==================== approx_adder_pipe
Fig. 1: approx_adder_pipe, routed clock nets over the placement
Scale bar: 20 microns.
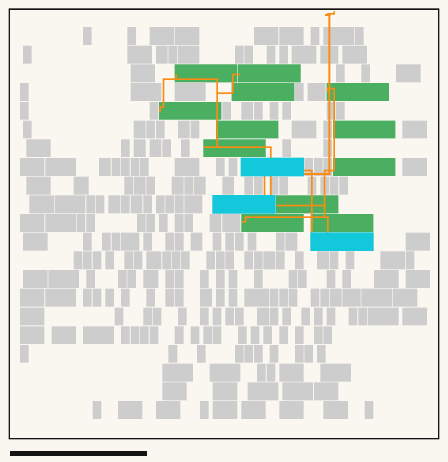

===== src/rtl/approx_pkg.sv =====
// Shared defaults and types for the truncating approximate adder pipeline.
package approx_pkg;

  // Default configuration of approx_adder_pipe.
  localparam int APPROX_WIDTH  = 16;
  localparam int APPROX_TRUNC  = 12;
  localparam int APPROX_STAGES = 2;
  localparam int APPROX_ACC_W  = 48;

  // Widest per-sample error the record must carry (TRUNC can reach 63).
  localparam int APPROX_MAX_ERR_W = 64;

  // Per-sample error record handed from the last pipeline stage to the stats block.
  typedef struct packed {
    logic [APPROX_MAX_ERR_W-1:0] err;
    logic                        vld;
  } err_rec_t;

endpackage


===== src/rtl/approx_stats.sv =====
// Error statistics: saturating error sum, running maximum and saturating
// sample count, updated once per output handshake.
module approx_stats
  import approx_pkg::*;
#(
  parameter int ACC_W = APPROX_ACC_W,
  parameter int ERR_W = 12
) (
  input  logic             clk,
  input  logic             rst,
  input  logic             i_clr,
  input  logic             i_hs,
  input  err_rec_t         i_rec,
  output logic [ACC_W-1:0] o_acc,
  output logic [ERR_W-1:0] o_max,
  output logic [31:0]      o_cnt
);

  // Headroom wide enough to detect overflow of either operand.
  localparam int                SUM_W   = ((ACC_W > APPROX_MAX_ERR_W) ? ACC_W : APPROX_MAX_ERR_W) + 1;
  localparam logic [ACC_W-1:0]  ACC_MAX = '1;

  logic [ACC_W-1:0] r_acc;
  logic [ERR_W-1:0] r_max;
  logic [31:0]      r_cnt;
  logic             w_take;

  // Saturating accumulate of an error value onto a running sum.
  function automatic logic [ACC_W-1:0] sat_acc(input logic [ACC_W-1:0] base,
                                               input logic [APPROX_MAX_ERR_W-1:0] add);
    logic [SUM_W-1:0] s;
    s = SUM_W'(base) + SUM_W'(add);
    if (s > SUM_W'(ACC_MAX)) return ACC_MAX;
    return ACC_W'(s);
  endfunction

  assign w_take = i_hs & i_rec.vld;

  // Statistics registers; a clear coinciding with a retiring sample restarts from that sample.
  always_ff @(posedge clk or posedge rst) begin
    if (rst) begin
      r_acc <= '0;
      r_max <= '0;
      r_cnt <= '0;
    end else if (i_clr) begin
      if (w_take) begin
        r_acc <= sat_acc('0, i_rec.err);
        r_max <= ERR_W'(i_rec.err);
        r_cnt <= 32'd1;
      end else begin
        r_acc <= '0;
        r_max <= '0;
        r_cnt <= '0;
      end
    end else if (w_take) begin
      r_acc <= sat_acc(r_acc, i_rec.err);
      if (i_rec.err > APPROX_MAX_ERR_W'(r_max)) r_max <= ERR_W'(i_rec.err);
      if (r_cnt != 32'hFFFF_FFFF) r_cnt <= r_cnt + 32'd1;
    end
  end

  assign o_acc = r_acc;
  assign o_max = r_max;
  assign o_cnt = r_cnt;

endmodule


===== src/rtl/approx_adder_pipe.sv =====
// Pipelined approximate adder: exact WIDTH+1 bit sum with the low TRUNC bits
// zeroed, carried through a valid-tagged shift register with a global stall.
// Optional macro APPROX_ERR_STATS_EN adds the exact-error path and the
// approx_stats block with its ports.
module approx_adder_pipe
  import approx_pkg::*;
#(
  parameter int  WIDTH  = APPROX_WIDTH,
  parameter int  TRUNC  = APPROX_TRUNC,
  parameter int  STAGES = APPROX_STAGES,
  parameter int  ACC_W  = APPROX_ACC_W,
  localparam int ERR_W  = (TRUNC > 0) ? TRUNC : 1
) (
  input  logic             clk,
  input  logic             rst,
  input  logic             in_valid,
  output logic             in_ready,
  input  logic [WIDTH-1:0] in_a,
  input  logic [WIDTH-1:0] in_b,
`ifdef APPROX_ERR_STATS_EN
  input  logic             stats_clr,
  output logic [ACC_W-1:0] err_acc,
  output logic [ERR_W-1:0] err_max,
  output logic [31:0]      err_cnt,
`endif
  output logic             out_valid,
  input  logic             out_ready,
  output logic [WIDTH:0]   out_sum
);

  // Ones over the truncated low bits; zero when nothing is truncated.
  localparam logic [WIDTH:0] LOW_MASK = ((WIDTH+1)'(1) << TRUNC) - (WIDTH+1)'(1);

  logic [WIDTH:0]    w_exact;
  logic [WIDTH:0]    w_approx;
  logic              w_stall;
  logic [STAGES-1:0] r_vld;
  logic [WIDTH:0]    r_sum [STAGES];

  // Full-precision add first so the carry out of the dropped bits still reaches the kept bits.
  assign w_exact  = (WIDTH+1)'(in_a) + (WIDTH+1)'(in_b);
  assign w_approx = w_exact & ~LOW_MASK;

  assign out_valid = r_vld[STAGES-1];
  assign out_sum   = r_sum[STAGES-1];
  assign w_stall   = out_valid & ~out_ready;
  assign in_ready  = ~w_stall;

  // Valid-tagged sum shift register; everything freezes while the output is blocked.
  always_ff @(posedge clk or posedge rst) begin
    if (rst) begin
      r_vld <= '0;
      for (int i = 0; i < STAGES; i++) r_sum[i] <= '0;
    end else if (!w_stall) begin
      r_vld[0] <= in_valid;
      r_sum[0] <= w_approx;
      for (int i = 1; i < STAGES; i++) begin
        r_vld[i] <= r_vld[i-1];
        r_sum[i] <= r_sum[i-1];
      end
    end
  end

`ifdef APPROX_ERR_STATS_EN
  logic [ERR_W-1:0] w_err;
  logic [ERR_W-1:0] r_err [STAGES];
  err_rec_t         w_rec;
  logic             w_out_hs;

  // Dropped low bits are exactly the error; forced to zero when TRUNC is zero by the mask.
  assign w_err = ERR_W'(w_exact & LOW_MASK);

  // Error shadow pipeline; data only, its validity comes from r_vld.
  always_ff @(posedge clk) begin
    if (!w_stall) begin
      r_err[0] <= w_err;
      for (int i = 1; i < STAGES; i++) r_err[i] <= r_err[i-1];
    end
  end

  assign w_rec.err = APPROX_MAX_ERR_W'(r_err[STAGES-1]);
  assign w_rec.vld = r_vld[STAGES-1];
  assign w_out_hs  = out_valid & out_ready;

  approx_stats #(
    .ACC_W (ACC_W),
    .ERR_W (ERR_W)
  ) u_stats (
    .clk   (clk),
    .rst   (rst),
    .i_clr (stats_clr),
    .i_hs  (w_out_hs),
    .i_rec (w_rec),
    .o_acc (err_acc),
    .o_max (err_max),
    .o_cnt (err_cnt)
  );
`endif

endmodule


===== config.mk =====
export PLATFORM = sky130hd
export DESIGN_NAME = approx_adder_pipe
export DESIGN_NICKNAME = d
export VERILOG_FILES = /design/src/rtl/approx_pkg.sv /design/src/rtl/approx_stats.sv /design/src/rtl/approx_adder_pipe.sv
export SDC_FILE = /design/constraint.sdc
export NUM_CORES = 1
export LEC_CHECK = 0
export ABC_AREA = 1
export CAP_MARGIN = 10
export CORE_UTILIZATION = 38
export CTS_BUF_LIST = sky130_fd_sc_hd__clkbuf_16
export CTS_CLUSTER_DIAMETER = 200
export DETAILED_ROUTE_END_ITERATION = 7
export GPL_ROUTABILITY_DRIVEN = 1
export PLACE_DENSITY = 0.78
export SETUP_SLACK_MARGIN = 0.05
export SYNTH_ARGS = -nofsm -noshare
export SYNTH_HDL_FRONTEND = slang
export SYNTH_SLANG_ARGS = --single-unit

===== constraint.sdc =====
create_clock -name clk -period 2.05 [get_ports clk]
set_input_delay 0.41 -clock clk [delete_from_list [all_inputs] [get_ports clk]]
set_output_delay 0.41 -clock clk [all_outputs]
set_load 0.02 [all_outputs]

==================== wb_ddr_arbiter
File: config.mk
export PLATFORM = sky130hd
export DESIGN_NAME = wb_ddr_arbiter
export DESIGN_NICKNAME = d
export VERILOG_FILES = /design/src/rtl/wb_ddr_arb_pkg.sv /design/src/rtl/wb_ddr_arbiter_rr.sv /design/src/rtl/wb_ddr_arbiter.sv
export SDC_FILE = /design/constraint.sdc
export NUM_CORES = 1
export LEC_CHECK = 0
export CORE_AREA = 2 2 386 388
export DETAILED_ROUTE_END_ITERATION = 12
export DIE_AREA = 0 0 388 390
export SLEW_MARGIN = 15
export SYNTH_ARGS = -nofsm -noshare
export SYNTH_HDL_FRONTEND = slang
export SYNTH_SLANG_ARGS = --single-unit
File: constraint.sdc
create_clock -name wb_clk_i -period 3.6 [get_ports wb_clk_i]
set_input_delay 0.72 -clock wb_clk_i [delete_from_list [all_inputs] [get_ports wb_clk_i]]
set_output_delay 0.72 -clock wb_clk_i [all_outputs]
set_load 0.005 [all_outputs]
File: src/rtl/wb_ddr_arb_pkg.sv
// Shared types and bus widths for the DDR3 Wishbone arbiter.
// Imported by the arbiter top and its round-robin core.
package wb_ddr_arb_pkg;

  localparam int WB_ADR_W = 32;
  localparam int WB_DAT_W = 128;
  localparam int WB_SEL_W = 16;

  typedef enum logic [1:0] {
    IDLE = 2'd0,
    OWN  = 2'd1,
    QUAR = 2'd2
  } arb_state_e;

endpackage

File: src/rtl/wb_ddr_arbiter_rr.sv
// Combinational round-robin pick: first requester after the pointer,
// wrapping, returned as one-hot grant plus its index.
module rr_arbiter_core #(
  parameter int N  = 3,
  parameter int PW = 2
) (
  input  logic [N-1:0]  req_i,
  input  logic [PW-1:0] ptr_i,
  output logic [N-1:0]  gnt_o,
  output logic [PW-1:0] idx_o,
  output logic          valid_o
);

  // Scan from ptr+1 upward; the first hit wins.
  always_comb begin
    int j;
    gnt_o   = '0;
    idx_o   = '0;
    valid_o = 1'b0;
    j       = 0;
    for (int k = 1; k <= N; k++) begin
      j = int'(ptr_i) + k;
      if (j >= N) j = j - N;
      if (!valid_o && req_i[j]) begin
        valid_o  = 1'b1;
        gnt_o[j] = 1'b1;
        idx_o    = PW'(j);
      end
    end
  end

endmodule

File: src/rtl/wb_ddr_arbiter.sv
// Round-robin Wishbone arbiter in front of the 128-bit DDR3 port,
// with a per-grant transfer cap and an ack watchdog.
module wb_ddr_arbiter
  import wb_ddr_arb_pkg::*;
#(
  parameter int NUM_MASTERS = 3,
  parameter int MAX_XFERS   = 4,
  parameter int TIMEOUT_CYC = 1024
) (
  input  logic                            wb_clk_i,
  input  logic                            wb_rst_i,
  input  logic [NUM_MASTERS-1:0]          m_cyc_i,
  input  logic [NUM_MASTERS-1:0]          m_stb_i,
  input  logic [NUM_MASTERS-1:0]          m_we_i,
  input  logic [NUM_MASTERS*WB_ADR_W-1:0] m_adr_i,
  input  logic [NUM_MASTERS*WB_SEL_W-1:0] m_sel_i,
  input  logic [NUM_MASTERS*WB_DAT_W-1:0] m_dat_i,
  output logic [WB_DAT_W-1:0]             m_dat_o,
  output logic [NUM_MASTERS-1:0]          m_ack_o,
  output logic [NUM_MASTERS-1:0]          m_err_o,
  output logic                            s_cyc_o,
  output logic                            s_stb_o,
  output logic                            s_we_o,
  output logic [WB_ADR_W-1:0]             s_adr_o,
  output logic [WB_SEL_W-1:0]             s_sel_o,
  output logic [WB_DAT_W-1:0]             s_dat_o,
  input  logic [WB_DAT_W-1:0]             s_dat_i,
  input  logic                            s_ack_i,
  output logic [NUM_MASTERS-1:0]          grant_o,
  output logic                            timeout_o
);

  localparam int PW = $clog2(NUM_MASTERS);
  localparam int TW = (TIMEOUT_CYC > 1) ? $clog2(TIMEOUT_CYC + 1) : 1;
  localparam logic [TW-1:0] TMO_LAST =
    TW'((TIMEOUT_CYC > 0) ? TIMEOUT_CYC - 1 : 0);
  localparam logic [7:0] XFER_LAST = 8'(MAX_XFERS - 1);

  arb_state_e             state_q, state_d;
  logic [NUM_MASTERS-1:0] grant_q, grant_d;
  logic [PW-1:0]          ptr_q, ptr_d;
  logic [7:0]             xfer_q, xfer_d;
  logic [TW-1:0]          tmo_q, tmo_d;
  logic                   timeout_q, timeout_d;

  logic [NUM_MASTERS-1:0] req;
  logic [NUM_MASTERS-1:0] pick_gnt;
  logic [PW-1:0]          pick_idx;
  logic                   pick_vld;
  logic [PW-1:0]          sel_idx;
  logic                   g_cyc, g_stb, tmo_hit;

  assign req = m_cyc_i & m_stb_i;

  rr_arbiter_core #(.N(NUM_MASTERS), .PW(PW)) u_rr (
    .req_i   (req),
    .ptr_i   (ptr_q),
    .gnt_o   (pick_gnt),
    .idx_o   (pick_idx),
    .valid_o (pick_vld)
  );

  // The pointer holds the owner index while OWN/QUAR; idle muxes master 0.
  assign sel_idx = (state_q == IDLE) ? '0 : ptr_q;
  assign g_cyc   = m_cyc_i[ptr_q];
  assign g_stb   = m_stb_i[ptr_q];
  assign tmo_hit = (TIMEOUT_CYC != 0) && (tmo_q == TMO_LAST) &&
                   g_stb && !s_ack_i;

  assign s_adr_o   = m_adr_i[int'(sel_idx)*WB_ADR_W +: WB_ADR_W];
  assign s_sel_o   = m_sel_i[int'(sel_idx)*WB_SEL_W +: WB_SEL_W];
  assign s_dat_o   = m_dat_i[int'(sel_idx)*WB_DAT_W +: WB_DAT_W];
  assign m_dat_o   = s_dat_i;
  assign grant_o   = grant_q;
  assign timeout_o = timeout_q;

  // State, grant, pointer and counters.
  always_ff @(posedge wb_clk_i or posedge wb_rst_i) begin
    if (wb_rst_i) begin
      state_q   <= IDLE;
      grant_q   <= '0;
      ptr_q     <= PW'(NUM_MASTERS - 1);
      xfer_q    <= '0;
      tmo_q     <= '0;
      timeout_q <= 1'b0;
    end else begin
      state_q   <= state_d;
      grant_q   <= grant_d;
      ptr_q     <= ptr_d;
      xfer_q    <= xfer_d;
      tmo_q     <= tmo_d;
      timeout_q <= timeout_d;
    end
  end

  // Next state: grant, cap / release / watchdog exits, quarantine drain.
  always_comb begin
    state_d   = state_q;
    grant_d   = grant_q;
    ptr_d     = ptr_q;
    xfer_d    = xfer_q;
    tmo_d     = '0;
    timeout_d = timeout_q;
    case (state_q)
      IDLE: begin
        xfer_d = '0;
        if (pick_vld) begin
          grant_d = pick_gnt;
          ptr_d   = pick_idx;
          state_d = OWN;
        end
      end
      OWN: begin
        if (g_stb && !s_ack_i) tmo_d = tmo_q + 1'b1;
        if (s_ack_i) xfer_d = xfer_q + 8'd1;
        if (!g_cyc) begin
          state_d = IDLE;
          grant_d = '0;
        end else if (s_ack_i && xfer_q == XFER_LAST) begin
          state_d = IDLE;
          grant_d = '0;
        end else if (tmo_hit) begin
          state_d   = QUAR;
          timeout_d = 1'b1;
          tmo_d     = '0;
        end
      end
      QUAR: begin
        if (s_ack_i) begin
          state_d = IDLE;
          grant_d = '0;
        end
      end
      default: begin
        state_d = IDLE;
        grant_d = '0;
      end
    endcase
  end

  // Slave-side controls and per-master ack/err steering.
  always_comb begin
    s_cyc_o = 1'b0;
    s_stb_o = 1'b0;
    s_we_o  = 1'b0;
    m_ack_o = '0;
    m_err_o = '0;
    case (state_q)
      OWN: begin
        s_cyc_o = g_cyc;
        s_stb_o = g_stb;
        s_we_o  = m_we_i[ptr_q];
        m_ack_o = s_ack_i ? grant_q : '0;
        m_err_o = tmo_hit ? grant_q : '0;
      end
      QUAR: begin
        s_cyc_o = 1'b1;
      end
      default: begin
        s_cyc_o = 1'b0;
      end
    endcase
  end

endmodule
==================== flappy_game_ctrl_flat
## config.mk

```make
export PLATFORM = sky130hd
export DESIGN_NAME = flappy_game_ctrl_flat
export DESIGN_NICKNAME = d
export VERILOG_FILES = /design/src/rtl/flappy_pkg.sv /design/src/rtl/flappy_game_ctrl_if.sv /design/src/rtl/flappy_game_ctrl_flap_conditioner.sv /design/src/rtl/flappy_game_ctrl.sv /design/src/flat_wrapper.sv
export SDC_FILE = /design/constraint.sdc
export NUM_CORES = 1
export LEC_CHECK = 0
export CELL_PAD_IN_SITES_DETAIL_PLACEMENT = 0
export CELL_PAD_IN_SITES_GLOBAL_PLACEMENT = 2
export CORE_ASPECT_RATIO = 1.1
export CORE_MARGIN = 2
export CORE_UTILIZATION = 31
export DETAILED_ROUTE_END_ITERATION = 10
export GPL_ROUTABILITY_DRIVEN = 0
export PLACE_DENSITY_LB_ADDON = 0.3
export REMOVE_ABC_BUFFERS = 1
export SLEW_MARGIN = 25
export SYNTH_ARGS = -nofsm -noshare
export SYNTH_HDL_FRONTEND = slang
export SYNTH_SLANG_ARGS = --single-unit
```

## constraint.sdc

```tcl
create_clock -name clk -period 2 [get_ports clk]
set_input_delay 0.3 -clock clk [delete_from_list [all_inputs] [get_ports clk]]
set_output_delay 0.3 -clock clk [all_outputs]
set_load 0.03 [all_outputs]
```

## src/rtl/flappy_pkg.sv

```systemverilog
// Shared types and constants for the flappy game controller, physics and overlay.
// The game_state encoding is visible on the game_state output and must not change.
package flappy_pkg;

  typedef enum logic [1:0] {
    ST_IDLE    = 2'd0,
    ST_PLAY    = 2'd1,
    ST_OVER    = 2'd2,
    ST_RESTART = 2'd3
  } game_state_e;

  localparam int DEFAULT_SCORE_W = 10;
  localparam int SCREEN_H        = 480;
  localparam int BIRD_H          = 32;

  // Counter width able to hold values 0..n-1, never narrower than one bit.
  function automatic int cnt_w(input int n);
    return (n > 1) ? $clog2(n) : 1;
  endfunction

endpackage

```

## src/rtl/flappy_game_ctrl_if.sv

```systemverilog
// Controller <-> datapath bundle: physics/pipe status in, tick/reset/score out.
// Optional hiscore signal exists only when FLAPPY_HISCORE_EN is defined.
interface flappy_game_ctrl_if
  import flappy_pkg::*;
#(
  parameter int SCORE_W = DEFAULT_SCORE_W
) ();

  // Handshake: phys_tick is a one-cycle strobe with no back-pressure; flap_req
  // is qualified by phys_tick and is don't-care in every other cycle.
  logic               bird_alive;
  logic               pipe_hit;
  logic               pipe_passed;
  logic               phys_tick;
  logic               flap_req;
  logic               phys_reset;
  logic               pipes_run;
  logic [SCORE_W-1:0] score;
  game_state_e        game_state;
`ifdef FLAPPY_HISCORE_EN
  logic [SCORE_W-1:0] hiscore;
`endif

  modport master (
    input  bird_alive, pipe_hit, pipe_passed,
    output phys_tick, flap_req, phys_reset, pipes_run, score, game_state
`ifdef FLAPPY_HISCORE_EN
    , output hiscore
`endif
  );

  modport slave (
    output bird_alive, pipe_hit, pipe_passed,
    input  phys_tick, flap_req, phys_reset, pipes_run, score, game_state
`ifdef FLAPPY_HISCORE_EN
    , input hiscore
`endif
  );

endinterface

```

## src/rtl/flappy_game_ctrl_flap_conditioner.sv

```systemverilog
// Flap button synchronizer, rising-edge detector and pending-flap latch.
// A held button produces exactly one edge; the latch is consumed by a physics tick.
module flap_conditioner #(
  parameter int SYNC_STAGES = 2
) (
  input  logic clk,
  input  logic reset,
  input  logic flap_btn,
  input  logic accept,
  input  logic tick,
  output logic flap_edge,
  output logic flap_req
);

  logic [SYNC_STAGES-1:0] sync_q, sync_d;
  logic                   prev_q, prev_d;
  logic                   pending_q, pending_d;

  always_comb begin
    sync_d    = {sync_q[SYNC_STAGES-2:0], flap_btn};
    prev_d    = sync_q[SYNC_STAGES-1];
    flap_edge = sync_q[SYNC_STAGES-1] & ~prev_q;
    pending_d = pending_q;
    // A tick consumes the pending flap, including an edge arriving in the same cycle.
    if (tick) begin
      pending_d = 1'b0;
    end else if (flap_edge && accept) begin
      pending_d = 1'b1;
    end
    flap_req = pending_q | flap_edge;
  end

  always_ff @(posedge clk) begin
    if (reset) begin
      sync_q    <= '0;
      prev_q    <= 1'b0;
      pending_q <= 1'b0;
    end else begin
      sync_q    <= sync_d;
      prev_q    <= prev_d;
      pending_q <= pending_d;
    end
  end

endmodule

```

## src/rtl/flappy_game_ctrl.sv

```systemverilog
// Game sequencer: IDLE/PLAY/OVER/RESTART FSM, physics tick divider, hold timer and score.
// Define FLAPPY_HISCORE_EN to add a high-score register latched on entry to OVER.
module flappy_game_ctrl
  import flappy_pkg::*;
#(
  parameter int FRAMES_PER_TICK  = 1,
  parameter int OVER_HOLD_FRAMES = 90,
  parameter int SCORE_W          = DEFAULT_SCORE_W,
  parameter int SYNC_STAGES      = 2
) (
  input  logic               clk,
  input  logic               reset,
  input  logic               flap_btn,
  input  logic               frame_start,
  flappy_game_ctrl_if.master bus
);

  localparam int FCW = cnt_w(FRAMES_PER_TICK);
  localparam int HCW = cnt_w(OVER_HOLD_FRAMES + 1);

  game_state_e        state_q, state_d;
  logic [FCW-1:0]     frame_cnt_q, frame_cnt_d;
  logic [HCW-1:0]     hold_cnt_q, hold_cnt_d;
  logic               phys_tick_q, phys_tick_d;
  logic               alive_seen_q, alive_seen_d;
  logic [SCORE_W-1:0] score_q, score_d;
  logic               flap_edge, cond_flap_req;
  logic               hold_done, accept, death, frame_wrap;

  flap_conditioner #(
    .SYNC_STAGES (SYNC_STAGES)
  ) u_flap (
    .clk       (clk),
    .reset     (reset),
    .flap_btn  (flap_btn),
    .accept    (accept),
    .tick      (phys_tick_q),
    .flap_edge (flap_edge),
    .flap_req  (cond_flap_req)
  );

  always_comb begin
    hold_done  = (hold_cnt_q == HCW'(OVER_HOLD_FRAMES));
    accept     = (state_q != ST_OVER) || hold_done;
    death      = bus.pipe_hit || (alive_seen_q && !bus.bird_alive);
    frame_wrap = (frame_cnt_q == FCW'(FRAMES_PER_TICK - 1));

    state_d      = state_q;
    frame_cnt_d  = frame_cnt_q;
    hold_cnt_d   = hold_cnt_q;
    phys_tick_d  = 1'b0;
    alive_seen_d = alive_seen_q;
    score_d      = score_q;

    case (state_q)
      ST_IDLE: begin
        if (flap_edge) begin
          state_d = ST_PLAY;
          score_d = '0;
        end
      end
      ST_PLAY: begin
        if (bus.bird_alive) alive_seen_d = 1'b1;
        if (frame_start) begin
          frame_cnt_d = frame_wrap ? '0 : frame_cnt_q + 1'b1;
          phys_tick_d = frame_wrap && !death;
        end
        // A hit outranks a coincident pass; the score saturates rather than wraps.
        if (death) begin
          state_d = ST_OVER;
        end else if (bus.pipe_passed && (score_q != '1)) begin
          score_d = score_q + 1'b1;
        end
      end
      ST_OVER: begin
        if (frame_start && !hold_done) hold_cnt_d = hold_cnt_q + 1'b1;
        if (flap_edge && hold_done) begin
          state_d = ST_RESTART;
          score_d = '0;
        end
      end
      ST_RESTART: begin
        state_d = ST_PLAY;
        score_d = '0;
      end
      default: state_d = ST_IDLE;
    endcase

    if ((state_d == ST_PLAY) && (state_q != ST_PLAY)) begin
      frame_cnt_d  = '0;
      alive_seen_d = 1'b0;
    end
    if ((state_d == ST_OVER) && (state_q != ST_OVER)) hold_cnt_d = '0;
  end

  always_ff @(posedge clk) begin
    if (reset) begin
      state_q      <= ST_IDLE;
      frame_cnt_q  <= '0;
      hold_cnt_q   <= '0;
      phys_tick_q  <= 1'b0;
      alive_seen_q <= 1'b0;
      score_q      <= '0;
    end else begin
      state_q      <= state_d;
      frame_cnt_q  <= frame_cnt_d;
      hold_cnt_q   <= hold_cnt_d;
      phys_tick_q  <= phys_tick_d;
      alive_seen_q <= alive_seen_d;
      score_q      <= score_d;
    end
  end

`ifdef FLAPPY_HISCORE_EN
  logic [SCORE_W-1:0] hiscore_q, hiscore_d;

  always_comb begin
    hiscore_d = hiscore_q;
    if ((state_d == ST_OVER) && (state_q != ST_OVER) && (score_q > hiscore_q)) begin
      hiscore_d = score_q;
    end
  end

  always_ff @(posedge clk) begin
    if (reset) hiscore_q <= '0;
    else       hiscore_q <= hiscore_d;
  end

  assign bus.hiscore = hiscore_q;
`endif

  // The bird stays frozen in OVER, so physics is held in reset only in IDLE and RESTART.
  assign bus.phys_reset = (state_q == ST_IDLE) || (state_q == ST_RESTART);
  assign bus.pipes_run  = (state_q == ST_PLAY);
  assign bus.phys_tick  = phys_tick_q;
  assign bus.flap_req   = cond_flap_req;
  assign bus.score      = score_q;
  assign bus.game_state = state_q;

endmodule
```

## src/flat_wrapper.sv

```systemverilog
// flat-port wrapper written by rule: the top's interface ports become plain ports
module flappy_game_ctrl_flat import flappy_pkg::*;
#(
  parameter int FRAMES_PER_TICK  = 1,
  parameter int OVER_HOLD_FRAMES = 90,
  parameter int SCORE_W          = DEFAULT_SCORE_W,
  parameter int SYNC_STAGES      = 2
)
  (clk, reset, flap_btn, frame_start, bus_bird_alive, bus_pipe_hit, bus_pipe_passed, bus_phys_tick, bus_flap_req, bus_phys_reset, bus_pipes_run, bus_score, bus_game_state);
  flappy_game_ctrl_if #(.SCORE_W(SCORE_W)) bus_i ();
  input  logic clk;
  input  logic reset;
  input  logic flap_btn;
  input  logic frame_start;
  input wire logic [$bits(bus_i.bird_alive)-1:0] bus_bird_alive;
  input wire logic [$bits(bus_i.pipe_hit)-1:0] bus_pipe_hit;
  input wire logic [$bits(bus_i.pipe_passed)-1:0] bus_pipe_passed;
  output wire logic [$bits(bus_i.phys_tick)-1:0] bus_phys_tick;
  output wire logic [$bits(bus_i.flap_req)-1:0] bus_flap_req;
  output wire logic [$bits(bus_i.phys_reset)-1:0] bus_phys_reset;
  output wire logic [$bits(bus_i.pipes_run)-1:0] bus_pipes_run;
  output wire logic [$bits(bus_i.score)-1:0] bus_score;
  output wire logic [$bits(bus_i.game_state)-1:0] bus_game_state;
  assign bus_i.bird_alive = bus_bird_alive;
  assign bus_i.pipe_hit = bus_pipe_hit;
  assign bus_i.pipe_passed = bus_pipe_passed;
  assign bus_phys_tick = bus_i.phys_tick;
  assign bus_flap_req = bus_i.flap_req;
  assign bus_phys_reset = bus_i.phys_reset;
  assign bus_pipes_run = bus_i.pipes_run;
  assign bus_score = bus_i.score;
  assign bus_game_state = bus_i.game_state;
  flappy_game_ctrl #(.FRAMES_PER_TICK(FRAMES_PER_TICK), .OVER_HOLD_FRAMES(OVER_HOLD_FRAMES), .SCORE_W(SCORE_W), .SYNC_STAGES(SYNC_STAGES)) u_core (.clk(clk), .reset(reset), .flap_btn(flap_btn), .frame_start(frame_start), .bus(bus_i));
endmodule
```

Fig. 2: flappy_game_ctrl_flat, routed clock nets over the placement
Scale bar: 20 microns.
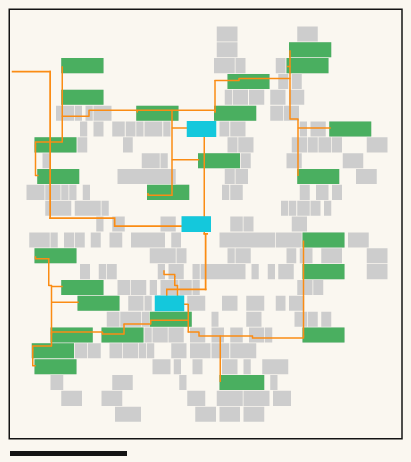
[orange] clock wires | length: 344 microns
[green] flip-flops | count: 25
[cyan] clock drivers | count: 3
routed clock nets: 4
clock power share: 29.4%
Worst Clk Skew: 1.892 ps
clk pwr: 299 uW

==> impl_metrics.env, flappy_game_ctrl_flat <==
# source this file to load flow results
export IMPL_die_x_microns=67.16
export IMPL_dieArea_sq_um=4934
export IMPL_status="complete, no violations"
export IMPL_r2r_cells=9
export IMPL_finalNonFillerCells=246
export IMPL_p_comb_share_pct=19.8
export IMPL_seq_area_sq_um=501.7
export IMPL_cts_buffer_depth=2
export IMPL_hpwlAfterDp_microns=2350
export IMPL_antenna_found_initial=0
export IMPL_clkCellAreaFrac_pct=2.550
export IMPL_ys_sh_adder_pct=6.440
export IMPL_cp_max_fo=8
export IMPL_placed_cell_area_sq_um=1703
export IMPL_cp_start_kind="flip-flop"
export IMPL_hp_class="reg2reg"
export IMPL_logic_area_sq_um=797.0
export IMPL_wl_per_cell_microns=12.17
export IMPL_taps=54
export IMPL_ys_cells=157
export IMPL_sh_seq_area_pct=28.40
export IMPL_hold_end="u_core.u_flap.pending_q"
export IMPL_wl_met2_microns=1488
export IMPL_seqPwrFrac_pct=50.7
export IMPL_slowest_delay_ps=420
export IMPL_crit_family="flip-flops"
export IMPL_netlist_area_sq_um=1360
export IMPL_syn_to_final_growth_pct=29.90
export IMPL_vdd_drop_max_v=0.0002849
export IMPL_edf_count=0
export IMPL_holdBufCountCts=0
export IMPL_top_logic_kind="simple AND/OR/NAND/NOR gates"
export IMPL_drtIter0Drc=43
export IMPL_dpl_cell_count=242
export IMPL_startpoint="u_core.bus.game_state[1]"
export IMPL_cts_tree="yes"
export IMPL_min_period_ps=1884
export IMPL_yosysTopAreaCell="dfxtp_1"
export IMPL_crit_cells=9
==> flappy_game_ctrl_flat: sequential cells by signal (all words and copies together), names as in the netlist <==
| name | flops |
|---|---|
| u_core.u_flap.prev_q | 1 |
| u_core.bus.score | 10 |
| u_core.u_flap.sync_q | 2 |
| u_core.alive_seen_q | 1 |
| u_core.u_flap.pending_q | 1 |
| u_core.bus.phys_tick | 1 |
| u_core.hold_cnt_q | 7 |
| u_core.bus.game_state | 2 |
==> flappy_game_ctrl_flat: what timing repair did <==
action	CTS	global route
cloned	0	0
gates resized	2	5
endpoints found under the setup margin	2	10
pin swaps	0	3
endpoints found under the hold margin	0	0
Fig. 3: approx_adder_pipe, power grid
Scale bar: 20 microns. Pins as bars on the die edge.
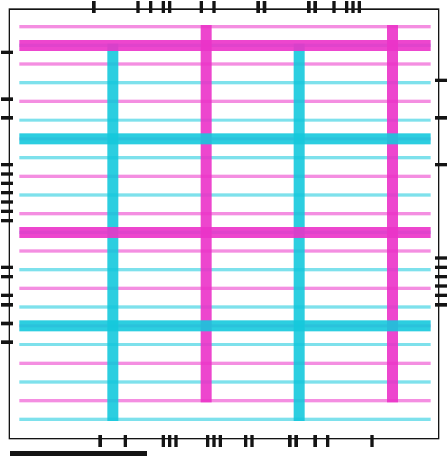
| colour | net |
|---|---|
| cyan | VSS |
| magenta | VDD |
met4 straps: 4
met1 rails: 22
met5 straps: 4

Fig. 4: approx_adder_pipe, placed cells, one colour a class
Scale bar: 20 microns.
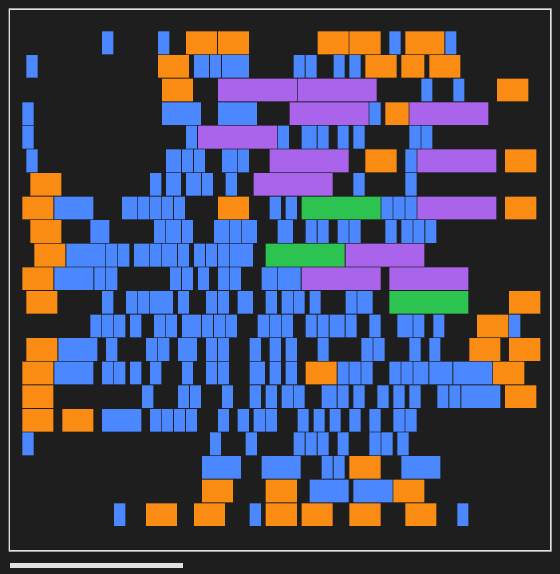
| colour | class | cells |
|---|---|---|
| blue | combinational and other logic | 212 |
| orange | remaining buffers and delay cells | 44 |
| green | clock drivers | 3 |
| purple | sequential cells | 12 |

About Fig. 1:
[cyan] clock drivers | count: 3
[green] flip-flops | count: 12
[orange] clock wires | length: 165 microns
routed clock nets: 4

==> impl_metrics.env, approx_adder_pipe <==
# source this file to load flow results
export IMPL_top_logic_kind="simple AND/OR/NAND/NOR gates"
export IMPL_cp_start_kind="input pin"
export IMPL_openroad_warnings=26
export IMPL_top_layer="met4"
export IMPL_grt_use_met3_pct=2.574
export IMPL_top_usage_layer="met2"
export IMPL_cp_common_cell="nand2_1"
export IMPL_hp_start="r_vld[0]"
export IMPL_finalNonFillerCells=317
export IMPL_hpwlAfterDp_microns=2330
export IMPL_synth_yosys_seq_area_share_pct=21.76
export IMPL_ff2ff_setup_slack_ps=860
export IMPL_seq_area_sq_um=300.3
export IMPL_fmax_mhz=551.7
export IMPL_r2r_cells=6
export IMPL_clock_sinks=12
export IMPL_status="complete, no violations"
export IMPL_largest_class="multi-input combinational cells"
export IMPL_wl_met1_microns=1273
export IMPL_final_util_pct=54.21
export IMPL_p_leak_nw=1.089
export IMPL_maxCapViolCount=0
export IMPL_slowest_delay_ps=400
export IMPL_use_met2_pct=27.06
export IMPL_grt_pass1_wl_microns=4836
export IMPL_reg2reg_from="r_vld[1]"
export IMPL_netlist_area_sq_um=1380
export IMPL_endpoint_kind="flip-flop"
export IMPL_clockRootBuffer="clkbuf_16"
export IMPL_hold_depth=2
export IMPL_grt_usage_pct=15.10
export IMPL_ant_nets=0
export IMPL_portBuffers=42
export IMPL_sh_seq_area_pct=16.22
export IMPL_comb_share_pct=44.46
export IMPL_lay_top_count="nand2_1"
[approx_adder_pipe: synth_stat cells]
master / number / area, sq um
nand2_1: 103 / 386.6
inv_1: 42 / 157.7
buf_4: 18 / 135.1
ha_1: 15 / 187.7
dfrtp_1: 12 / 300.3
a21oi_1: 11 / 55.05
nor2_1: 11 / 41.29
nand3_1: 7 / 35.03
nand3b_1: 3 / 22.52
nand2_2: 2 / 12.51
nor3_1: 2 / 10.01
a211o_1: 1 / 8.760
buf_2: 1 / 5.000
conb_1: 1 / 3.750
nor2_2: 1 / 6.260
o21ai_0: 1 / 5.000
o21bai_1: 1 / 7.510
Fig. 5: wb_ddr_arbiter, placed cells, one colour a class
Scale bar: 100 microns.
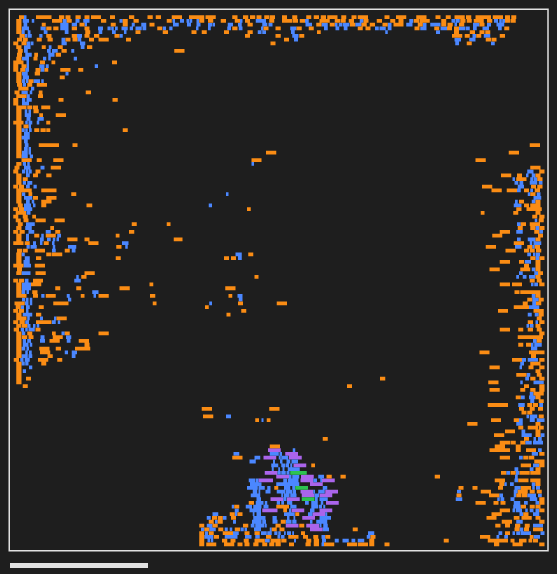
| colour | class | cells |
|---|---|---|
| blue | combinational and other logic | 780 |
| purple | sequential cells | 27 |
| orange | remaining buffers and delay cells | 760 |
| green | clock drivers and dummy loads | 4 |
Seq area share: 4.107%
Util after Layout: 11.33%

==> impl_metrics.env, wb_ddr_arbiter <==
# source this file to load flow results
export IMPL_slew_headroom_pct=36.67
export IMPL_synth_yosys_seq_area_share_pct=9.701
export IMPL_logic_area_sq_um=4875
export IMPL_hold_depth=1
export IMPL_fillCellCount=17050
export IMPL_status="complete, no violations"
export IMPL_ant_nets=0
export IMPL_use_met2_pct=18.02
export IMPL_min_period_ps=3476
export IMPL_coreArea_sq_um=147100
export IMPL_ff_type="dfrtp_1"
export IMPL_pg_comb_mw=11.0
export IMPL_holdBufCountCts=0
export IMPL_openroad_warnings=34
export IMPL_taps=1930
export IMPL_clkTransAtPathRegs_ps=70
export IMPL_clkLatencyLatePin_ps=260
export IMPL_ys_ff=27
export IMPL_p_leak_nw=5.698
wb_ddr_arbiter: worst max path at each step:
| stage | from | to | slack (ps) | depth (start not counted) |
|---|---|---|---|---|
| final | state_q[0] | s_dat_o[68] | 120 | 8 |
| after CTS | ptr_q[1] | s_dat_o[7] | 20 | 7 |
| after detailed placement | m_stb_i[2] | m_err_o[2] | 110 | 7 |
| after global routing | m_stb_i[2] | m_err_o[2] | 20 | 7 |
| after global placement | m_stb_i[2] | m_err_o[0] | -50 | 7 |
| after floorplan | ptr_q[1] | grant_o[0] | 800 | 11 |

==================== edulent_mem_arbiter
Fig. 6: edulent_mem_arbiter, metal layers overlaid
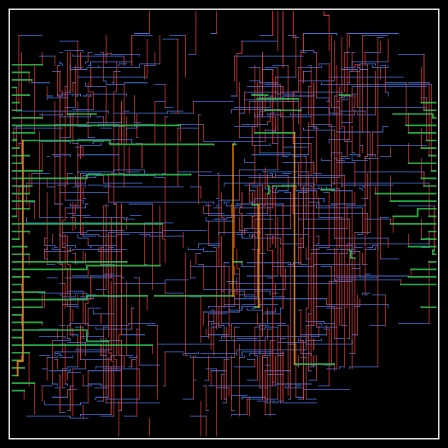

$ cat src/rtl/edulent_mem_arbiter.sv
// edulent_mem_arbiter: shares the single-port edulent memory between the CPU
// data path (port 0) and the debug/program loader (port 1). Each access is a
// single-beat transaction; the winner gets a one-cycle ack and, for reads,
// the captured memory data. Arbitration is round-robin or fixed priority.
module edulent_mem_arbiter #(
    parameter int ADDR_W     = 8,
    parameter int DATA_W     = 8,
    parameter int RD_LATENCY = 1,
    parameter int FIXED_PRIO = 0
) (
    input  logic              i_clk,
    input  logic              i_rst,

    input  logic              i_req0,
    input  logic              i_we0,
    input  logic [ADDR_W-1:0] i_addr0,
    input  logic [DATA_W-1:0] i_wdata0,
    output logic              o_ack0,
    output logic [DATA_W-1:0] o_rdata0,

    input  logic              i_req1,
    input  logic              i_we1,
    input  logic [ADDR_W-1:0] i_addr1,
    input  logic [DATA_W-1:0] i_wdata1,
    output logic              o_ack1,
    output logic [DATA_W-1:0] o_rdata1,

    output logic [ADDR_W-1:0] o_mem_addr,
    output logic [DATA_W-1:0] o_mem_data_write,
    output logic              o_mem_write_enable,
    input  logic [DATA_W-1:0] i_mem_data_read,

    output logic              o_busy,
    output logic              o_owner
);

    localparam logic [1:0] ST_IDLE  = 2'd0;
    localparam logic [1:0] ST_WRITE = 2'd1;
    localparam logic [1:0] ST_READ  = 2'd2;

    // Read wait count in the 3-bit counter domain.
    localparam logic [2:0] LAT = 3'(RD_LATENCY);

    logic [1:0]        state;
    logic [2:0]        lat_cnt;
    logic              last_port;

    logic              elig0;
    logic              elig1;
    logic              grant_vld;
    logic              grant_port;
    logic              grant_we;
    logic [ADDR_W-1:0] grant_addr;
    logic [DATA_W-1:0] grant_wdata;

    // Winner selection when both ports are eligible; with a single eligible
    // port that port is returned.
    function automatic logic pick_port(input logic e0, input logic e1,
                                       input logic last);
        if (e0 && e1) begin
            return (FIXED_PRIO != 0) ? 1'b0 : ~last;
        end
        return e1;
    endfunction

    // Eligibility and candidate transaction for the next IDLE edge; a port
    // whose ack is high this cycle is masked so a still-held request is not
    // granted twice.
    always_comb begin
        elig0       = i_req0 & ~o_ack0;
        elig1       = i_req1 & ~o_ack1;
        grant_vld   = elig0 | elig1;
        grant_port  = pick_port(elig0, elig1, last_port);
        grant_we    = grant_port ? i_we1    : i_we0;
        grant_addr  = grant_port ? i_addr1  : i_addr0;
        grant_wdata = grant_port ? i_wdata1 : i_wdata0;
    end

    // Transaction FSM with registered memory-side and requester-side outputs.
    always_ff @(posedge i_clk) begin
        if (i_rst) begin
            state              <= ST_IDLE;
            lat_cnt            <= '0;
            last_port          <= 1'b1;
            o_ack0             <= 1'b0;
            o_ack1             <= 1'b0;
            o_rdata0           <= '0;
            o_rdata1           <= '0;
            o_mem_addr         <= '0;
            o_mem_data_write   <= '0;
            o_mem_write_enable <= 1'b0;
            o_busy             <= 1'b0;
            o_owner            <= 1'b0;
        end else begin
            o_ack0 <= 1'b0;
            o_ack1 <= 1'b0;
            case (state)
                ST_IDLE: begin
                    o_mem_write_enable <= 1'b0;
                    if (grant_vld) begin
                        o_mem_addr       <= grant_addr;
                        o_mem_data_write <= grant_wdata;
                        o_owner          <= grant_port;
                        o_busy           <= 1'b1;
                        last_port        <= grant_port;
                        if (grant_we) begin
                            state              <= ST_WRITE;
                            o_mem_write_enable <= 1'b1;
                        end else begin
                            state   <= ST_READ;
                            lat_cnt <= '0;
                        end
                    end
                end
                ST_WRITE: begin
                    // Memory samples the strobe at this edge.
                    o_mem_write_enable <= 1'b0;
                    o_busy             <= 1'b0;
                    state              <= ST_IDLE;
                    if (o_owner) begin
                        o_ack1 <= 1'b1;
                    end else begin
                        o_ack0 <= 1'b1;
                    end
                end
                ST_READ: begin
                    if (lat_cnt == LAT) begin
                        o_busy <= 1'b0;
                        state  <= ST_IDLE;
                        if (o_owner) begin
                            o_ack1   <= 1'b1;
                            o_rdata1 <= i_mem_data_read;
                        end else begin
                            o_ack0   <= 1'b1;
                            o_rdata0 <= i_mem_data_read;
                        end
                    end else begin
                        lat_cnt <= lat_cnt + 3'd1;
                    end
                end
                default: begin
                    state              <= ST_IDLE;
                    o_busy             <= 1'b0;
                    o_mem_write_enable <= 1'b0;
                end
            endcase
        end
    end

endmodule
$ cat config.mk
export PLATFORM = sky130hd
export DESIGN_NAME = edulent_mem_arbiter
export DESIGN_NICKNAME = d
export VERILOG_FILES = /design/src/rtl/edulent_mem_arbiter.sv
export SDC_FILE = /design/constraint.sdc
export NUM_CORES = 1
export LEC_CHECK = 0
export ABC_AREA = 1
export CORE_MARGIN = 1.5
export CORE_UTILIZATION = 39
export CTS_CLUSTER_DIAMETER = 100
export DETAILED_ROUTE_END_ITERATION = 10
export HOLD_SLACK_MARGIN = 0.06
export PLACE_DENSITY = 0.76
export SLEW_MARGIN = 20
export SYNTH_ARGS = -nofsm -noshare
export SYNTH_HDL_FRONTEND = slang
export SYNTH_SLANG_ARGS = --single-unit
$ cat constraint.sdc
create_clock -name i_clk -period 1.3 [get_ports i_clk]
set_input_delay 0.195 -clock i_clk [delete_from_list [all_inputs] [get_ports i_clk]]
set_output_delay 0.195 -clock i_clk [all_outputs]
set_load 0.05 [all_outputs]
==================== lif_timestep_scheduler
`src/rtl/lif_timestep_scheduler.sv`:
```
// lif_timestep_scheduler: sweeps NUM_NEURONS through one shared LIF datapath.
// Optional: define REFRACTORY_EN for per-neuron refractory skip slots.
module lif_timestep_scheduler #(
    parameter int  NUM_NEURONS   = 4,
    parameter int  V_WIDTH       = 8,
    parameter int  IN_WIDTH      = 5,
    parameter int  REFRAC_CYCLES = 2,
    localparam int IDX_W         = $clog2(NUM_NEURONS)
) (
    input  logic                            clk,
    input  logic                            rst_n,
    input  logic                            step_start,
    input  logic [NUM_NEURONS*IN_WIDTH-1:0] ext_in,
    output logic                            busy,
    output logic                            step_done,
    output logic [NUM_NEURONS-1:0]          spikes,
    output logic [7:0]                      spike_count,
    output logic                            dp_req,
    output logic [IDX_W-1:0]                dp_idx,
    output logic [V_WIDTH-1:0]              dp_v,
    output logic [IN_WIDTH-1:0]             dp_cur,
    input  logic                            dp_ack,
    input  logic [V_WIDTH-1:0]              dp_v_next,
    input  logic                            dp_spike
);

    localparam int PC_W = $clog2(NUM_NEURONS + 1);
    localparam logic [IDX_W-1:0] LAST_IDX = IDX_W'(NUM_NEURONS - 1);

    if (NUM_NEURONS < 2 || NUM_NEURONS > 16 || REFRAC_CYCLES < 1) begin : g_param_check
        $error("lif_timestep_scheduler: parameter out of range");
    end

`ifdef REFRACTORY_EN
    localparam int RC_W = $clog2(REFRAC_CYCLES + 1);
    typedef enum logic [1:0] {S_IDLE, S_SWEEP, S_SKIP, S_DONE} state_t;
`else
    typedef enum logic [1:0] {S_IDLE, S_SWEEP, S_DONE} state_t;
`endif

    state_t                 state_q;
    logic                   busy_q;
    logic                   step_done_q;
    logic                   dp_req_q;
    logic [NUM_NEURONS-1:0] spikes_q;
    logic [NUM_NEURONS-1:0] work_q;
    logic [NUM_NEURONS-1:0] work_d;
    logic [7:0]             count_q;
    logic [7:0]             count_d;
    logic [8:0]             count_sum;
    logic [IDX_W-1:0]       idx_q;
    logic [IDX_W-1:0]       idx_nxt;
    logic [V_WIDTH-1:0]     dp_v_q;
    logic [IN_WIDTH-1:0]    dp_cur_q;
    logic [PC_W-1:0]        pop;
    logic                   last_slot;
    logic                   slot_end;

    logic [V_WIDTH-1:0]     v_q     [NUM_NEURONS];
    logic [IN_WIDTH-1:0]    cur_q   [NUM_NEURONS];
    logic [IN_WIDTH-1:0]    ext_arr [NUM_NEURONS];

`ifdef REFRACTORY_EN
    logic [RC_W-1:0]        rc_q    [NUM_NEURONS];
`endif

    // Slot bookkeeping: unpacked currents, next index, merged spike vector, count.
    always_comb begin
        for (int i = 0; i < NUM_NEURONS; i++) begin
            ext_arr[i] = ext_in[i*IN_WIDTH +: IN_WIDTH];
        end
        idx_nxt   = idx_q + 1'b1;
        last_slot = (idx_q == LAST_IDX);
        work_d    = work_q;
        if (state_q == S_SWEEP) begin
            work_d[idx_q] = dp_spike;
        end
        pop = '0;
        for (int i = 0; i < NUM_NEURONS; i++) begin
            pop = pop + PC_W'(work_d[i]);
        end
        count_sum = {1'b0, count_q} + 9'(pop);
        count_d   = count_sum[8] ? 8'hFF : count_sum[7:0];
`ifdef REFRACTORY_EN
        slot_end  = (dp_req_q && dp_ack) || (state_q == S_SKIP);
`else
        slot_end  = dp_req_q && dp_ack;
`endif
    end

    // Sequencer: start snapshot, writeback, slot advance, step completion.
    always_ff @(posedge clk or negedge rst_n) begin
        if (!rst_n) begin
            state_q     <= S_IDLE;
            busy_q      <= 1'b0;
            step_done_q <= 1'b0;
            dp_req_q    <= 1'b0;
            spikes_q    <= '0;
            work_q      <= '0;
            count_q     <= '0;
            idx_q       <= '0;
            dp_v_q      <= '0;
            dp_cur_q    <= '0;
            for (int i = 0; i < NUM_NEURONS; i++) begin
                v_q[i]   <= '0;
                cur_q[i] <= '0;
`ifdef REFRACTORY_EN
                rc_q[i]  <= '0;
`endif
            end
        end else begin
            unique case (state_q)
                S_IDLE: begin
                    if (step_start) begin
                        cur_q    <= ext_arr;
                        idx_q    <= '0;
                        work_q   <= '0;
                        busy_q   <= 1'b1;
                        dp_v_q   <= v_q[0];
                        dp_cur_q <= ext_arr[0];
`ifdef REFRACTORY_EN
                        if (rc_q[0] != '0) begin
                            state_q  <= S_SKIP;
                            dp_req_q <= 1'b0;
                        end else begin
                            state_q  <= S_SWEEP;
                            dp_req_q <= 1'b1;
                        end
`else
                        state_q  <= S_SWEEP;
                        dp_req_q <= 1'b1;
`endif
                    end
                end
                S_SWEEP: begin
                    if (dp_ack) begin
                        v_q[idx_q] <= dp_spike ? '0 : dp_v_next;
                        work_q     <= work_d;
`ifdef REFRACTORY_EN
                        if (dp_spike) begin
                            rc_q[idx_q] <= RC_W'(REFRAC_CYCLES);
                        end
`endif
                    end
                end
`ifdef REFRACTORY_EN
                S_SKIP: begin
                    rc_q[idx_q] <= rc_q[idx_q] - 1'b1;
                end
`endif
                S_DONE: begin
                    state_q     <= S_IDLE;
                    busy_q      <= 1'b0;
                    step_done_q <= 1'b0;
                end
                default: begin
                    state_q <= S_IDLE;
                end
            endcase

            if (slot_end) begin
                if (last_slot) begin
                    dp_req_q    <= 1'b0;
                    spikes_q    <= work_d;
                    count_q     <= count_d;
                    step_done_q <= 1'b1;
                    state_q     <= S_DONE;
                end else begin
                    idx_q    <= idx_nxt;
                    dp_v_q   <= v_q[idx_nxt];
                    dp_cur_q <= cur_q[idx_nxt];
`ifdef REFRACTORY_EN
                    if (rc_q[idx_nxt] != '0) begin
                        state_q  <= S_SKIP;
                        dp_req_q <= 1'b0;
                    end else begin
                        state_q  <= S_SWEEP;
                        dp_req_q <= 1'b1;
                    end
`else
                    state_q  <= S_SWEEP;
                    dp_req_q <= 1'b1;
`endif
                end
            end
        end
    end

    assign busy        = busy_q;
    assign step_done   = step_done_q;
    assign spikes      = spikes_q;
    assign spike_count = count_q;
    assign dp_req      = dp_req_q;
    assign dp_idx      = idx_q;
    assign dp_v        = dp_v_q;
    assign dp_cur      = dp_cur_q;

endmodule

```
`config.mk`:
```
export PLATFORM = sky130hd
export DESIGN_NAME = lif_timestep_scheduler
export DESIGN_NICKNAME = d
export VERILOG_FILES = /design/src/rtl/lif_timestep_scheduler.sv
export SDC_FILE = /design/constraint.sdc
export NUM_CORES = 1
export LEC_CHECK = 0
export CAP_MARGIN = 25
export CORE_ASPECT_RATIO = 0.8
export CORE_UTILIZATION = 48
export DETAILED_ROUTE_END_ITERATION = 10
export MAX_ROUTING_LAYER = met4
export PLACE_DENSITY = 0.72
export RECOVER_POWER = 50
export SETUP_SLACK_MARGIN = 0.3
export SYNTH_ARGS = -nofsm -noshare
export SYNTH_HDL_FRONTEND = slang
export SYNTH_SLANG_ARGS = --single-unit
```
`constraint.sdc`:
```
create_clock -name clk -period 3.28 [get_ports clk]
set_input_delay 0.656 -clock clk [delete_from_list [all_inputs] [get_ports clk]]
set_output_delay 0.656 -clock clk [all_outputs]
set_load 0.005 [all_outputs]
```
==================== mc_ctrl_fsm
`src/rtl/mc_ctrl_fsm.sv`:
```
// Multi-cycle MIPS main controller: sequences fetch/decode/execute/memory/write-back
// and drives every datapath select and enable from the current state and IR fields.
module mc_ctrl_fsm #(
    parameter bit ILLEGAL_HALT = 1'b1
) (
    input  logic       clk,
    input  logic       rst,
    input  logic [5:0] opcode,
    input  logic [5:0] func,
    input  logic       alu_zero,
    input  logic       imem_ready,
    input  logic       dmem_ready,
    output logic       imem_req,
    output logic       ir_we,
    output logic       pc_we,
    output logic [1:0] pc_src,
    output logic       dmem_req,
    output logic       dmem_we,
    output logic [1:0] alu_src_b,
    output logic [3:0] alu_op,
    output logic       reg_we,
    output logic [1:0] reg_dst,
    output logic [1:0] wb_src,
    output logic       instr_done,
    output logic       illegal,
    output logic [3:0] state_dbg
);

    typedef enum logic [3:0] {
        FETCH    = 4'd0,
        DECODE   = 4'd1,
        EXEC     = 4'd2,
        MEM_ADDR = 4'd3,
        MEM_RD   = 4'd4,
        MEM_WR   = 4'd5,
        WB       = 4'd6,
        BRANCH   = 4'd7,
        JUMP     = 4'd8,
        ILLEGAL  = 4'd9
    } state_e;

    localparam logic [3:0] ALU_ADD = 4'd0;
    localparam logic [3:0] ALU_SUB = 4'd1;
    localparam logic [3:0] ALU_AND = 4'd2;
    localparam logic [3:0] ALU_OR  = 4'd3;
    localparam logic [3:0] ALU_SLT = 4'd4;
    localparam logic [3:0] ALU_SLL = 4'd5;
    localparam logic [3:0] ALU_LUI = 4'd6;

    state_e r_state;
    state_e w_nextState;

    logic w_isR, w_rAlu, w_jr, w_addiu, w_iAlu, w_lw, w_sw, w_beq, w_bne, w_j, w_jal;

    always_comb begin
        w_isR   = (opcode == 6'h00);
        w_rAlu  = w_isR && ((func == 6'h21) || (func == 6'h23) || (func == 6'h24) ||
                            (func == 6'h25) || (func == 6'h2A) || (func == 6'h00));
        w_jr    = w_isR && (func == 6'h08);
        w_addiu = (opcode == 6'h09);
        w_iAlu  = w_addiu || (opcode == 6'h0C) || (opcode == 6'h0D) || (opcode == 6'h0F);
        w_lw    = (opcode == 6'h23);
        w_sw    = (opcode == 6'h2B);
        w_beq   = (opcode == 6'h04);
        w_bne   = (opcode == 6'h05);
        w_j     = (opcode == 6'h02);
        w_jal   = (opcode == 6'h03);
    end

    always_ff @(posedge clk) begin
        if (rst) begin
            r_state <= FETCH;
        end else begin
            r_state <= w_nextState;
        end
    end

    // Reset forces every output low, so an abandoned memory request drops immediately.
    always_comb begin
        w_nextState = r_state;
        imem_req    = 1'b0;
        ir_we       = 1'b0;
        pc_we       = 1'b0;
        pc_src      = 2'b00;
        dmem_req    = 1'b0;
        dmem_we     = 1'b0;
        alu_src_b   = 2'b00;
        alu_op      = ALU_ADD;
        reg_we      = 1'b0;
        reg_dst     = 2'b00;
        wb_src      = 2'b00;
        instr_done  = 1'b0;
        illegal     = 1'b0;
        state_dbg   = 4'd0;
        if (rst) begin
            w_nextState = FETCH;
        end else begin
            state_dbg = r_state;
            case (r_state)
                FETCH: begin
                    imem_req = 1'b1;
                    if (imem_ready) begin
                        ir_we       = 1'b1;
                        pc_we       = 1'b1;
                        w_nextState = DECODE;
                    end
                end
                DECODE: begin
                    if (w_rAlu || w_iAlu)          w_nextState = EXEC;
                    else if (w_lw || w_sw)         w_nextState = MEM_ADDR;
                    else if (w_beq || w_bne)       w_nextState = BRANCH;
                    else if (w_jr || w_j || w_jal) w_nextState = JUMP;
                    else                           w_nextState = ILLEGAL;
                end
                EXEC: begin
                    if (w_isR) begin
                        alu_src_b = 2'b00;
                        case (func)
                            6'h23:   alu_op = ALU_SUB;
                            6'h24:   alu_op = ALU_AND;
                            6'h25:   alu_op = ALU_OR;
                            6'h2A:   alu_op = ALU_SLT;
                            6'h00:   alu_op = ALU_SLL;
                            default: alu_op = ALU_ADD;
                        endcase
                    end else begin
                        alu_src_b = w_addiu ? 2'b01 : 2'b10;
                        case (opcode)
                            6'h0C:   alu_op = ALU_AND;
                            6'h0D:   alu_op = ALU_OR;
                            6'h0F:   alu_op = ALU_LUI;
                            default: alu_op = ALU_ADD;
                        endcase
                    end
                    w_nextState = WB;
                end
                MEM_ADDR: begin
                    alu_src_b   = 2'b01;
                    w_nextState = w_lw ? MEM_RD : MEM_WR;
                end
                MEM_RD: begin
                    dmem_req = 1'b1;
                    if (dmem_ready) w_nextState = WB;
                end
                MEM_WR: begin
                    dmem_req = 1'b1;
                    dmem_we  = 1'b1;
                    if (dmem_ready) begin
                        instr_done  = 1'b1;
                        w_nextState = FETCH;
                    end
                end
                WB: begin
                    reg_we      = 1'b1;
                    wb_src      = w_lw ? 2'b01 : 2'b00;
                    reg_dst     = w_isR ? 2'b01 : 2'b00;
                    instr_done  = 1'b1;
                    w_nextState = FETCH;
                end
                BRANCH: begin
                    alu_op      = ALU_SUB;
                    pc_src      = 2'b01;
                    pc_we       = w_bne ? ~alu_zero : alu_zero;
                    instr_done  = 1'b1;
                    w_nextState = FETCH;
                end
                JUMP: begin
                    pc_we  = 1'b1;
                    pc_src = w_jr ? 2'b11 : 2'b10;
                    if (w_jal) begin
                        reg_we  = 1'b1;
                        reg_dst = 2'b10;
                        wb_src  = 2'b10;
                    end
                    instr_done  = 1'b1;
                    w_nextState = FETCH;
                end
                ILLEGAL: begin
                    illegal     = 1'b1;
                    w_nextState = ILLEGAL_HALT ? ILLEGAL : FETCH;
                end
                default: w_nextState = FETCH;
            endcase
        end
    end

endmodule

```
`config.mk`:
```
export PLATFORM = sky130hd
export DESIGN_NAME = mc_ctrl_fsm
export DESIGN_NICKNAME = d
export VERILOG_FILES = /design/src/rtl/mc_ctrl_fsm.sv
export SDC_FILE = /design/constraint.sdc
export NUM_CORES = 1
export LEC_CHECK = 0
export ABC_AREA = 1
export CORE_MARGIN = 8
export CORE_UTILIZATION = 35
export DETAILED_ROUTE_END_ITERATION = 8
export GPL_ROUTABILITY_DRIVEN = 0
export GPL_TIMING_DRIVEN = 0
export PLACE_DENSITY = 0.76
export SYNTH_ARGS = -nofsm -noshare
export SYNTH_HDL_FRONTEND = slang
export SYNTH_SLANG_ARGS = --single-unit
```
`constraint.sdc`:
```
create_clock -name clk -period 1.3 [get_ports clk]
set_clock_uncertainty 0.15 [all_clocks]
set_input_delay 0.195 -clock clk [delete_from_list [all_inputs] [get_ports clk]]
set_output_delay 0.195 -clock clk [all_outputs]
set_load 0.005 [all_outputs]
```
==================== instruction_fetch
File: src/rtl/instruction_fetch.sv
`default_nettype none
// ---------------------------------------------------------------------------
// instruction_fetch : MIPS IF stage, PC + imem req/ready + IF/ID skid buffer
// Revision: 1.0
// ---------------------------------------------------------------------------
module instruction_fetch #(
   parameter int           B        = 32,
   parameter logic [B-1:0] PC_RESET = '0
) (
   input  logic         clk,
   input  logic         reset,
   input  logic         stall,
   input  logic         flush,
   input  logic         jump,
   input  logic [B-1:0] pc_jump,
   input  logic         branch_taken,
   input  logic [B-1:0] pc_branch,
   output logic         imem_req,
   output logic [B-1:0] imem_addr,
   input  logic         imem_ready,
   input  logic [B-1:0] imem_rdata,
   output logic [B-1:0] instruction,
   output logic [B-1:0] pc_incrementado,
   output logic         if_valid
);

   typedef enum logic [0:0] {
      S_REQ  = 1'b0,
      S_HOLD = 1'b1
   } state_t;

   state_t       state_q, state_d;
   logic [B-1:0] pc_q, pc_d;
   logic [B-1:0] instr_q, instr_d;
   logic [B-1:0] pc4_q, pc4_d;
   logic         valid_q, valid_d;
   logic         pend_q, pend_d;
   logic [B-1:0] tgt_q, tgt_d;
   logic [B-1:0] buf_q, buf_d;
   logic [B-1:0] bufpc4_q, bufpc4_d;

   logic         w_redirect;
   logic [B-1:0] w_target;
   logic         w_accept;
   logic [B-1:0] w_pc_plus4;
   logic         w_fill;
   logic [B-1:0] w_fill_word;
   logic [B-1:0] w_fill_pc4;

   assign w_redirect = jump | branch_taken;
   assign w_target   = jump ? pc_jump : pc_branch;
   assign w_accept   = !stall || !valid_q;
   assign w_pc_plus4 = pc_q + B'(4);

   always_comb begin
      state_d     = state_q;
      pc_d        = pc_q;
      instr_d     = instr_q;
      pc4_d       = pc4_q;
      valid_d     = valid_q;
      pend_d      = pend_q;
      tgt_d       = tgt_q;
      buf_d       = buf_q;
      bufpc4_d    = bufpc4_q;
      w_fill      = 1'b0;
      w_fill_word = '0;
      w_fill_pc4  = '0;

      case (state_q)
         S_REQ: begin
            if (imem_ready) begin
               // A redirect (now or pending) discards the returning word.
               if (w_redirect) begin
                  pc_d   = w_target;
                  pend_d = 1'b0;
               end else if (pend_q) begin
                  pc_d   = tgt_q;
                  pend_d = 1'b0;
               end else begin
                  pc_d = w_pc_plus4;
                  if (w_accept) begin
                     w_fill      = 1'b1;
                     w_fill_word = imem_rdata;
                     w_fill_pc4  = w_pc_plus4;
                  end else begin
                     buf_d    = imem_rdata;
                     bufpc4_d = w_pc_plus4;
                     state_d  = S_HOLD;
                  end
               end
            end else if (w_redirect) begin
               pend_d = 1'b1;
               tgt_d  = w_target;
            end
         end
         S_HOLD: begin
            if (w_redirect) begin
               pc_d    = w_target;
               state_d = S_REQ;
            end else if (w_accept) begin
               w_fill      = 1'b1;
               w_fill_word = buf_q;
               w_fill_pc4  = bufpc4_q;
               state_d     = S_REQ;
            end
         end
         default: state_d = S_REQ;
      endcase

      // A fill beats flush; without a fill, an unstalled decode drains IF/ID.
      if (w_fill) begin
         instr_d = w_fill_word;
         pc4_d   = w_fill_pc4;
         valid_d = 1'b1;
      end else if (w_redirect || flush || !stall) begin
         instr_d = '0;
         valid_d = 1'b0;
      end
   end

   always_ff @(posedge clk or negedge reset) begin
      if (!reset) begin
         state_q  <= S_REQ;
         pc_q     <= PC_RESET;
         instr_q  <= '0;
         pc4_q    <= '0;
         valid_q  <= 1'b0;
         pend_q   <= 1'b0;
         tgt_q    <= '0;
         buf_q    <= '0;
         bufpc4_q <= '0;
      end else begin
         state_q  <= state_d;
         pc_q     <= pc_d;
         instr_q  <= instr_d;
         pc4_q    <= pc4_d;
         valid_q  <= valid_d;
         pend_q   <= pend_d;
         tgt_q    <= tgt_d;
         buf_q    <= buf_d;
         bufpc4_q <= bufpc4_d;
      end
   end

   assign imem_req        = reset && (state_q == S_REQ);
   assign imem_addr       = pc_q;
   assign instruction     = instr_q;
   assign pc_incrementado = pc4_q;
   assign if_valid        = valid_q;

endmodule
`default_nettype wire

File: config.mk
export PLATFORM = sky130hd
export DESIGN_NAME = instruction_fetch
export DESIGN_NICKNAME = d
export VERILOG_FILES = /design/src/rtl/instruction_fetch.sv
export SDC_FILE = /design/constraint.sdc
export NUM_CORES = 1
export LEC_CHECK = 0
export CORE_UTILIZATION = 35
export CTS_CLUSTER_DIAMETER = 40
export DETAILED_ROUTE_END_ITERATION = 10
export SETUP_SLACK_MARGIN = 0.2
export SLEW_MARGIN = 30
export SYNTH_ARGS = -nofsm -noshare
export SYNTH_HDL_FRONTEND = slang
export SYNTH_SLANG_ARGS = --single-unit
File: constraint.sdc
create_clock -name clk -period 2.8 [get_ports clk]
set_input_delay 0.56 -clock clk [delete_from_list [all_inputs] [get_ports clk]]
set_output_delay 0.56 -clock clk [all_outputs]
set_load 0.05 [all_outputs]

==> gallery <==
Power grid.
shot_01.png
Scale bar: 20 microns. Pins as bars on the die edge.
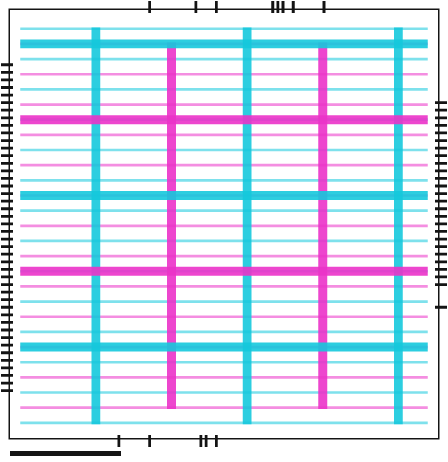
shot_02.png
Scale bar: 20 microns. Pins as bars on the die edge.
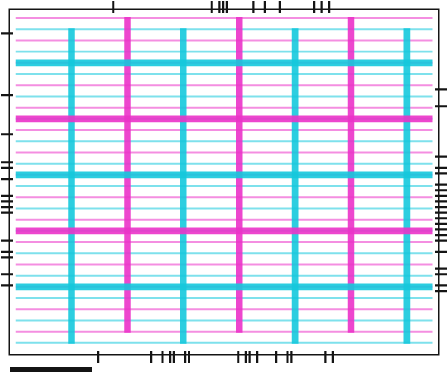
shot_03.png
Scale bar: 20 microns. Pins as bars on the die edge.
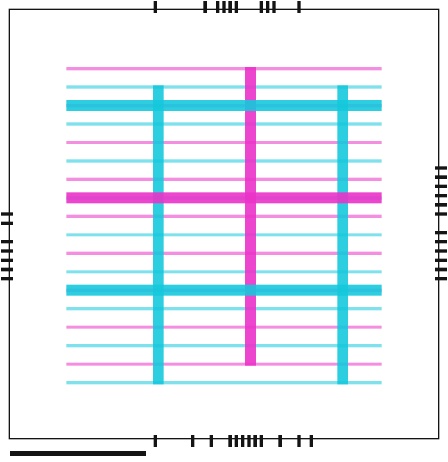
shot_04.png
Scale bar: 50 microns. Pins as bars on the die edge.
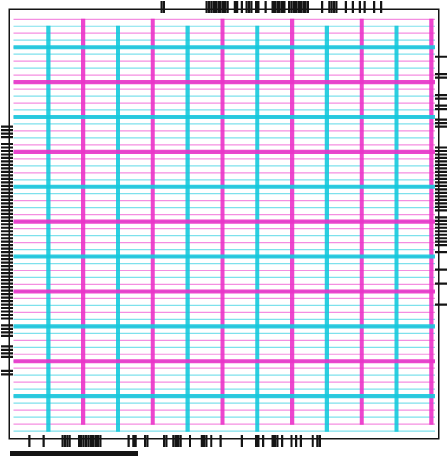
The one with the most pins is shot_04.png.
The one with the fewest pins is shot_03.png.
- lif_timestep_scheduler = shot_02.png
- mc_ctrl_fsm = shot_03.png
- edulent_mem_arbiter = shot_01.png
- instruction_fetch = shot_04.png

Key to shot_03.png:
| colour | net |
|---|---|
| cyan | VSS |
| magenta | VDD |
signal pins: 41
rows: 17

Fig. 7: edulent_mem_arbiter, track usage over the die
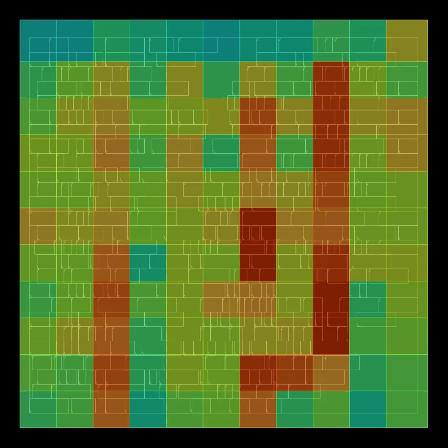
GR Util met3: 8.571%
Util after Layout: 74.75%
met2 GRT Util: 34.25%

About Fig. 6:
| colour | layer | wire length |
|---|---|---|
| red | metal 2 | 3100 microns |
| blue | metal 1 | 2310 microns |
| green | metal 3 | 514 microns |
| orange | metal 4 | 130 microns |

==> impl_metrics.env, edulent_mem_arbiter <==
# source this file to load flow results
export IMPL_lay_top_count="nand2_1"
export IMPL_diodes=0
export IMPL_power_mw=4.782
export IMPL_grt_met1_usage_pct=20.32
export IMPL_slowest_delay_ps=340
export IMPL_cp_start_kind="flip-flop"
export IMPL_cts_resized=28
export IMPL_area_leaders="dfxtp_1 41%, nand2_1 11%, o211ai_2 9.4%"
export IMPL_timing_final_ws_setup_ps=-62.33
export IMPL_hpwlAfterDp_microns=4167
export IMPL_top_cell="nand2_1"
export IMPL_ys_ff=43
export IMPL_clockRootBuffer="clkbuf_8"
export IMPL_crit_path_cell_trace="inv_4 -> ha_4 -> inv_4 -> nor3_4 -> buf_12 -> buf_8 -> nand3_4 -> a21oi_2"
export IMPL_p_leak_nw=1.667
export IMPL_synth_cells=262
export IMPL_hp_start="last_port"
export IMPL_whs_ps=497.9
export IMPL_finClkSkew_ps=9.214
export IMPL_startpoint="state[0]"
export IMPL_coreArea_sq_um=5172
export IMPL_ff_type="dfxtp_1"
export IMPL_vdd_drop_max_v=0.0007009
export IMPL_grt_pass1_wl_microns=9121
export IMPL_ys_sh_xor_pct=0
export IMPL_status="finished, violations left"
export IMPL_setup_viol=24
export IMPL_crit_buf_inv=4
export IMPL_die_h_microns=76.81
export IMPL_ys_sh_aoi_pct=15.90
export IMPL_fin_setup_tns_ps=-621.9
export IMPL_openroad_warnings=31
export IMPL_grt_max_degree=18
export IMPL_wl_met3_microns=514
export IMPL_violations="setup timing"
export IMPL_vias_per_cell=4.822
==> edulent_mem_arbiter: final cells by class <==
type	count	area [sq um]
Clock buffer	6	72.57
Multi-Input combinational cell	175	1210
Inverter	34	145.1
Timing Repair Buffer	102	1424
Sequential cell	43	867.1
Tap cell	70	87.58
Clock inverter	2	60.06
Fill cell	347	1306
==> edulent_mem_arbiter: report_power, final <==
part	total, mW	internal (mW)	switching (mW)
combinational	1.95	0.941	1.01
sequential	1.62	1.46	0.161
clock	1.21	0.768	0.443
total	4.78	3.17	1.61
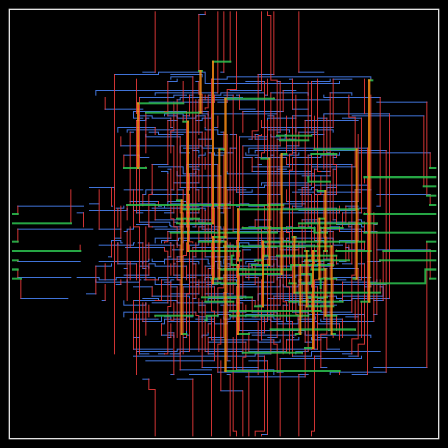
Fig. 8. Metal layers overlaid (mc_ctrl_fsm).
| colour | layer | wire length |
|---|---|---|
| red | metal 2 | 2240 microns |
| green | metal 3 | 470 microns |
| blue | metal 1 | 1780 microns |
| orange | metal 4 | 334 microns |

==> impl_metrics.env, mc_ctrl_fsm <==
# source this file to load flow results
export IMPL_setup_viol=25
export IMPL_grt_pass1_wl_microns=6810
export IMPL_ant_nets=0
export IMPL_buf_share_pct=36.01
export IMPL_ys_types=27
export IMPL_crit_buf_inv=3
export IMPL_slowest_delay_ps=360
export IMPL_openroad_warnings=29
export IMPL_ys_cells=150
export IMPL_p_comb_share_pct=75.4
export IMPL_synth_yosys_seq_area_share_pct=10.34
export IMPL_status="finished, violations left"
export IMPL_hold_end="r_state[3]"
export IMPL_placed_cell_area_sq_um=1226
export IMPL_switchingPower_uw=771.1
export IMPL_die_h_microns=63.04
export IMPL_maxCapViolCount=0
export IMPL_ys_ff=4
export IMPL_hold_depth=4
export IMPL_timing_final_ws_setup_ps=-591.2
export IMPL_cp_start_kind="flip-flop"
export IMPL_violations="setup timing"
export IMPL_num_nonclk_inverters=30
export IMPL_whs_ps=245.3
export IMPL_nClkBuffers=3
export IMPL_numCtsBuffers=3
export IMPL_cp_endpoint="alu_op[2]"
export IMPL_reg_top3="r_state (4)"
export IMPL_ios=41
export IMPL_power_mw=1.532
export IMPL_fmax_mhz=528.8
export IMPL_cts_buffer_depth=2
export IMPL_reg2reg_from="r_state[0]"
export IMPL_syn_area_per_cell_sq_um=5.163
export IMPL_path_class="reg2out"
export IMPL_fin_setup_tns_ps=-9055
export IMPL_dpl_cell_count=217
export IMPL_power_leader="combinational logic"
export IMPL_stdcell_area_sq_um=1695
export IMPL_crit_path_cell_trace="inv_6 -> nand2_4 -> nor3_4 -> nand2_2 -> buf_6 -> a211oi_2 -> buf_2"
export IMPL_drc_errors=0
export IMPL_critPathSlowestCell="dfxtp_4"
## mc_ctrl_fsm: metal layers
| layer | share of wire (%) | GRT usage [%] |
|---|---|---|
| met4 | 6.9 | 12.25 |
| met5 | 0 | 0 |
| met1 | 37 | 21.48 |
| met2 | 46 | 35.47 |
| met3 | 9.7 | 5.556 |
## mc_ctrl_fsm: cell families after synthesis
group | Yosys count | share of synthesized area, %
buffers and inverters | 33 | 16.96
DFF | 4 | 10.34
and+or+nand+nor | 92 | 56.22
other | 1 | 0.4842
AOI/OAI and AO/OA | 20 | 15.99
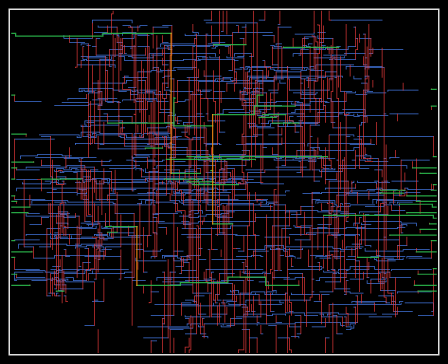
Fig. 9. Metal layers overlaid (lif_timestep_scheduler).
| colour | layer | wire length |
|---|---|---|
| blue | metal 1 | 4080 microns |
| orange | metal 4 | 74.8 microns |
| red | metal 2 | 3940 microns |
| green | metal 3 | 458 microns |

==> impl_metrics.env, lif_timestep_scheduler <==
# source this file to load flow results
export IMPL_status="finished, violations left"
export IMPL_violations="capacitance limit, slew limit"
export IMPL_p_int_mw=2.848
export IMPL_ys_area_sq_um=3990
export IMPL_seqPwrFrac_pct=40.7
export IMPL_ys_sh_aoi_pct=10.38
export IMPL_gp_congestion=0.8350
export IMPL_maxSlewViolCount=41
export IMPL_layout_top_cells="131 x nand2_1, 86 x dfrtp_1, 54 x clkdlybuf4s50_1"
export IMPL_logic_area_sq_um=1682
export IMPL_holdBufCountCts=0
export IMPL_yosysTopAreaCell="dfrtp_1"
export IMPL_ys_sh_xor_pct=0.6585
export IMPL_taps=108
export IMPL_vias_per_cell=5.306
export IMPL_tightest_slew_ps=2207
export IMPL_nClkBuffers=10
export IMPL_slowest_delay_ps=440
export IMPL_wl_per_cell_microns=15.03
export IMPL_top_area_share_pct=55.19
export IMPL_crit_path_cell_trace="inv_2 -> ha_4 -> nand2_1 -> mux2_4 -> ha_1 -> inv_1 -> xnor2_2 -> fa_2 -> inv_1 -> fa_2 -> nand2_2 -> or3_4 -> o211ai_1"
export IMPL_dieArea_sq_um=8684
export IMPL_wl_microns=8554
export IMPL_path_class="reg2reg"
export IMPL_finalNonFillerCells=569
export IMPL_fin_crit_sh_pct=86.96
export IMPL_maxCapViolCount=1
## lif_timestep_scheduler: power groups by stage
| stage | Clock (mW) | Combinational (mW) | Sequential [mW] |
|---|---|---|---|
| final | 0.772 | 1.82 | 1.78 |
| after CTS | 0.794 | 1.81 | 1.78 |
| after floorplan | 0 | 1.22 | 1.75 |
| after detailed placement | 0 | 1.80 | 1.80 |
| after global placement | 0 | 1.76 | 1.79 |
| after global routing | 0.839 | 2.04 | 1.84 |
## lif_timestep_scheduler: routing by layer
layer	GRT usage (%)	wire length [microns]
met5	-	0
met4	5.974	74
met3	6.245	458
met2	32.97	3944
met1	31.73	4076
Fig. 10: instruction_fetch, metal layers overlaid
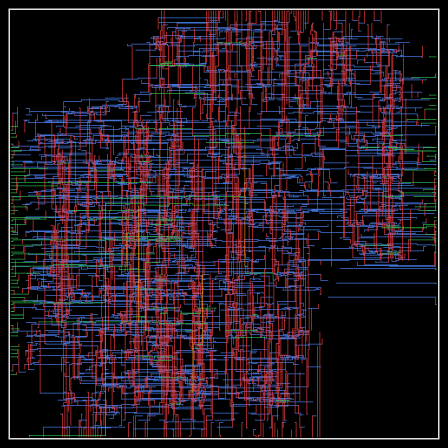
| colour | layer | wire length |
|---|---|---|
| blue | metal 1 | 13600 microns |
| orange | metal 4 | 340 microns |
| red | metal 2 | 13100 microns |
| green | metal 3 | 1450 microns |
DR WL/cell: 18.46 microns
Post-Route WL: 28430 microns
Tot GR Track Use: 20.98%
Vias: 8300

==> impl_metrics.env, instruction_fetch <==
# source this file to load flow results
export IMPL_status="complete, no violations"
export IMPL_hp_class="reg2reg"
export IMPL_vias_per_cell=5.390
export IMPL_dpl_cell_count=1506
export IMPL_wl_met1_microns=13560
export IMPL_yosysTopAreaCell="dfrtp_1"
export IMPL_netlist_area_sq_um=9507
export IMPL_coreArea_sq_um=26350
export IMPL_crit_cells=3
export IMPL_endpoint_kind="primary output"
export IMPL_fp_util_pct=36.07
export IMPL_die_h_microns=166.8
export IMPL_startpoint="state_q"
export IMPL_holdBufCountCts=1
export IMPL_maxCapViolCount=0
==> instruction_fetch: final cells by class <==
class / count / area, sq um
clock buffers: 17 / 425.4
inverters: 11 / 41.29
fillers: 2445 / 13710
well taps: 335 / 419.2
flip-flops and latches: 195 / 4881
diodes: 1 / 2.502
clock inverters: 15 / 200.2
repair buffers: 242 / 2382
multi-input cells: 724 / 4295
==> instruction_fetch: registers in the layout (all words and copies together) (netlist names) <==
register / flops
instruction: 32
if_valid: 1
pc_incrementado: 32
buf_q: 32
pend_q: 1
imem_addr: 32
bufpc4_q: 32
state_q: 1
tgt_q: 32

==================== sys_regbank
## src/rtl/sys_regbank_pkg.sv

```systemverilog
// Shared word map, STATUS/CTRL bit positions and bus FSM encoding for the
// system register bank.
package sys_regbank_pkg;

  localparam int W_ID        = 0;
  localparam int W_STATUS    = 1;
  localparam int W_CTRL      = 2;
  localparam int W_FIFO_DATA = 3;
  localparam int REGIN_BASE  = 16;
  localparam int REGOUT_BASE = 32;

  localparam int ST_EMPTY = 16;
  localparam int ST_FULL  = 17;
  localparam int ST_OVF   = 18;

  localparam int CTRL_FLUSH   = 0;
  localparam int CTRL_CLR_OVF = 1;

  localparam logic [31:0] ID_DEFAULT = 32'h5253_0002;

  typedef enum logic [1:0] {
    S_IDLE = 2'd0,
    S_RESP = 2'd1,
    S_WAIT = 2'd2
  } bus_state_e;

endpackage

```

## src/rtl/sys_sync_fifo.sv

```systemverilog
// Synchronous capture FIFO with flush, sticky overflow and push-while-full
// accepted only when a pop frees the slot in the same cycle.
module sys_sync_fifo #(
  parameter int DW = 32,
  parameter int AW = 4
) (
  input  logic          clk_i,
  input  logic          rst_ni,
  input  logic          push_i,
  input  logic          pop_i,
  input  logic          flush_i,
  input  logic          clr_ovf_i,
  input  logic [DW-1:0] data_i,
  output logic [DW-1:0] data_o,
  output logic [AW:0]   count_o,
  output logic          full_o,
  output logic          empty_o,
  output logic          ovf_o
);

  localparam logic [AW:0] DEPTH = {1'b1, {AW{1'b0}}};

  logic [DW-1:0] mem_q [2**AW];
  logic [AW-1:0] wr_ptr_q, rd_ptr_q;
  logic [AW:0]   count_q;
  logic          ovf_q;
  logic          do_pop, do_push, drop;

  assign full_o  = (count_q == DEPTH);
  assign empty_o = (count_q == '0);
  assign do_pop  = pop_i & ~empty_o;
  assign do_push = push_i & (~full_o | do_pop);
  // A push swallowed by a flush is discarded, not counted as an overflow.
  assign drop    = push_i & full_o & ~do_pop & ~flush_i;

  always_ff @(posedge clk_i) begin
    if (do_push && !flush_i) mem_q[wr_ptr_q] <= data_i;
  end

  always_ff @(posedge clk_i or negedge rst_ni) begin
    if (!rst_ni) begin
      wr_ptr_q <= '0;
      rd_ptr_q <= '0;
      count_q  <= '0;
      ovf_q    <= 1'b0;
    end else begin
      if (flush_i) begin
        wr_ptr_q <= '0;
        rd_ptr_q <= '0;
        count_q  <= '0;
      end else begin
        if (do_push) wr_ptr_q <= wr_ptr_q + 1'b1;
        if (do_pop)  rd_ptr_q <= rd_ptr_q + 1'b1;
        case ({do_push, do_pop})
          2'b10:   count_q <= count_q + 1'b1;
          2'b01:   count_q <= count_q - 1'b1;
          default: count_q <= count_q;
        endcase
      end
      if (drop)           ovf_q <= 1'b1;
      else if (clr_ovf_i) ovf_q <= 1'b0;
    end
  end

  assign data_o  = mem_q[rd_ptr_q];
  assign count_o = count_q;
  assign ovf_o   = ovf_q;

endmodule

```

## src/rtl/sys_regbank.sv

```systemverilog
// Wishbone classic register bank: ID/STATUS/CTRL, capture FIFO drain port,
// synchronised status inputs and byte-writable control outputs.
module sys_regbank
  import sys_regbank_pkg::*;
#(
  parameter int          N_IN     = 8,
  parameter int          N_OUT    = 8,
  parameter int          FIFO_AW  = 4,
  parameter logic [31:0] ID_VALUE = ID_DEFAULT
) (
  input  logic                  wb_clk_i,
  input  logic                  wb_rst_n_i,
  input  logic                  wb_cyc_i,
  input  logic                  wb_stb_i,
  input  logic                  wb_we_i,
  input  logic [3:0]            wb_sel_i,
  input  logic [31:0]           wb_adr_i,
  input  logic [31:0]           wb_dat_i,
  output logic [31:0]           wb_dat_o,
  output logic                  wb_ack_o,
  output logic                  wb_err_o,
  input  logic [32*N_IN-1:0]    regin,
  output logic [32*N_OUT-1:0]   regout,
  input  logic [31:0]           fifo_wr_in,
  input  logic                  fifo_wr_en,
  output logic [1:0]            dbg_state_o
);

  logic [1:0]           rst_sync_q;
  logic                 rst_n;
  bus_state_e           state_q;
  logic                 ack_q, err_q;
  logic [31:0]          dat_q;
  logic [32*N_IN-1:0]   sync1_q, sync2_q;
  logic [32*N_OUT-1:0]  regout_q, regout_d;
  logic [5:0]           word_idx;
  logic                 access, rd_ok, wr_ok, hit_ok;
  logic                 pop_hit, flush_hit, clr_hit;
  logic [N_OUT-1:0]     out_hit;
  logic [31:0]          rd_data, status_w, fifo_head;
  logic [FIFO_AW:0]     fifo_count;
  logic                 fifo_full, fifo_empty, fifo_ovf;
  logic                 unused_adr;

  assign unused_adr = ^{wb_adr_i[31:8], wb_adr_i[1:0]};

  always_ff @(posedge wb_clk_i or negedge wb_rst_n_i) begin
    if (!wb_rst_n_i) rst_sync_q <= 2'b00;
    else             rst_sync_q <= {rst_sync_q[0], 1'b1};
  end
  assign rst_n = rst_sync_q[1];

  // Handshake: a transfer is requested while cyc&stb are high in IDLE; it is
  // terminated by exactly one ack or err cycle, and the next request is taken
  // only after the master has dropped stb.
  assign word_idx = wb_adr_i[7:2];
  assign access   = (state_q == S_IDLE) && wb_cyc_i && wb_stb_i;

  always_comb begin
    status_w = '0;
    status_w[FIFO_AW:0] = fifo_count;
    status_w[ST_EMPTY]  = fifo_empty;
    status_w[ST_FULL]   = fifo_full;
    status_w[ST_OVF]    = fifo_ovf;
  end

  always_comb begin
    rd_ok = 1'b0; wr_ok = 1'b0; rd_data = '0;
    pop_hit = 1'b0; flush_hit = 1'b0; clr_hit = 1'b0; out_hit = '0;
    if (int'(word_idx) == W_ID) begin
      rd_ok = 1'b1; rd_data = ID_VALUE;
    end else if (int'(word_idx) == W_STATUS) begin
      rd_ok = 1'b1; rd_data = status_w;
    end else if (int'(word_idx) == W_CTRL) begin
      rd_ok = 1'b1; wr_ok = 1'b1;
      flush_hit = wb_sel_i[0] & wb_dat_i[CTRL_FLUSH];
      clr_hit   = wb_sel_i[0] & wb_dat_i[CTRL_CLR_OVF];
    end else if (int'(word_idx) == W_FIFO_DATA) begin
      rd_ok = 1'b1; pop_hit = ~fifo_empty;
      rd_data = fifo_empty ? 32'h0 : fifo_head;
    end else begin
      for (int k = 0; k < N_IN; k++) begin
        if (int'(word_idx) == REGIN_BASE + k) begin
          rd_ok = 1'b1; rd_data = sync2_q[32*k +: 32];
        end
      end
      for (int k = 0; k < N_OUT; k++) begin
        if (int'(word_idx) == REGOUT_BASE + k) begin
          rd_ok = 1'b1; wr_ok = 1'b1; out_hit[k] = 1'b1;
          rd_data = regout_q[32*k +: 32];
        end
      end
    end
  end

  assign hit_ok = wb_we_i ? wr_ok : rd_ok;

  always_comb begin
    regout_d = regout_q;
    for (int k = 0; k < N_OUT; k++) begin
      for (int b = 0; b < 4; b++) begin
        if (access && wb_we_i && out_hit[k] && wb_sel_i[b])
          regout_d[32*k+8*b +: 8] = wb_dat_i[8*b +: 8];
      end
    end
  end

  always_ff @(posedge wb_clk_i or negedge rst_n) begin
    if (!rst_n) begin
      sync1_q  <= '0;
      sync2_q  <= '0;
      regout_q <= '0;
    end else begin
      sync1_q  <= regin;
      sync2_q  <= sync1_q;
      regout_q <= regout_d;
    end
  end

  always_ff @(posedge wb_clk_i or negedge rst_n) begin
    if (!rst_n) begin
      state_q <= S_IDLE;
      ack_q   <= 1'b0;
      err_q   <= 1'b0;
      dat_q   <= '0;
    end else begin
      case (state_q)
        S_IDLE: if (access) begin
          state_q <= S_RESP;
          ack_q   <= hit_ok;
          err_q   <= ~hit_ok;
          dat_q   <= (wb_we_i || !hit_ok) ? 32'h0 : rd_data;
        end
        S_RESP: begin
          state_q <= S_WAIT;
          ack_q   <= 1'b0;
          err_q   <= 1'b0;
          dat_q   <= '0;
        end
        S_WAIT:  if (!(wb_cyc_i && wb_stb_i)) state_q <= S_IDLE;
        default: state_q <= S_IDLE;
      endcase
    end
  end

  sys_sync_fifo #(.DW(32), .AW(FIFO_AW)) u_fifo (
    .clk_i     (wb_clk_i),
    .rst_ni    (rst_n),
    .push_i    (fifo_wr_en),
    .pop_i     (access & ~wb_we_i & pop_hit),
    .flush_i   (access & wb_we_i & flush_hit),
    .clr_ovf_i (access & wb_we_i & clr_hit),
    .data_i    (fifo_wr_in),
    .data_o    (fifo_head),
    .count_o   (fifo_count),
    .full_o    (fifo_full),
    .empty_o   (fifo_empty),
    .ovf_o     (fifo_ovf)
  );

  assign wb_ack_o    = ack_q;
  assign wb_err_o    = err_q;
  assign wb_dat_o    = dat_q;
  assign regout      = regout_q;
  assign dbg_state_o = state_q;

endmodule
```

## config.mk

```make
export PLATFORM = sky130hd
export DESIGN_NAME = sys_regbank
export DESIGN_NICKNAME = d
export VERILOG_FILES = /design/src/rtl/sys_regbank_pkg.sv /design/src/rtl/sys_sync_fifo.sv /design/src/rtl/sys_regbank.sv
export SDC_FILE = /design/constraint.sdc
export NUM_CORES = 1
export LEC_CHECK = 0
export CORE_UTILIZATION = 55
export DETAILED_ROUTE_END_ITERATION = 10
export PLACE_DENSITY_LB_ADDON = 0.08
export SYNTH_ARGS = -nofsm -noshare
export SYNTH_HDL_FRONTEND = slang
export SYNTH_SLANG_ARGS = --single-unit
```

## constraint.sdc

```tcl
create_clock -name wb_clk_i -period 34.4 [get_ports wb_clk_i]
set_input_delay 6.88 -clock wb_clk_i [delete_from_list [all_inputs] [get_ports wb_clk_i]]
set_output_delay 6.88 -clock wb_clk_i [all_outputs]
set_load 0.03 [all_outputs]
```

==================== irq_arbiter
--- config.mk ---
export PLATFORM = sky130hd
export DESIGN_NAME = irq_arbiter
export DESIGN_NICKNAME = d
export VERILOG_FILES = /design/src/rtl/irq_arbiter.sv
export SDC_FILE = /design/constraint.sdc
export NUM_CORES = 1
export LEC_CHECK = 0
export CORE_AREA = 4 4 65 67
export DETAILED_ROUTE_END_ITERATION = 10
export DIE_AREA = 0 0 69 71
export GPL_ROUTABILITY_DRIVEN = 0
export PLACE_DENSITY = 0.82
export SYNTH_ARGS = -nofsm -noshare
export SYNTH_HDL_FRONTEND = slang
export SYNTH_SLANG_ARGS = --single-unit
--- constraint.sdc ---
create_clock -name clock -period 2.4 [get_ports clock]
set_input_delay 0.36 -clock clock [delete_from_list [all_inputs] [get_ports clock]]
set_output_delay 0.36 -clock clock [all_outputs]
set_load 0.01 [all_outputs]
--- src/rtl/irq_arbiter.sv ---
// irq_arbiter
//   Shares the CPU's single interrupt request / acknowledge pair between
//   NUM_SRC device request lines. Rising edges on src_irq post requests into
//   a pending register. A software mask and fixed priority (source 0 highest)
//   select one source. That source is presented to the CPU with its handler
//   vector. No further source is granted until software writes EOI.
//
// Ports
//   clock          system clock
//   reset          synchronous, active-high reset
//   src_irq        device request lines (level; rising edge posts a request)
//   waddr/wdata    io bus write address / data
//   wenable        io bus write strobe
//   raddr          io bus read address
//   rdata          io bus read data, combinational from raddr
//   cpu_irq        interrupt request to the controlpath
//   cpu_reset_irq  one-cycle acknowledge from the controlpath
//   irq_vector     handler address of the granted source (0 while idle)
//   irq_id         granted source index
//   in_service     high between acknowledge and EOI
//
// Register map (offset from BASE_ADDR)
//   +0 MASK  R/W   bit i enables source i
//   +1 PEND  R/W1C pending requests
//   +2 ID    R     granted source index
//   +3 EOI   W     any write ends service; reads 0
module irq_arbiter #(
  parameter int          NUM_SRC    = 4,
  parameter logic [15:0] BASE_ADDR  = 16'hFFF0,
  parameter logic [15:0] VEC_BASE   = 16'h0100,
  parameter logic [15:0] VEC_STRIDE = 16'h0010
) (
  input  logic               clock,
  input  logic               reset,
  input  logic [NUM_SRC-1:0] src_irq,
  input  logic [15:0]        waddr,
  input  logic [15:0]        wdata,
  input  logic               wenable,
  input  logic [15:0]        raddr,
  output logic [15:0]        rdata,
  output logic               cpu_irq,
  input  logic               cpu_reset_irq,
  output logic [15:0]        irq_vector,
  output logic [2:0]         irq_id,
  output logic               in_service
);

  localparam logic [15:0] ADDR_MASK = BASE_ADDR;
  localparam logic [15:0] ADDR_PEND = BASE_ADDR + 16'd1;
  localparam logic [15:0] ADDR_ID   = BASE_ADDR + 16'd2;
  localparam logic [15:0] ADDR_EOI  = BASE_ADDR + 16'd3;

  typedef enum logic [1:0] {
    ST_IDLE    = 2'd0,
    ST_ASSERT  = 2'd1,
    ST_SERVICE = 2'd2
  } state_t;

  state_t               state_reg, state_next;
  logic [NUM_SRC-1:0]   mask_reg, mask_next;
  logic [NUM_SRC-1:0]   pend_reg, pend_next;
  logic [NUM_SRC-1:0]   src_prev_reg;
  logic                 edge_arm_reg;
  logic [2:0]           id_reg, id_next;

  logic                 wr_mask, wr_pend, wr_eoi;
  logic [NUM_SRC-1:0]   w1c;
  logic [NUM_SRC-1:0]   rise;
  logic [NUM_SRC-1:0]   id_sel;
  logic [NUM_SRC-1:0]   ack_clr;
  logic [NUM_SRC-1:0]   req;
  logic [2:0]           grant_id;
  logic                 ack;
  logic                 id_still_pending;
  logic                 id_still_enabled;

  // Only the low NUM_SRC data bits reach a register; the rest is ignored.
  logic unused_wdata;
  assign unused_wdata = &{1'b0, wdata};

  // ---------------------------------------------------------------------------
  // Bus decode
  // ---------------------------------------------------------------------------
  assign wr_mask = wenable && (waddr == ADDR_MASK);
  assign wr_pend = wenable && (waddr == ADDR_PEND);
  assign wr_eoi  = wenable && (waddr == ADDR_EOI);
  assign w1c     = wr_pend ? wdata[NUM_SRC-1:0] : '0;

  // Edge detection is held off for the first cycle after reset so that a
  // line already high when reset releases does not look like a new request.
  assign rise = src_irq & ~src_prev_reg & {NUM_SRC{edge_arm_reg}};

  // Acknowledge only counts while a request is actually being presented.
  assign ack = cpu_reset_irq && (state_reg == ST_ASSERT);

  assign mask_next = wr_mask ? wdata[NUM_SRC-1:0] : mask_reg;
  assign req       = pend_reg & mask_reg;

  genvar gi;
  generate
    for (gi = 0; gi < NUM_SRC; gi++) begin : g_src
      assign id_sel[gi]    = (id_reg == 3'(gi));
      assign ack_clr[gi]   = ack && id_sel[gi];
      // A new edge wins over a same-cycle software or acknowledge clear.
      assign pend_next[gi] = rise[gi] | (pend_reg[gi] & ~w1c[gi] & ~ack_clr[gi]);
    end
  endgenerate

  // Look at the values the pending/mask bits are about to take, so a W1C or
  // mask write withdraws the request at the same edge that performs it.
  assign id_still_pending = |(pend_next & id_sel);
  assign id_still_enabled = |(mask_next & id_sel);

  // Fixed priority: lowest index wins, so scan from the top down.
  always_comb begin
    grant_id = '0;
    for (int i = NUM_SRC - 1; i >= 0; i--) begin
      if (req[i]) grant_id = 3'(i);
    end
  end

  // ---------------------------------------------------------------------------
  // Datapath registers
  // ---------------------------------------------------------------------------
  always_ff @(posedge clock) begin
    if (reset) begin
      mask_reg     <= '0;
      pend_reg     <= '0;
      src_prev_reg <= '0;
      edge_arm_reg <= 1'b0;
    end else begin
      mask_reg     <= mask_next;
      pend_reg     <= pend_next;
      src_prev_reg <= src_irq;
      edge_arm_reg <= 1'b1;
    end
  end

  // ---------------------------------------------------------------------------
  // FSM: state register
  // ---------------------------------------------------------------------------
  always_ff @(posedge clock) begin
    if (reset) begin
      state_reg <= ST_IDLE;
      id_reg    <= '0;
    end else begin
      state_reg <= state_next;
      id_reg    <= id_next;
    end
  end

  // ---------------------------------------------------------------------------
  // FSM: next state
  // ---------------------------------------------------------------------------
  always_comb begin
    state_next = state_reg;
    id_next    = id_reg;
    case (state_reg)
      ST_IDLE: begin
        if (|req) begin
          id_next    = grant_id;
          state_next = ST_ASSERT;
        end
      end
      ST_ASSERT: begin
        // The granted id is held; if it is withdrawn we fall back to IDLE
        // and arbitrate afresh from there.
        if (cpu_reset_irq) begin
          state_next = ST_SERVICE;
        end else if (!id_still_pending || !id_still_enabled) begin
          state_next = ST_IDLE;
        end
      end
      ST_SERVICE: begin
        if (wr_eoi) state_next = ST_IDLE;
      end
      default: state_next = ST_IDLE;
    endcase
  end

  // ---------------------------------------------------------------------------
  // FSM: outputs (decoded from registered state only)
  // ---------------------------------------------------------------------------
  always_comb begin
    cpu_irq    = (state_reg == ST_ASSERT);
    in_service = (state_reg == ST_SERVICE);
    irq_id     = id_reg;
    irq_vector = '0;
    if (state_reg != ST_IDLE) begin
      // 16-bit context: the product and sum wrap naturally.
      irq_vector = VEC_BASE + VEC_STRIDE * {13'b0, id_reg};
    end
  end

  // ---------------------------------------------------------------------------
  // Read mux
  // ---------------------------------------------------------------------------
  always_comb begin
    rdata = '0;
    case (raddr)
      ADDR_MASK: rdata = 16'(mask_reg);
      ADDR_PEND: rdata = 16'(pend_reg);
      ADDR_ID:   rdata = {13'b0, id_reg};
      default:   rdata = '0;
    endcase
  end

endmodule

Fig. 11: irq_arbiter, metal layers overlaid
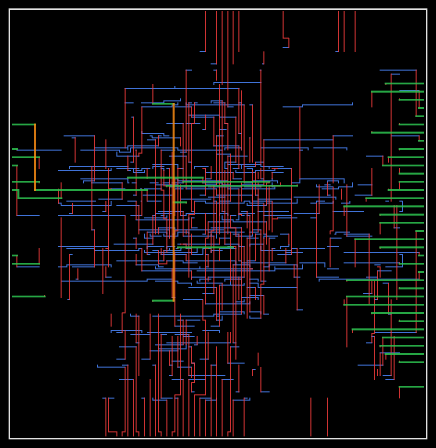
| colour | layer | wire length |
|---|---|---|
| blue | metal 1 | 1220 microns |
| red | metal 2 | 1600 microns |
| orange | metal 4 | 43.5 microns |
| green | metal 3 | 338 microns |
Post-Route WL: 3200 microns
Vias: 1206
DR WL/cell: 12.26 microns
Tot GR Track Use: 12.98%

==> impl_metrics.env, irq_arbiter <==
# source this file to load flow results
export IMPL_ys_sh_xor_pct=0
export IMPL_vias_per_cell=4.621
export IMPL_lay_top_count="clkdlybuf4s50_1"
export IMPL_seq_area_sq_um=340.3
export IMPL_status="complete, no violations"
export IMPL_dieArea_sq_um=4899
export IMPL_reg2reg_from="irq_id[1]"
export IMPL_switching_share_pct=24.06
export IMPL_async_flop_share_pct=0
export IMPL_crit_path_cell_trace="clkdlybuf4s50_1 -> nand4_1 -> or3_4 -> nor3_4 -> buf_4 -> and2_1 -> dlygate4sd2_1"
export IMPL_ff2ff_setup_slack_ps=770
export IMPL_critPathSlowestCell="clkdlybuf4s50_1"
export IMPL_switchingPower_uw=155.3
export IMPL_cp_required_ps=2040
export IMPL_maxSlewViolCount=0
export IMPL_cp_max_fo=2
export IMPL_synth_simple_area_share_pct=32.27
export IMPL_drc_errors=0
export IMPL_p_int_uw=490.3
export IMPL_p_comb_share_pct=21.2
export IMPL_ys_area_sq_um=1295
export IMPL_antenna_found_initial=0
export IMPL_diodes=0
export IMPL_hold_end="mask_reg[2]"
export IMPL_clock_power_uw=212
export IMPL_overflow=0
export IMPL_seqPwrFrac_pct=46.1
export IMPL_layout_top_cells="50 x clkdlybuf4s50_1, 26 x conb_1, 17 x dfxtp_1"
export IMPL_holdBufCountCts=0
export IMPL_die_x_microns=69
export IMPL_pg_seq_uw=297
export IMPL_area_leaders="dfxtp_1 26%, buf_4 15%, o21ai_0 4.3%"
export IMPL_timing_rr_end="state_reg[0]"
export IMPL_power_density_nw_per_um2=351.7
export IMPL_crit_buf_inv=3
export IMPL_r2r_cells=6
export IMPL_ys_ff=17
export IMPL_crit_cells=7
export IMPL_hold_violations=0
export IMPL_drive_above_1_share_pct=10.80
export IMPL_hp_class="reg2reg"
export IMPL_coreArea_sq_um=3633
export IMPL_grt_max_degree=17
export IMPL_ant_nets=0
export IMPL_top_area_share_pct=26.28
==> irq_arbiter: cells by family after synthesis <==
group / count (synthesis)
buffers and inverters: 35
muxes: 6
AOI/OAI and AO/OA: 31
other: 1
and+or+nand+nor: 65
DFF: 17
==> irq_arbiter: metal layers <==
metal	track usage, %	share of wire [%]
met4	5.423	1.3
met1	13.71	38
met5	0	0
met3	4.545	11
met2	23.41	50
==> irq_arbiter: area by class of cell <==
cell class / instances / share of cell area, %
clock buffers: 4 / 2.454
multi-input cells: 128 / 43.90
repair buffers: 59 / 30.81
flip-flops and latches: 17 / 18.54
inverters: 5 / 1.022
well taps: 48 / 3.272
Fig. 12: sys_regbank, routed clock nets over the placement
Scale bar: 100 microns.
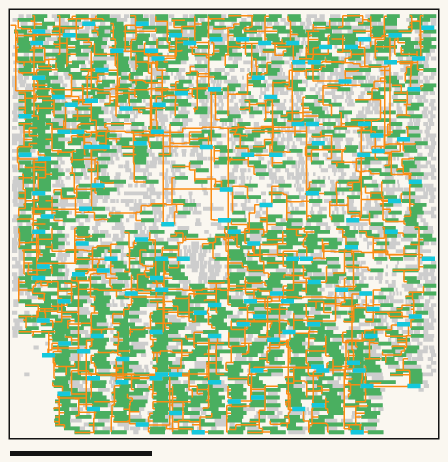
[cyan] clock drivers | count: 137
[green] flip-flops | count: 1332
[orange] clock wires | length: 14500 microns
routed clock nets: 138
flops lie: all over the die
clk ins delay skew pair: 750 ps
clock power share: 40.6%

==> impl_metrics.env, sys_regbank <==
# source this file to load flow results
export IMPL_top_area_share_pct=41.42
export IMPL_min_period_ps=10880
export IMPL_cts_resized=0
export IMPL_status="complete, no violations"
export IMPL_pg_seq_mw=1.80
export IMPL_hold_violations=0
export IMPL_fin_crit_sh_pct=31.62
export IMPL_cp_endpoint="u_fifo.count_o[4]"
export IMPL_ios=654
export IMPL_edf_count=512
export IMPL_nClkBuffers=188
export IMPL_clkTransAtPathRegs_ps=70
export IMPL_nets=3989
export IMPL_crit_cells=12
export IMPL_power_leader="registers"
export IMPL_die_x_microns=302.1
export IMPL_seqPwrFrac_pct=50.7
export IMPL_drt_pass1_iter_count=9
export IMPL_common_cells="820 x dfrtp_1, 512 x edfxtp_1, 251 x mux2_2"
export IMPL_wl_per_cell_microns=32.48
export IMPL_maxSlewViolCount=0
export IMPL_ys_sh_adder_pct=0.2677
export IMPL_holdBufCountCts=0
==> sys_regbank: metal layers <==
| metal | vias to the layer above | track usage, % | routed length (microns) |
|---|---|---|---|
| met1 | 16090 | 46.10 | 60210 |
| li1 | 12610 | - | - |
| met4 | 8 | 17.41 | 8529 |
| met3 | 401 | 10.11 | 16310 |
| met5 | - | 0 | 55 |
| met2 | 1791 | 53.30 | 74260 |
==> sys_regbank: kinds of logic after synthesis <==
group	Yosys count
AND/OR/NAND/NOR	404
AND-OR/OR-AND	504
other	1
adder cells (fa/ha/maj)	10
multiplexers	515
XOR/XNOR	9
flip-flops	1332
buffers and inverters	182

==================== pipe_stage_chain_flat
Fig. 13: pipe_stage_chain_flat, metal layers overlaid
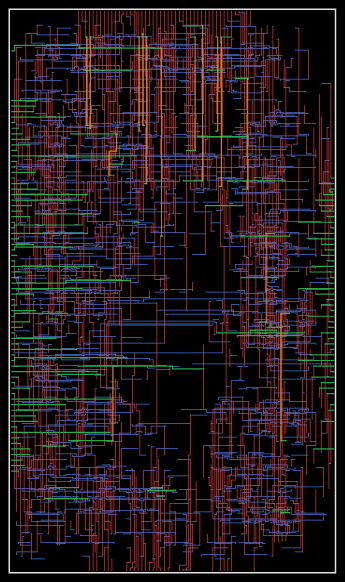

==> src/rtl/pipe_stage_chain_if.sv <==
// Pipeline bus for pipe_stage_chain: stage-0 input handshake, per-stage
// stall/flush controls and the per-stage valid/data/ctrl taps.
interface pipe_stage_chain_if #(
  parameter int DATA_W = 32,
  parameter int CTRL_W = 16,
  parameter int DEPTH  = 2
);
  logic                     i_valid;
  logic [DATA_W-1:0]        i_data;
  logic [CTRL_W-1:0]        i_ctrl;
  logic                     o_ready;
  logic [DEPTH-1:0]         i_stall;
  logic [DEPTH-1:0]         i_flush;
  logic [DEPTH-1:0]         o_valid;
  logic [DEPTH*DATA_W-1:0]  o_data;
  logic [DEPTH*CTRL_W-1:0]  o_ctrl;

  // Producer / hazard-unit side
  modport master (
    output i_valid, i_data, i_ctrl, i_stall, i_flush,
    input  o_ready, o_valid, o_data, o_ctrl
  );

  // Pipeline side
  modport slave (
    input  i_valid, i_data, i_ctrl, i_stall, i_flush,
    output o_ready, o_valid, o_data, o_ctrl
  );
endinterface

==> src/rtl/pipe_stage_chain.sv <==
// Parametrised chain of DEPTH pipeline registers carrying valid + data + ctrl.
// A stall at stage k freezes stages 0..k and drops a bubble into stage k+1;
// a flush zeroes its stage and overrides any hold. Two saturating counters
// track stalled cycles and valid items killed by flush.
module pipe_stage_chain #(
  parameter int DATA_W = 32,
  parameter int CTRL_W = 16,
  parameter int DEPTH  = 2,
  parameter int CNT_W  = 16
) (
  input  logic                 i_clk,
  input  logic                 i_rst,
  input  logic                 i_clr_cnt,
  pipe_stage_chain_if.slave    bus,
  output logic [CNT_W-1:0]     o_stall_cnt,
  output logic [CNT_W-1:0]     o_kill_cnt
);

  logic [DEPTH-1:0]              hold;
  logic [DEPTH-1:0]              valid_q, valid_d;
  logic [DEPTH-1:0][DATA_W-1:0]  data_q, data_d;
  logic [DEPTH-1:0][CTRL_W-1:0]  ctrl_q, ctrl_d;
  logic [CNT_W-1:0]              stall_cnt_q, stall_cnt_d;
  logic [CNT_W-1:0]              kill_cnt_q, kill_cnt_d;
  logic [CNT_W-1:0]              kill_inc;

  // Counter increment that sticks at all-ones instead of wrapping.
  function automatic logic [CNT_W-1:0] sat_add(input logic [CNT_W-1:0] a,
                                               input logic [CNT_W-1:0] b);
    logic [CNT_W:0] sum;
    sum = {1'b0, a} + {1'b0, b};
    return sum[CNT_W] ? {CNT_W{1'b1}} : sum[CNT_W-1:0];
  endfunction

  // Hold chain: a stall propagates towards stage 0.
  always_comb begin
    hold = '0;
    hold[DEPTH-1] = bus.i_stall[DEPTH-1];
    for (int k = DEPTH - 2; k >= 0; k--) begin
      hold[k] = bus.i_stall[k] | hold[k+1];
    end
  end

  // Per-stage next state: flush > hold > load (bubble when the feeder holds).
  always_comb begin
    valid_d = valid_q;
    data_d  = data_q;
    ctrl_d  = ctrl_q;
    if (bus.i_flush[0]) begin
      valid_d[0] = 1'b0;
      data_d[0]  = '0;
      ctrl_d[0]  = '0;
    end else if (!hold[0]) begin
      valid_d[0] = bus.i_valid;
      data_d[0]  = bus.i_valid ? bus.i_data : '0;
      ctrl_d[0]  = bus.i_valid ? bus.i_ctrl : '0;
    end
    for (int k = 1; k < DEPTH; k++) begin
      if (bus.i_flush[k] || (!hold[k] && hold[k-1])) begin
        valid_d[k] = 1'b0;
        data_d[k]  = '0;
        ctrl_d[k]  = '0;
      end else if (!hold[k]) begin
        valid_d[k] = valid_q[k-1];
        data_d[k]  = data_q[k-1];
        ctrl_d[k]  = ctrl_q[k-1];
      end
    end
  end

  // Performance counters: clear wins over a same-cycle increment.
  always_comb begin
    kill_inc = '0;
    for (int k = 0; k < DEPTH; k++) begin
      kill_inc = kill_inc + CNT_W'(bus.i_flush[k] & valid_q[k]);
    end
    stall_cnt_d = sat_add(stall_cnt_q, CNT_W'(hold[0]));
    kill_cnt_d  = sat_add(kill_cnt_q, kill_inc);
    if (i_clr_cnt) begin
      stall_cnt_d = '0;
      kill_cnt_d  = '0;
    end
  end

  // Register update; reset discards every stage and both counters at once.
  always_ff @(posedge i_clk) begin
    if (i_rst) begin
      valid_q     <= '0;
      data_q      <= '0;
      ctrl_q      <= '0;
      stall_cnt_q <= '0;
      kill_cnt_q  <= '0;
    end else begin
      valid_q     <= valid_d;
      data_q      <= data_d;
      ctrl_q      <= ctrl_d;
      stall_cnt_q <= stall_cnt_d;
      kill_cnt_q  <= kill_cnt_d;
    end
  end

  assign bus.o_ready  = ~hold[0];
  assign bus.o_valid  = valid_q;
  assign bus.o_data   = data_q;
  assign bus.o_ctrl   = ctrl_q;
  assign o_stall_cnt  = stall_cnt_q;
  assign o_kill_cnt   = kill_cnt_q;

endmodule
==> src/flat_wrapper.sv <==
// flat-port wrapper written by rule: the top's interface ports become plain ports
module pipe_stage_chain_flat 
#(
  parameter int DATA_W = 32,
  parameter int CTRL_W = 16,
  parameter int DEPTH  = 2,
  parameter int CNT_W  = 16
)
  (i_clk, i_rst, i_clr_cnt, o_stall_cnt, o_kill_cnt, bus_i_valid, bus_i_data, bus_i_ctrl, bus_i_stall, bus_i_flush, bus_o_ready, bus_o_valid, bus_o_data, bus_o_ctrl);
  pipe_stage_chain_if #(.DATA_W(DATA_W), .CTRL_W(CTRL_W), .DEPTH(DEPTH)) bus_i ();
  input  logic i_clk;
  input  logic i_rst;
  input  logic i_clr_cnt;
  output logic [CNT_W-1:0] o_stall_cnt;
  output logic [CNT_W-1:0] o_kill_cnt;
  input wire logic [$bits(bus_i.i_valid)-1:0] bus_i_valid;
  input wire logic [$bits(bus_i.i_data)-1:0] bus_i_data;
  input wire logic [$bits(bus_i.i_ctrl)-1:0] bus_i_ctrl;
  input wire logic [$bits(bus_i.i_stall)-1:0] bus_i_stall;
  input wire logic [$bits(bus_i.i_flush)-1:0] bus_i_flush;
  output wire logic [$bits(bus_i.o_ready)-1:0] bus_o_ready;
  output wire logic [$bits(bus_i.o_valid)-1:0] bus_o_valid;
  output wire logic [$bits(bus_i.o_data)-1:0] bus_o_data;
  output wire logic [$bits(bus_i.o_ctrl)-1:0] bus_o_ctrl;
  assign bus_i.i_valid = bus_i_valid;
  assign bus_i.i_data = bus_i_data;
  assign bus_i.i_ctrl = bus_i_ctrl;
  assign bus_i.i_stall = bus_i_stall;
  assign bus_i.i_flush = bus_i_flush;
  assign bus_o_ready = bus_i.o_ready;
  assign bus_o_valid = bus_i.o_valid;
  assign bus_o_data = bus_i.o_data;
  assign bus_o_ctrl = bus_i.o_ctrl;
  pipe_stage_chain #(.DATA_W(DATA_W), .CTRL_W(CTRL_W), .DEPTH(DEPTH), .CNT_W(CNT_W)) u_core (.i_clk(i_clk), .i_rst(i_rst), .i_clr_cnt(i_clr_cnt), .bus(bus_i), .o_stall_cnt(o_stall_cnt), .o_kill_cnt(o_kill_cnt));
endmodule
==> config.mk <==
export PLATFORM = sky130hd
export DESIGN_NAME = pipe_stage_chain_flat
export DESIGN_NICKNAME = d
export VERILOG_FILES = /design/src/rtl/pipe_stage_chain_if.sv /design/src/rtl/pipe_stage_chain.sv /design/src/flat_wrapper.sv
export SDC_FILE = /design/constraint.sdc
export NUM_CORES = 1
export LEC_CHECK = 0
export CORE_ASPECT_RATIO = 1.75
export CORE_MARGIN = 1
export CORE_UTILIZATION = 47
export CTS_CLUSTER_DIAMETER = 80
export DETAILED_ROUTE_END_ITERATION = 10
export PLACE_DENSITY = 0.84
export RECOVER_POWER = 25
export SYNTH_ARGS = -nofsm -noshare
export SYNTH_HDL_FRONTEND = slang
export SYNTH_SLANG_ARGS = --single-unit
==> constraint.sdc <==
create_clock -name i_clk -period 6.95 [get_ports i_clk]
set_clock_uncertainty 0.05 [all_clocks]
set_input_delay 2.085 -clock i_clk [delete_from_list [all_inputs] [get_ports i_clk]]
set_output_delay 2.085 -clock i_clk [all_outputs]
set_load 0.05 [all_outputs]
==================== control101
$ cat config.mk
export PLATFORM = sky130hd
export DESIGN_NAME = control101
export DESIGN_NICKNAME = d
export VERILOG_FILES = /design/src/rtl/control101.sv
export SDC_FILE = /design/constraint.sdc
export NUM_CORES = 1
export LEC_CHECK = 0
export ABC_AREA = 1
export CAP_MARGIN = 20
export CORE_MARGIN = 10
export CORE_UTILIZATION = 49
export DETAILED_ROUTE_END_ITERATION = 10
export GPL_TIMING_DRIVEN = 0
export PLACE_DENSITY = 0.89
export SYNTH_ARGS = -nofsm -noshare
export SYNTH_HDL_FRONTEND = slang
export SYNTH_SLANG_ARGS = --single-unit
$ cat constraint.sdc
create_clock -name clk -period 4.03 [get_ports clk]
set_input_delay 1.0075 -clock clk [delete_from_list [all_inputs] [get_ports clk]]
set_output_delay 1.0075 -clock clk [all_outputs]
set_load 0.05 [all_outputs]
$ cat src/rtl/control101.sv
// Multi-cycle controller: each instruction runs FETCH/DECODE/EXEC/WB and drives a register-bank/ALU datapath.
// Optional feature: define CTRL101_ILLEGAL_TRAP_EN to halt (with illegal=1) on opcodes 7-15.
module control101 (
  input  logic        clk,
  input  logic        rst,
  input  logic        start,
  input  logic [23:0] instr,
  input  logic [7:0]  ULAResult,
  input  logic        FlagZ,
  output logic [7:0]  pc,
  output logic [2:0]  ra1,
  output logic [2:0]  ra2,
  output logic [2:0]  wa3,
  output logic        we3,
  output logic [7:0]  wd3,
  output logic [7:0]  constante,
  output logic [2:0]  ULAControl,
  output logic        select_src,
  output logic        busy,
  output logic        halted,
  output logic        illegal
);

  typedef enum logic [2:0] {
    S_IDLE,
    S_FETCH,
    S_DECODE,
    S_EXEC,
    S_WB,
    S_HALTED
  } state_t;

  localparam logic [3:0] OP_NOP    = 4'd0;
  localparam logic [3:0] OP_ALU_RR = 4'd1;
  localparam logic [3:0] OP_ALU_RI = 4'd2;
  localparam logic [3:0] OP_LI     = 4'd3;
  localparam logic [3:0] OP_BZ     = 4'd4;
  localparam logic [3:0] OP_JMP    = 4'd5;
  localparam logic [3:0] OP_HALT   = 4'd6;

  state_t      r_state;
  state_t      w_state_next;
  logic [7:0]  r_pc;
  logic [7:0]  w_pc_next;
  logic [23:0] r_ir;
  logic [7:0]  r_result;
  logic        r_zreg;
  logic        r_illegal;
  logic        w_trap;

  logic [3:0]  w_op;
  logic [2:0]  w_rd;
  logic [2:0]  w_rs1;
  logic [2:0]  w_rs2;
  logic [2:0]  w_alu;
  logic [7:0]  w_imm;
  logic        w_is_alu;
  logic        w_writes;
  logic        w_drive_dp;

  assign w_op  = r_ir[23:20];
  assign w_rd  = r_ir[19:17];
  assign w_rs1 = r_ir[16:14];
  assign w_rs2 = r_ir[13:11];
  assign w_alu = r_ir[10:8];
  assign w_imm = r_ir[7:0];

  assign w_is_alu   = (w_op == OP_ALU_RR) || (w_op == OP_ALU_RI);
  assign w_writes   = w_is_alu || (w_op == OP_LI);
  assign w_drive_dp = (r_state == S_DECODE) || (r_state == S_EXEC) || (r_state == S_WB);

  always_ff @(posedge clk) begin
    if (rst) begin
      r_state   <= S_IDLE;
      r_pc      <= 8'd0;
      r_ir      <= 24'd0;
      r_result  <= 8'd0;
      r_zreg    <= 1'b0;
      r_illegal <= 1'b0;
    end else begin
      r_state   <= w_state_next;
      r_pc      <= w_pc_next;
      r_illegal <= r_illegal | w_trap;
      if (r_state == S_FETCH) begin
        r_ir <= instr;
      end
      // zreg only tracks ALU ops so a later BZ sees the last ALU outcome
      if (r_state == S_EXEC) begin
        r_result <= ULAResult;
        if (w_is_alu) begin
          r_zreg <= FlagZ;
        end
      end
    end
  end

  always_comb begin
    w_state_next = r_state;
    w_pc_next    = r_pc;
    w_trap       = 1'b0;
    case (r_state)
      S_IDLE: begin
        if (start) begin
          w_state_next = S_FETCH;
          w_pc_next    = 8'd0;
        end
      end
      S_FETCH:  w_state_next = S_DECODE;
      S_DECODE: w_state_next = S_EXEC;
      S_EXEC:   w_state_next = S_WB;
      S_WB: begin
        w_state_next = S_FETCH;
        w_pc_next    = r_pc + 8'd1;
        case (w_op)
          OP_BZ: begin
            if (r_zreg) begin
              w_pc_next = w_imm;
            end
          end
          OP_JMP: w_pc_next = w_imm;
          OP_HALT: begin
            w_state_next = S_HALTED;
            w_pc_next    = r_pc;
          end
          default: begin
`ifdef CTRL101_ILLEGAL_TRAP_EN
            if (w_op > OP_HALT) begin
              w_state_next = S_HALTED;
              w_pc_next    = r_pc;
              w_trap       = 1'b1;
            end
`endif
          end
        endcase
      end
      S_HALTED: w_state_next = S_HALTED;
      default:  w_state_next = S_IDLE;
    endcase
  end

  always_comb begin
    ra1        = 3'd0;
    ra2        = 3'd0;
    wa3        = 3'd0;
    wd3        = 8'd0;
    constante  = 8'd0;
    ULAControl = 3'd0;
    select_src = 1'b0;
    we3        = 1'b0;
    if (w_drive_dp) begin
      ra1        = w_rs1;
      ra2        = w_rs2;
      wa3        = w_rd;
      constante  = w_imm;
      ULAControl = w_alu;
      select_src = (w_op == OP_ALU_RI);
      wd3        = w_is_alu ? r_result : w_imm;
      we3        = (r_state == S_WB) && w_writes;
    end
  end

  assign pc      = r_pc;
  assign busy    = (r_state == S_FETCH) || w_drive_dp;
  assign halted  = (r_state == S_HALTED);
  assign illegal = r_illegal;

endmodule


## Gallery

Routed clock nets over the placement.
Scale bar: 20 microns.
image #1
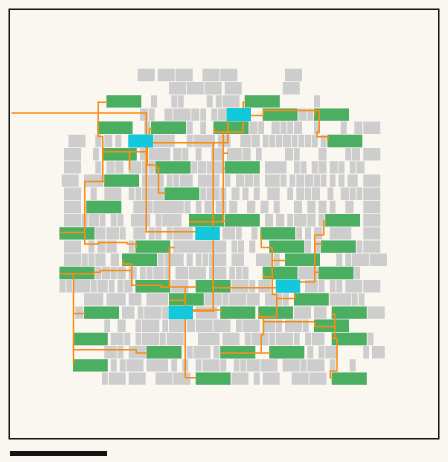
image #2
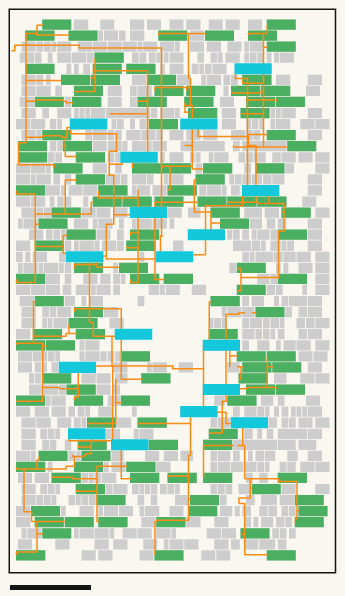
Of these, largest die: image #2
Of these, most sequential cells: image #2
image #2 -> pipe_stage_chain_flat
image #1 -> control101

Key to image #2:
[green] flip-flops | count: 130
[orange] clock wires | length: 1500 microns
[cyan] clock drivers | count: 17
routed clock nets: 18

Fig. 14: pipe_stage_chain_flat, power grid
Scale bar: 20 microns. Pins as bars on the die edge.
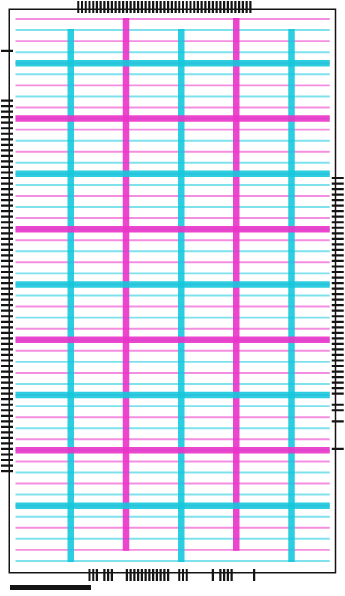
| colour | net |
|---|---|
| cyan | VSS |
| magenta | VDD |
signal pins: 187
met5 straps: 9
met4 straps: 5
rows: 49
met1 rails: 50

About Fig. 13:
| colour | layer | wire length |
|---|---|---|
| orange | metal 4 | 409 microns |
| green | metal 3 | 966 microns |
| red | metal 2 | 7650 microns |
| blue | metal 1 | 5420 microns |
Vias: 4644
Tot GR Track Use: 26.59%
DR WL/cell: 16.78 microns
Post-Route WL: 14450 microns

==> impl_metrics.env, pipe_stage_chain_flat <==
# source this file to load flow results
export IMPL_violations="capacitance limit, slew limit"
export IMPL_maxSlewViolCount=72
export IMPL_power_mw=1.810
export IMPL_cts_buffer_depth=2
export IMPL_status="finished, violations left"
export IMPL_stdcell_area_sq_um=7487
export IMPL_nonClockBufferCount=190
export IMPL_drtIter0Drc=203
export IMPL_comb_share_pct=29.26
export IMPL_tightest_slew_ps=2561
export IMPL_power_density_nw_per_um2=241.8
export IMPL_clock_sinks=130
export IMPL_vias_per_cell=5.394
export IMPL_diodes=0
export IMPL_slowest_delay_ps=560
export IMPL_nClkBuffers=17
export IMPL_top_cell="dfxtp_1"
export IMPL_switchingPower_uw=407.0
export IMPL_whs_ps=420.8
export IMPL_num_nonclk_inverters=9
export IMPL_buf_share_pct=25.03
export IMPL_power_leader="clock"
export IMPL_nets=783
export IMPL_cts_resized=0
export IMPL_sh_seq_area_pct=34.76
export IMPL_synth_cells=551
export IMPL_synth_warnings=0
export IMPL_cp_max_fo=2
export IMPL_grt_pass1_wl_microns=22720
export IMPL_fmax_mhz=185.8
export IMPL_holdBufCountCts=0
export IMPL_post_cts_repair_setup_buffers=0
export IMPL_cts_tree="yes"
export IMPL_syn_to_final_growth_pct=50.24
export IMPL_mux_area_share_pct=9.842
export IMPL_ys_ff=130
export IMPL_cp_required_ps=4820
export IMPL_p_int_mw=1.403
export IMPL_hold_end="u_core.bus.o_data[23]"
export IMPL_openroad_warnings=26
export IMPL_syn_area_per_cell_sq_um=9.045
export IMPL_maxCapViolCount=2
export IMPL_clockRootBuffer="clkbuf_16"
export IMPL_fp_nets=613
export IMPL_vdd_drop_max_v=0.0002210
pipe_stage_chain_flat: per-stage QoR:
step                      cells  setup slack [ps]
after detailed placement    829              1698
after global routing        861              1470
final                       861              1568
after CTS                   861              1710
after floorplan             551              1470
after global placement      829              1724
pipe_stage_chain_flat: metal layers:
metal,up-vias,wire (microns),global-route usage (%)
met5,-,0,0
met4,0,408,13.44
met3,32,965,6.799
met2,197,7652,47.73
met1,2186,5422,27.66
li1,2229,-,-
pipe_stage_chain_flat: critical path, delay by kind of cell:
family	cells	cell delay, ps
buffers and inverters	3	850
and+or+nand+nor	1	300
Fig. 15: control101, metal layers overlaid
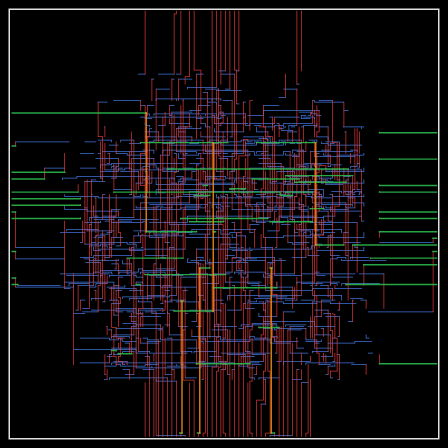
| colour | layer | wire length |
|---|---|---|
| green | metal 3 | 541 microns |
| blue | metal 1 | 2620 microns |
| red | metal 2 | 3500 microns |
| orange | metal 4 | 175 microns |

==> impl_metrics.env, control101 <==
# source this file to load flow results
export IMPL_clkCellAreaFrac_pct=3.598
export IMPL_status="complete, no violations"
export IMPL_common_cells="60 x nor2_1, 54 x nand2_1, 44 x dfxtp_1"
export IMPL_vias=2347
export IMPL_finClkSkew_ps=8.268
export IMPL_fmax_mhz=291.4
export IMPL_syn_area_per_cell_sq_um=7.256
export IMPL_flops=44
export IMPL_p_leak_nw=1.178
export IMPL_wl_met2_microns=3503
export IMPL_layout_top_cells="74 x clkdlybuf4s50_1, 60 x nor2_1, 54 x nand2_1"
export IMPL_timing_rr_end="r_zreg"
export IMPL_endpoint_kind="primary output"
export IMPL_reg2reg_from="r_state[1]"
export IMPL_nets=432
export IMPL_ios=77
export IMPL_vdd_drop_max_v=0.0002223
export IMPL_cts_tree="yes"
export IMPL_cts_buffer_depth=2
export IMPL_cts_htree_levels=2
export IMPL_arrival_ps=2420
export IMPL_num_nonclk_inverters=40
export IMPL_yosysTopAreaCell="dfxtp_1"
export IMPL_lay_top_count="clkdlybuf4s50_1"
==> control101: worst reg2reg max path, stage by stage (launching register included) <==
cell and delay (ps):
dfxtp_1 410, nand2_1 140, nor2_4 200, inv_1 80, buf_4 180, o21ai_1 150, a21oi_1 80
==> control101: kinds of logic after synthesis <==
| group | synth area share (%) |
|---|---|
| AND/OR/NAND/NOR | 30.26 |
| buffers and inverters | 11.81 |
| AND-OR/OR-AND | 18.18 |
| flip-flops | 38.66 |
| XOR/XNOR | 0.3845 |
| adder cells (fa/ha/maj) | 0.5491 |
| other | 0.1646 |


==> layout pictures side by side <==
Placed cells, one colour a class.
(a)
Scale bar: 20 microns.
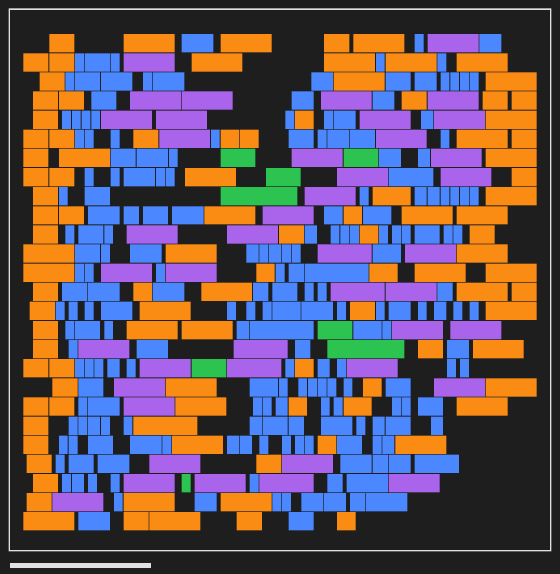
(b)
Scale bar: 20 microns.
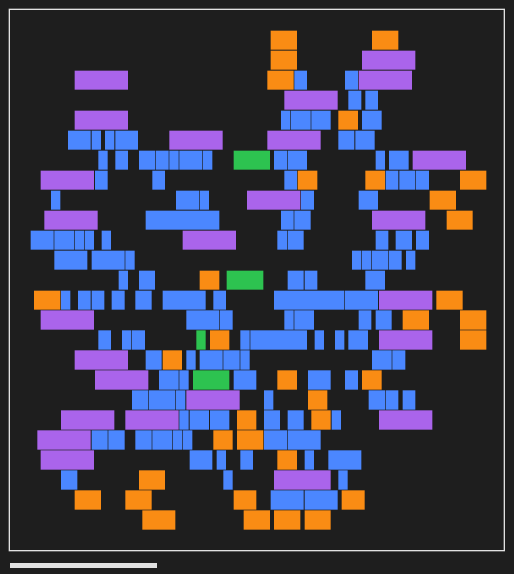
(c)
Scale bar: 50 microns.
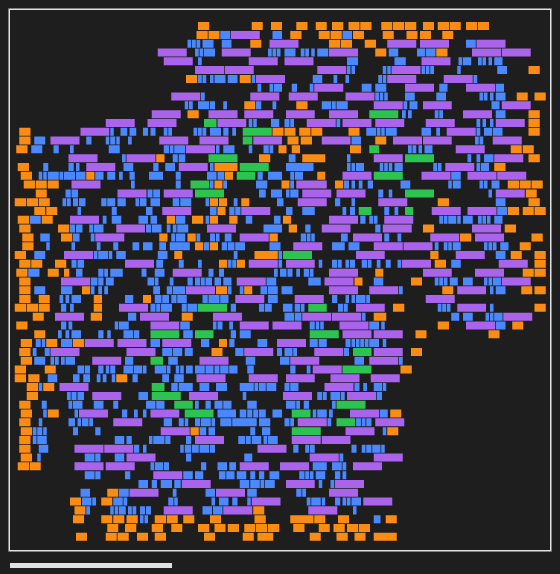
(d)
Scale bar: 20 microns.
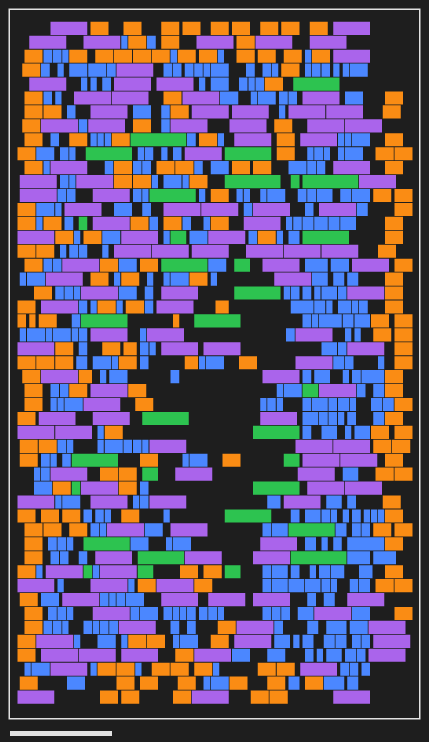
(e)
Scale bar: 100 microns.
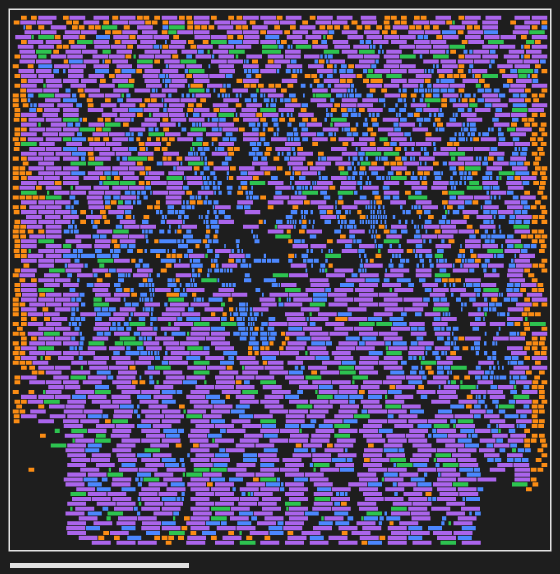
(f)
Scale bar: 20 microns.
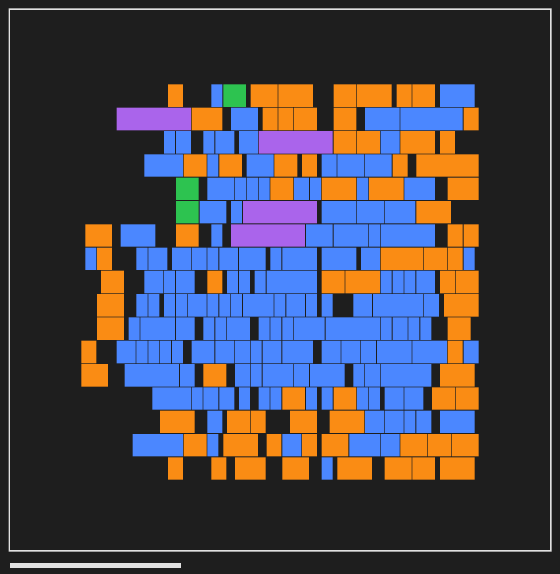
| from | picture |
|---|---|
| mc_ctrl_fsm | (f) |
| flappy_game_ctrl_flat | (b) |
| edulent_mem_arbiter | (a) |
| sys_regbank | (e) |
| instruction_fetch | (c) |
| pipe_stage_chain_flat | (d) |

Key to (a):
| colour | class | cells |
|---|---|---|
| green | clock drivers and dummy loads | 8 |
| blue | combinational and other logic | 209 |
| purple | sequential cells | 43 |
| orange | remaining buffers and delay cells | 102 |


==> layout pictures side by side <==
Track usage over the die.
Plate I
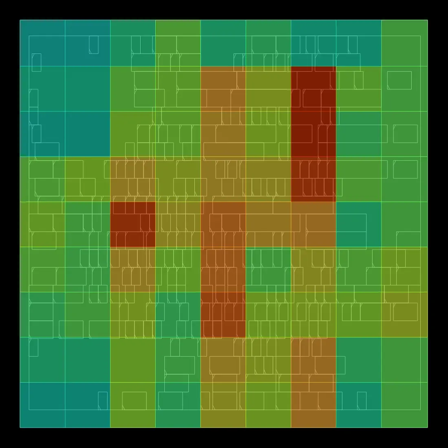
Plate II
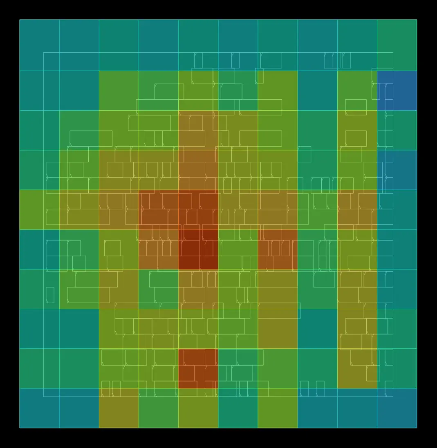
Plate III
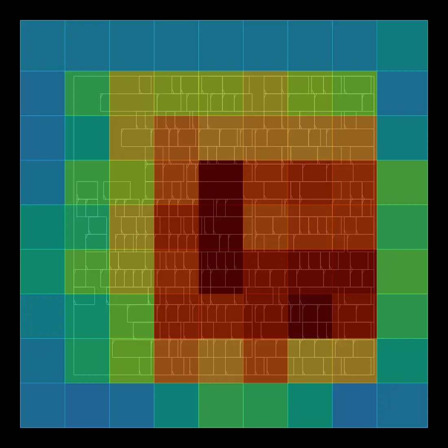
Plate IV
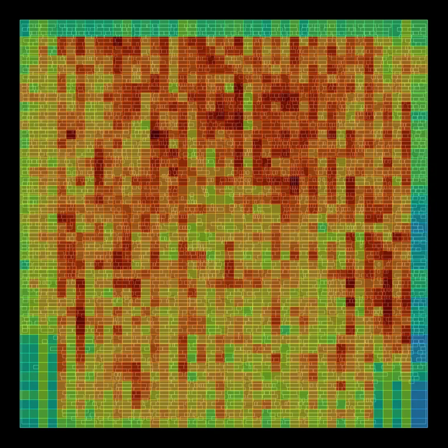
Plate V
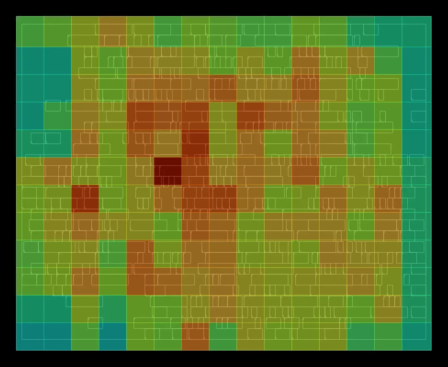
Plate VI
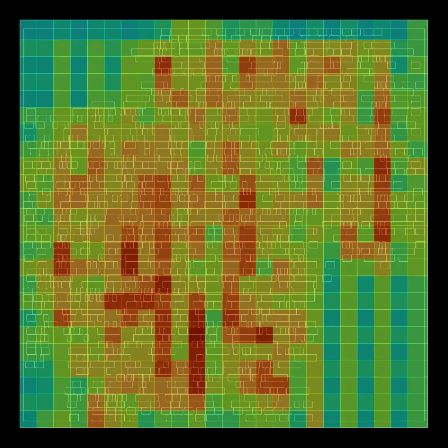
- lowest track usage: Plate II
lif_timestep_scheduler -> Plate V
irq_arbiter -> Plate II
mc_ctrl_fsm -> Plate III
instruction_fetch -> Plate VI
sys_regbank -> Plate IV
approx_adder_pipe -> Plate I

Power and IR drop assume default switching activity.
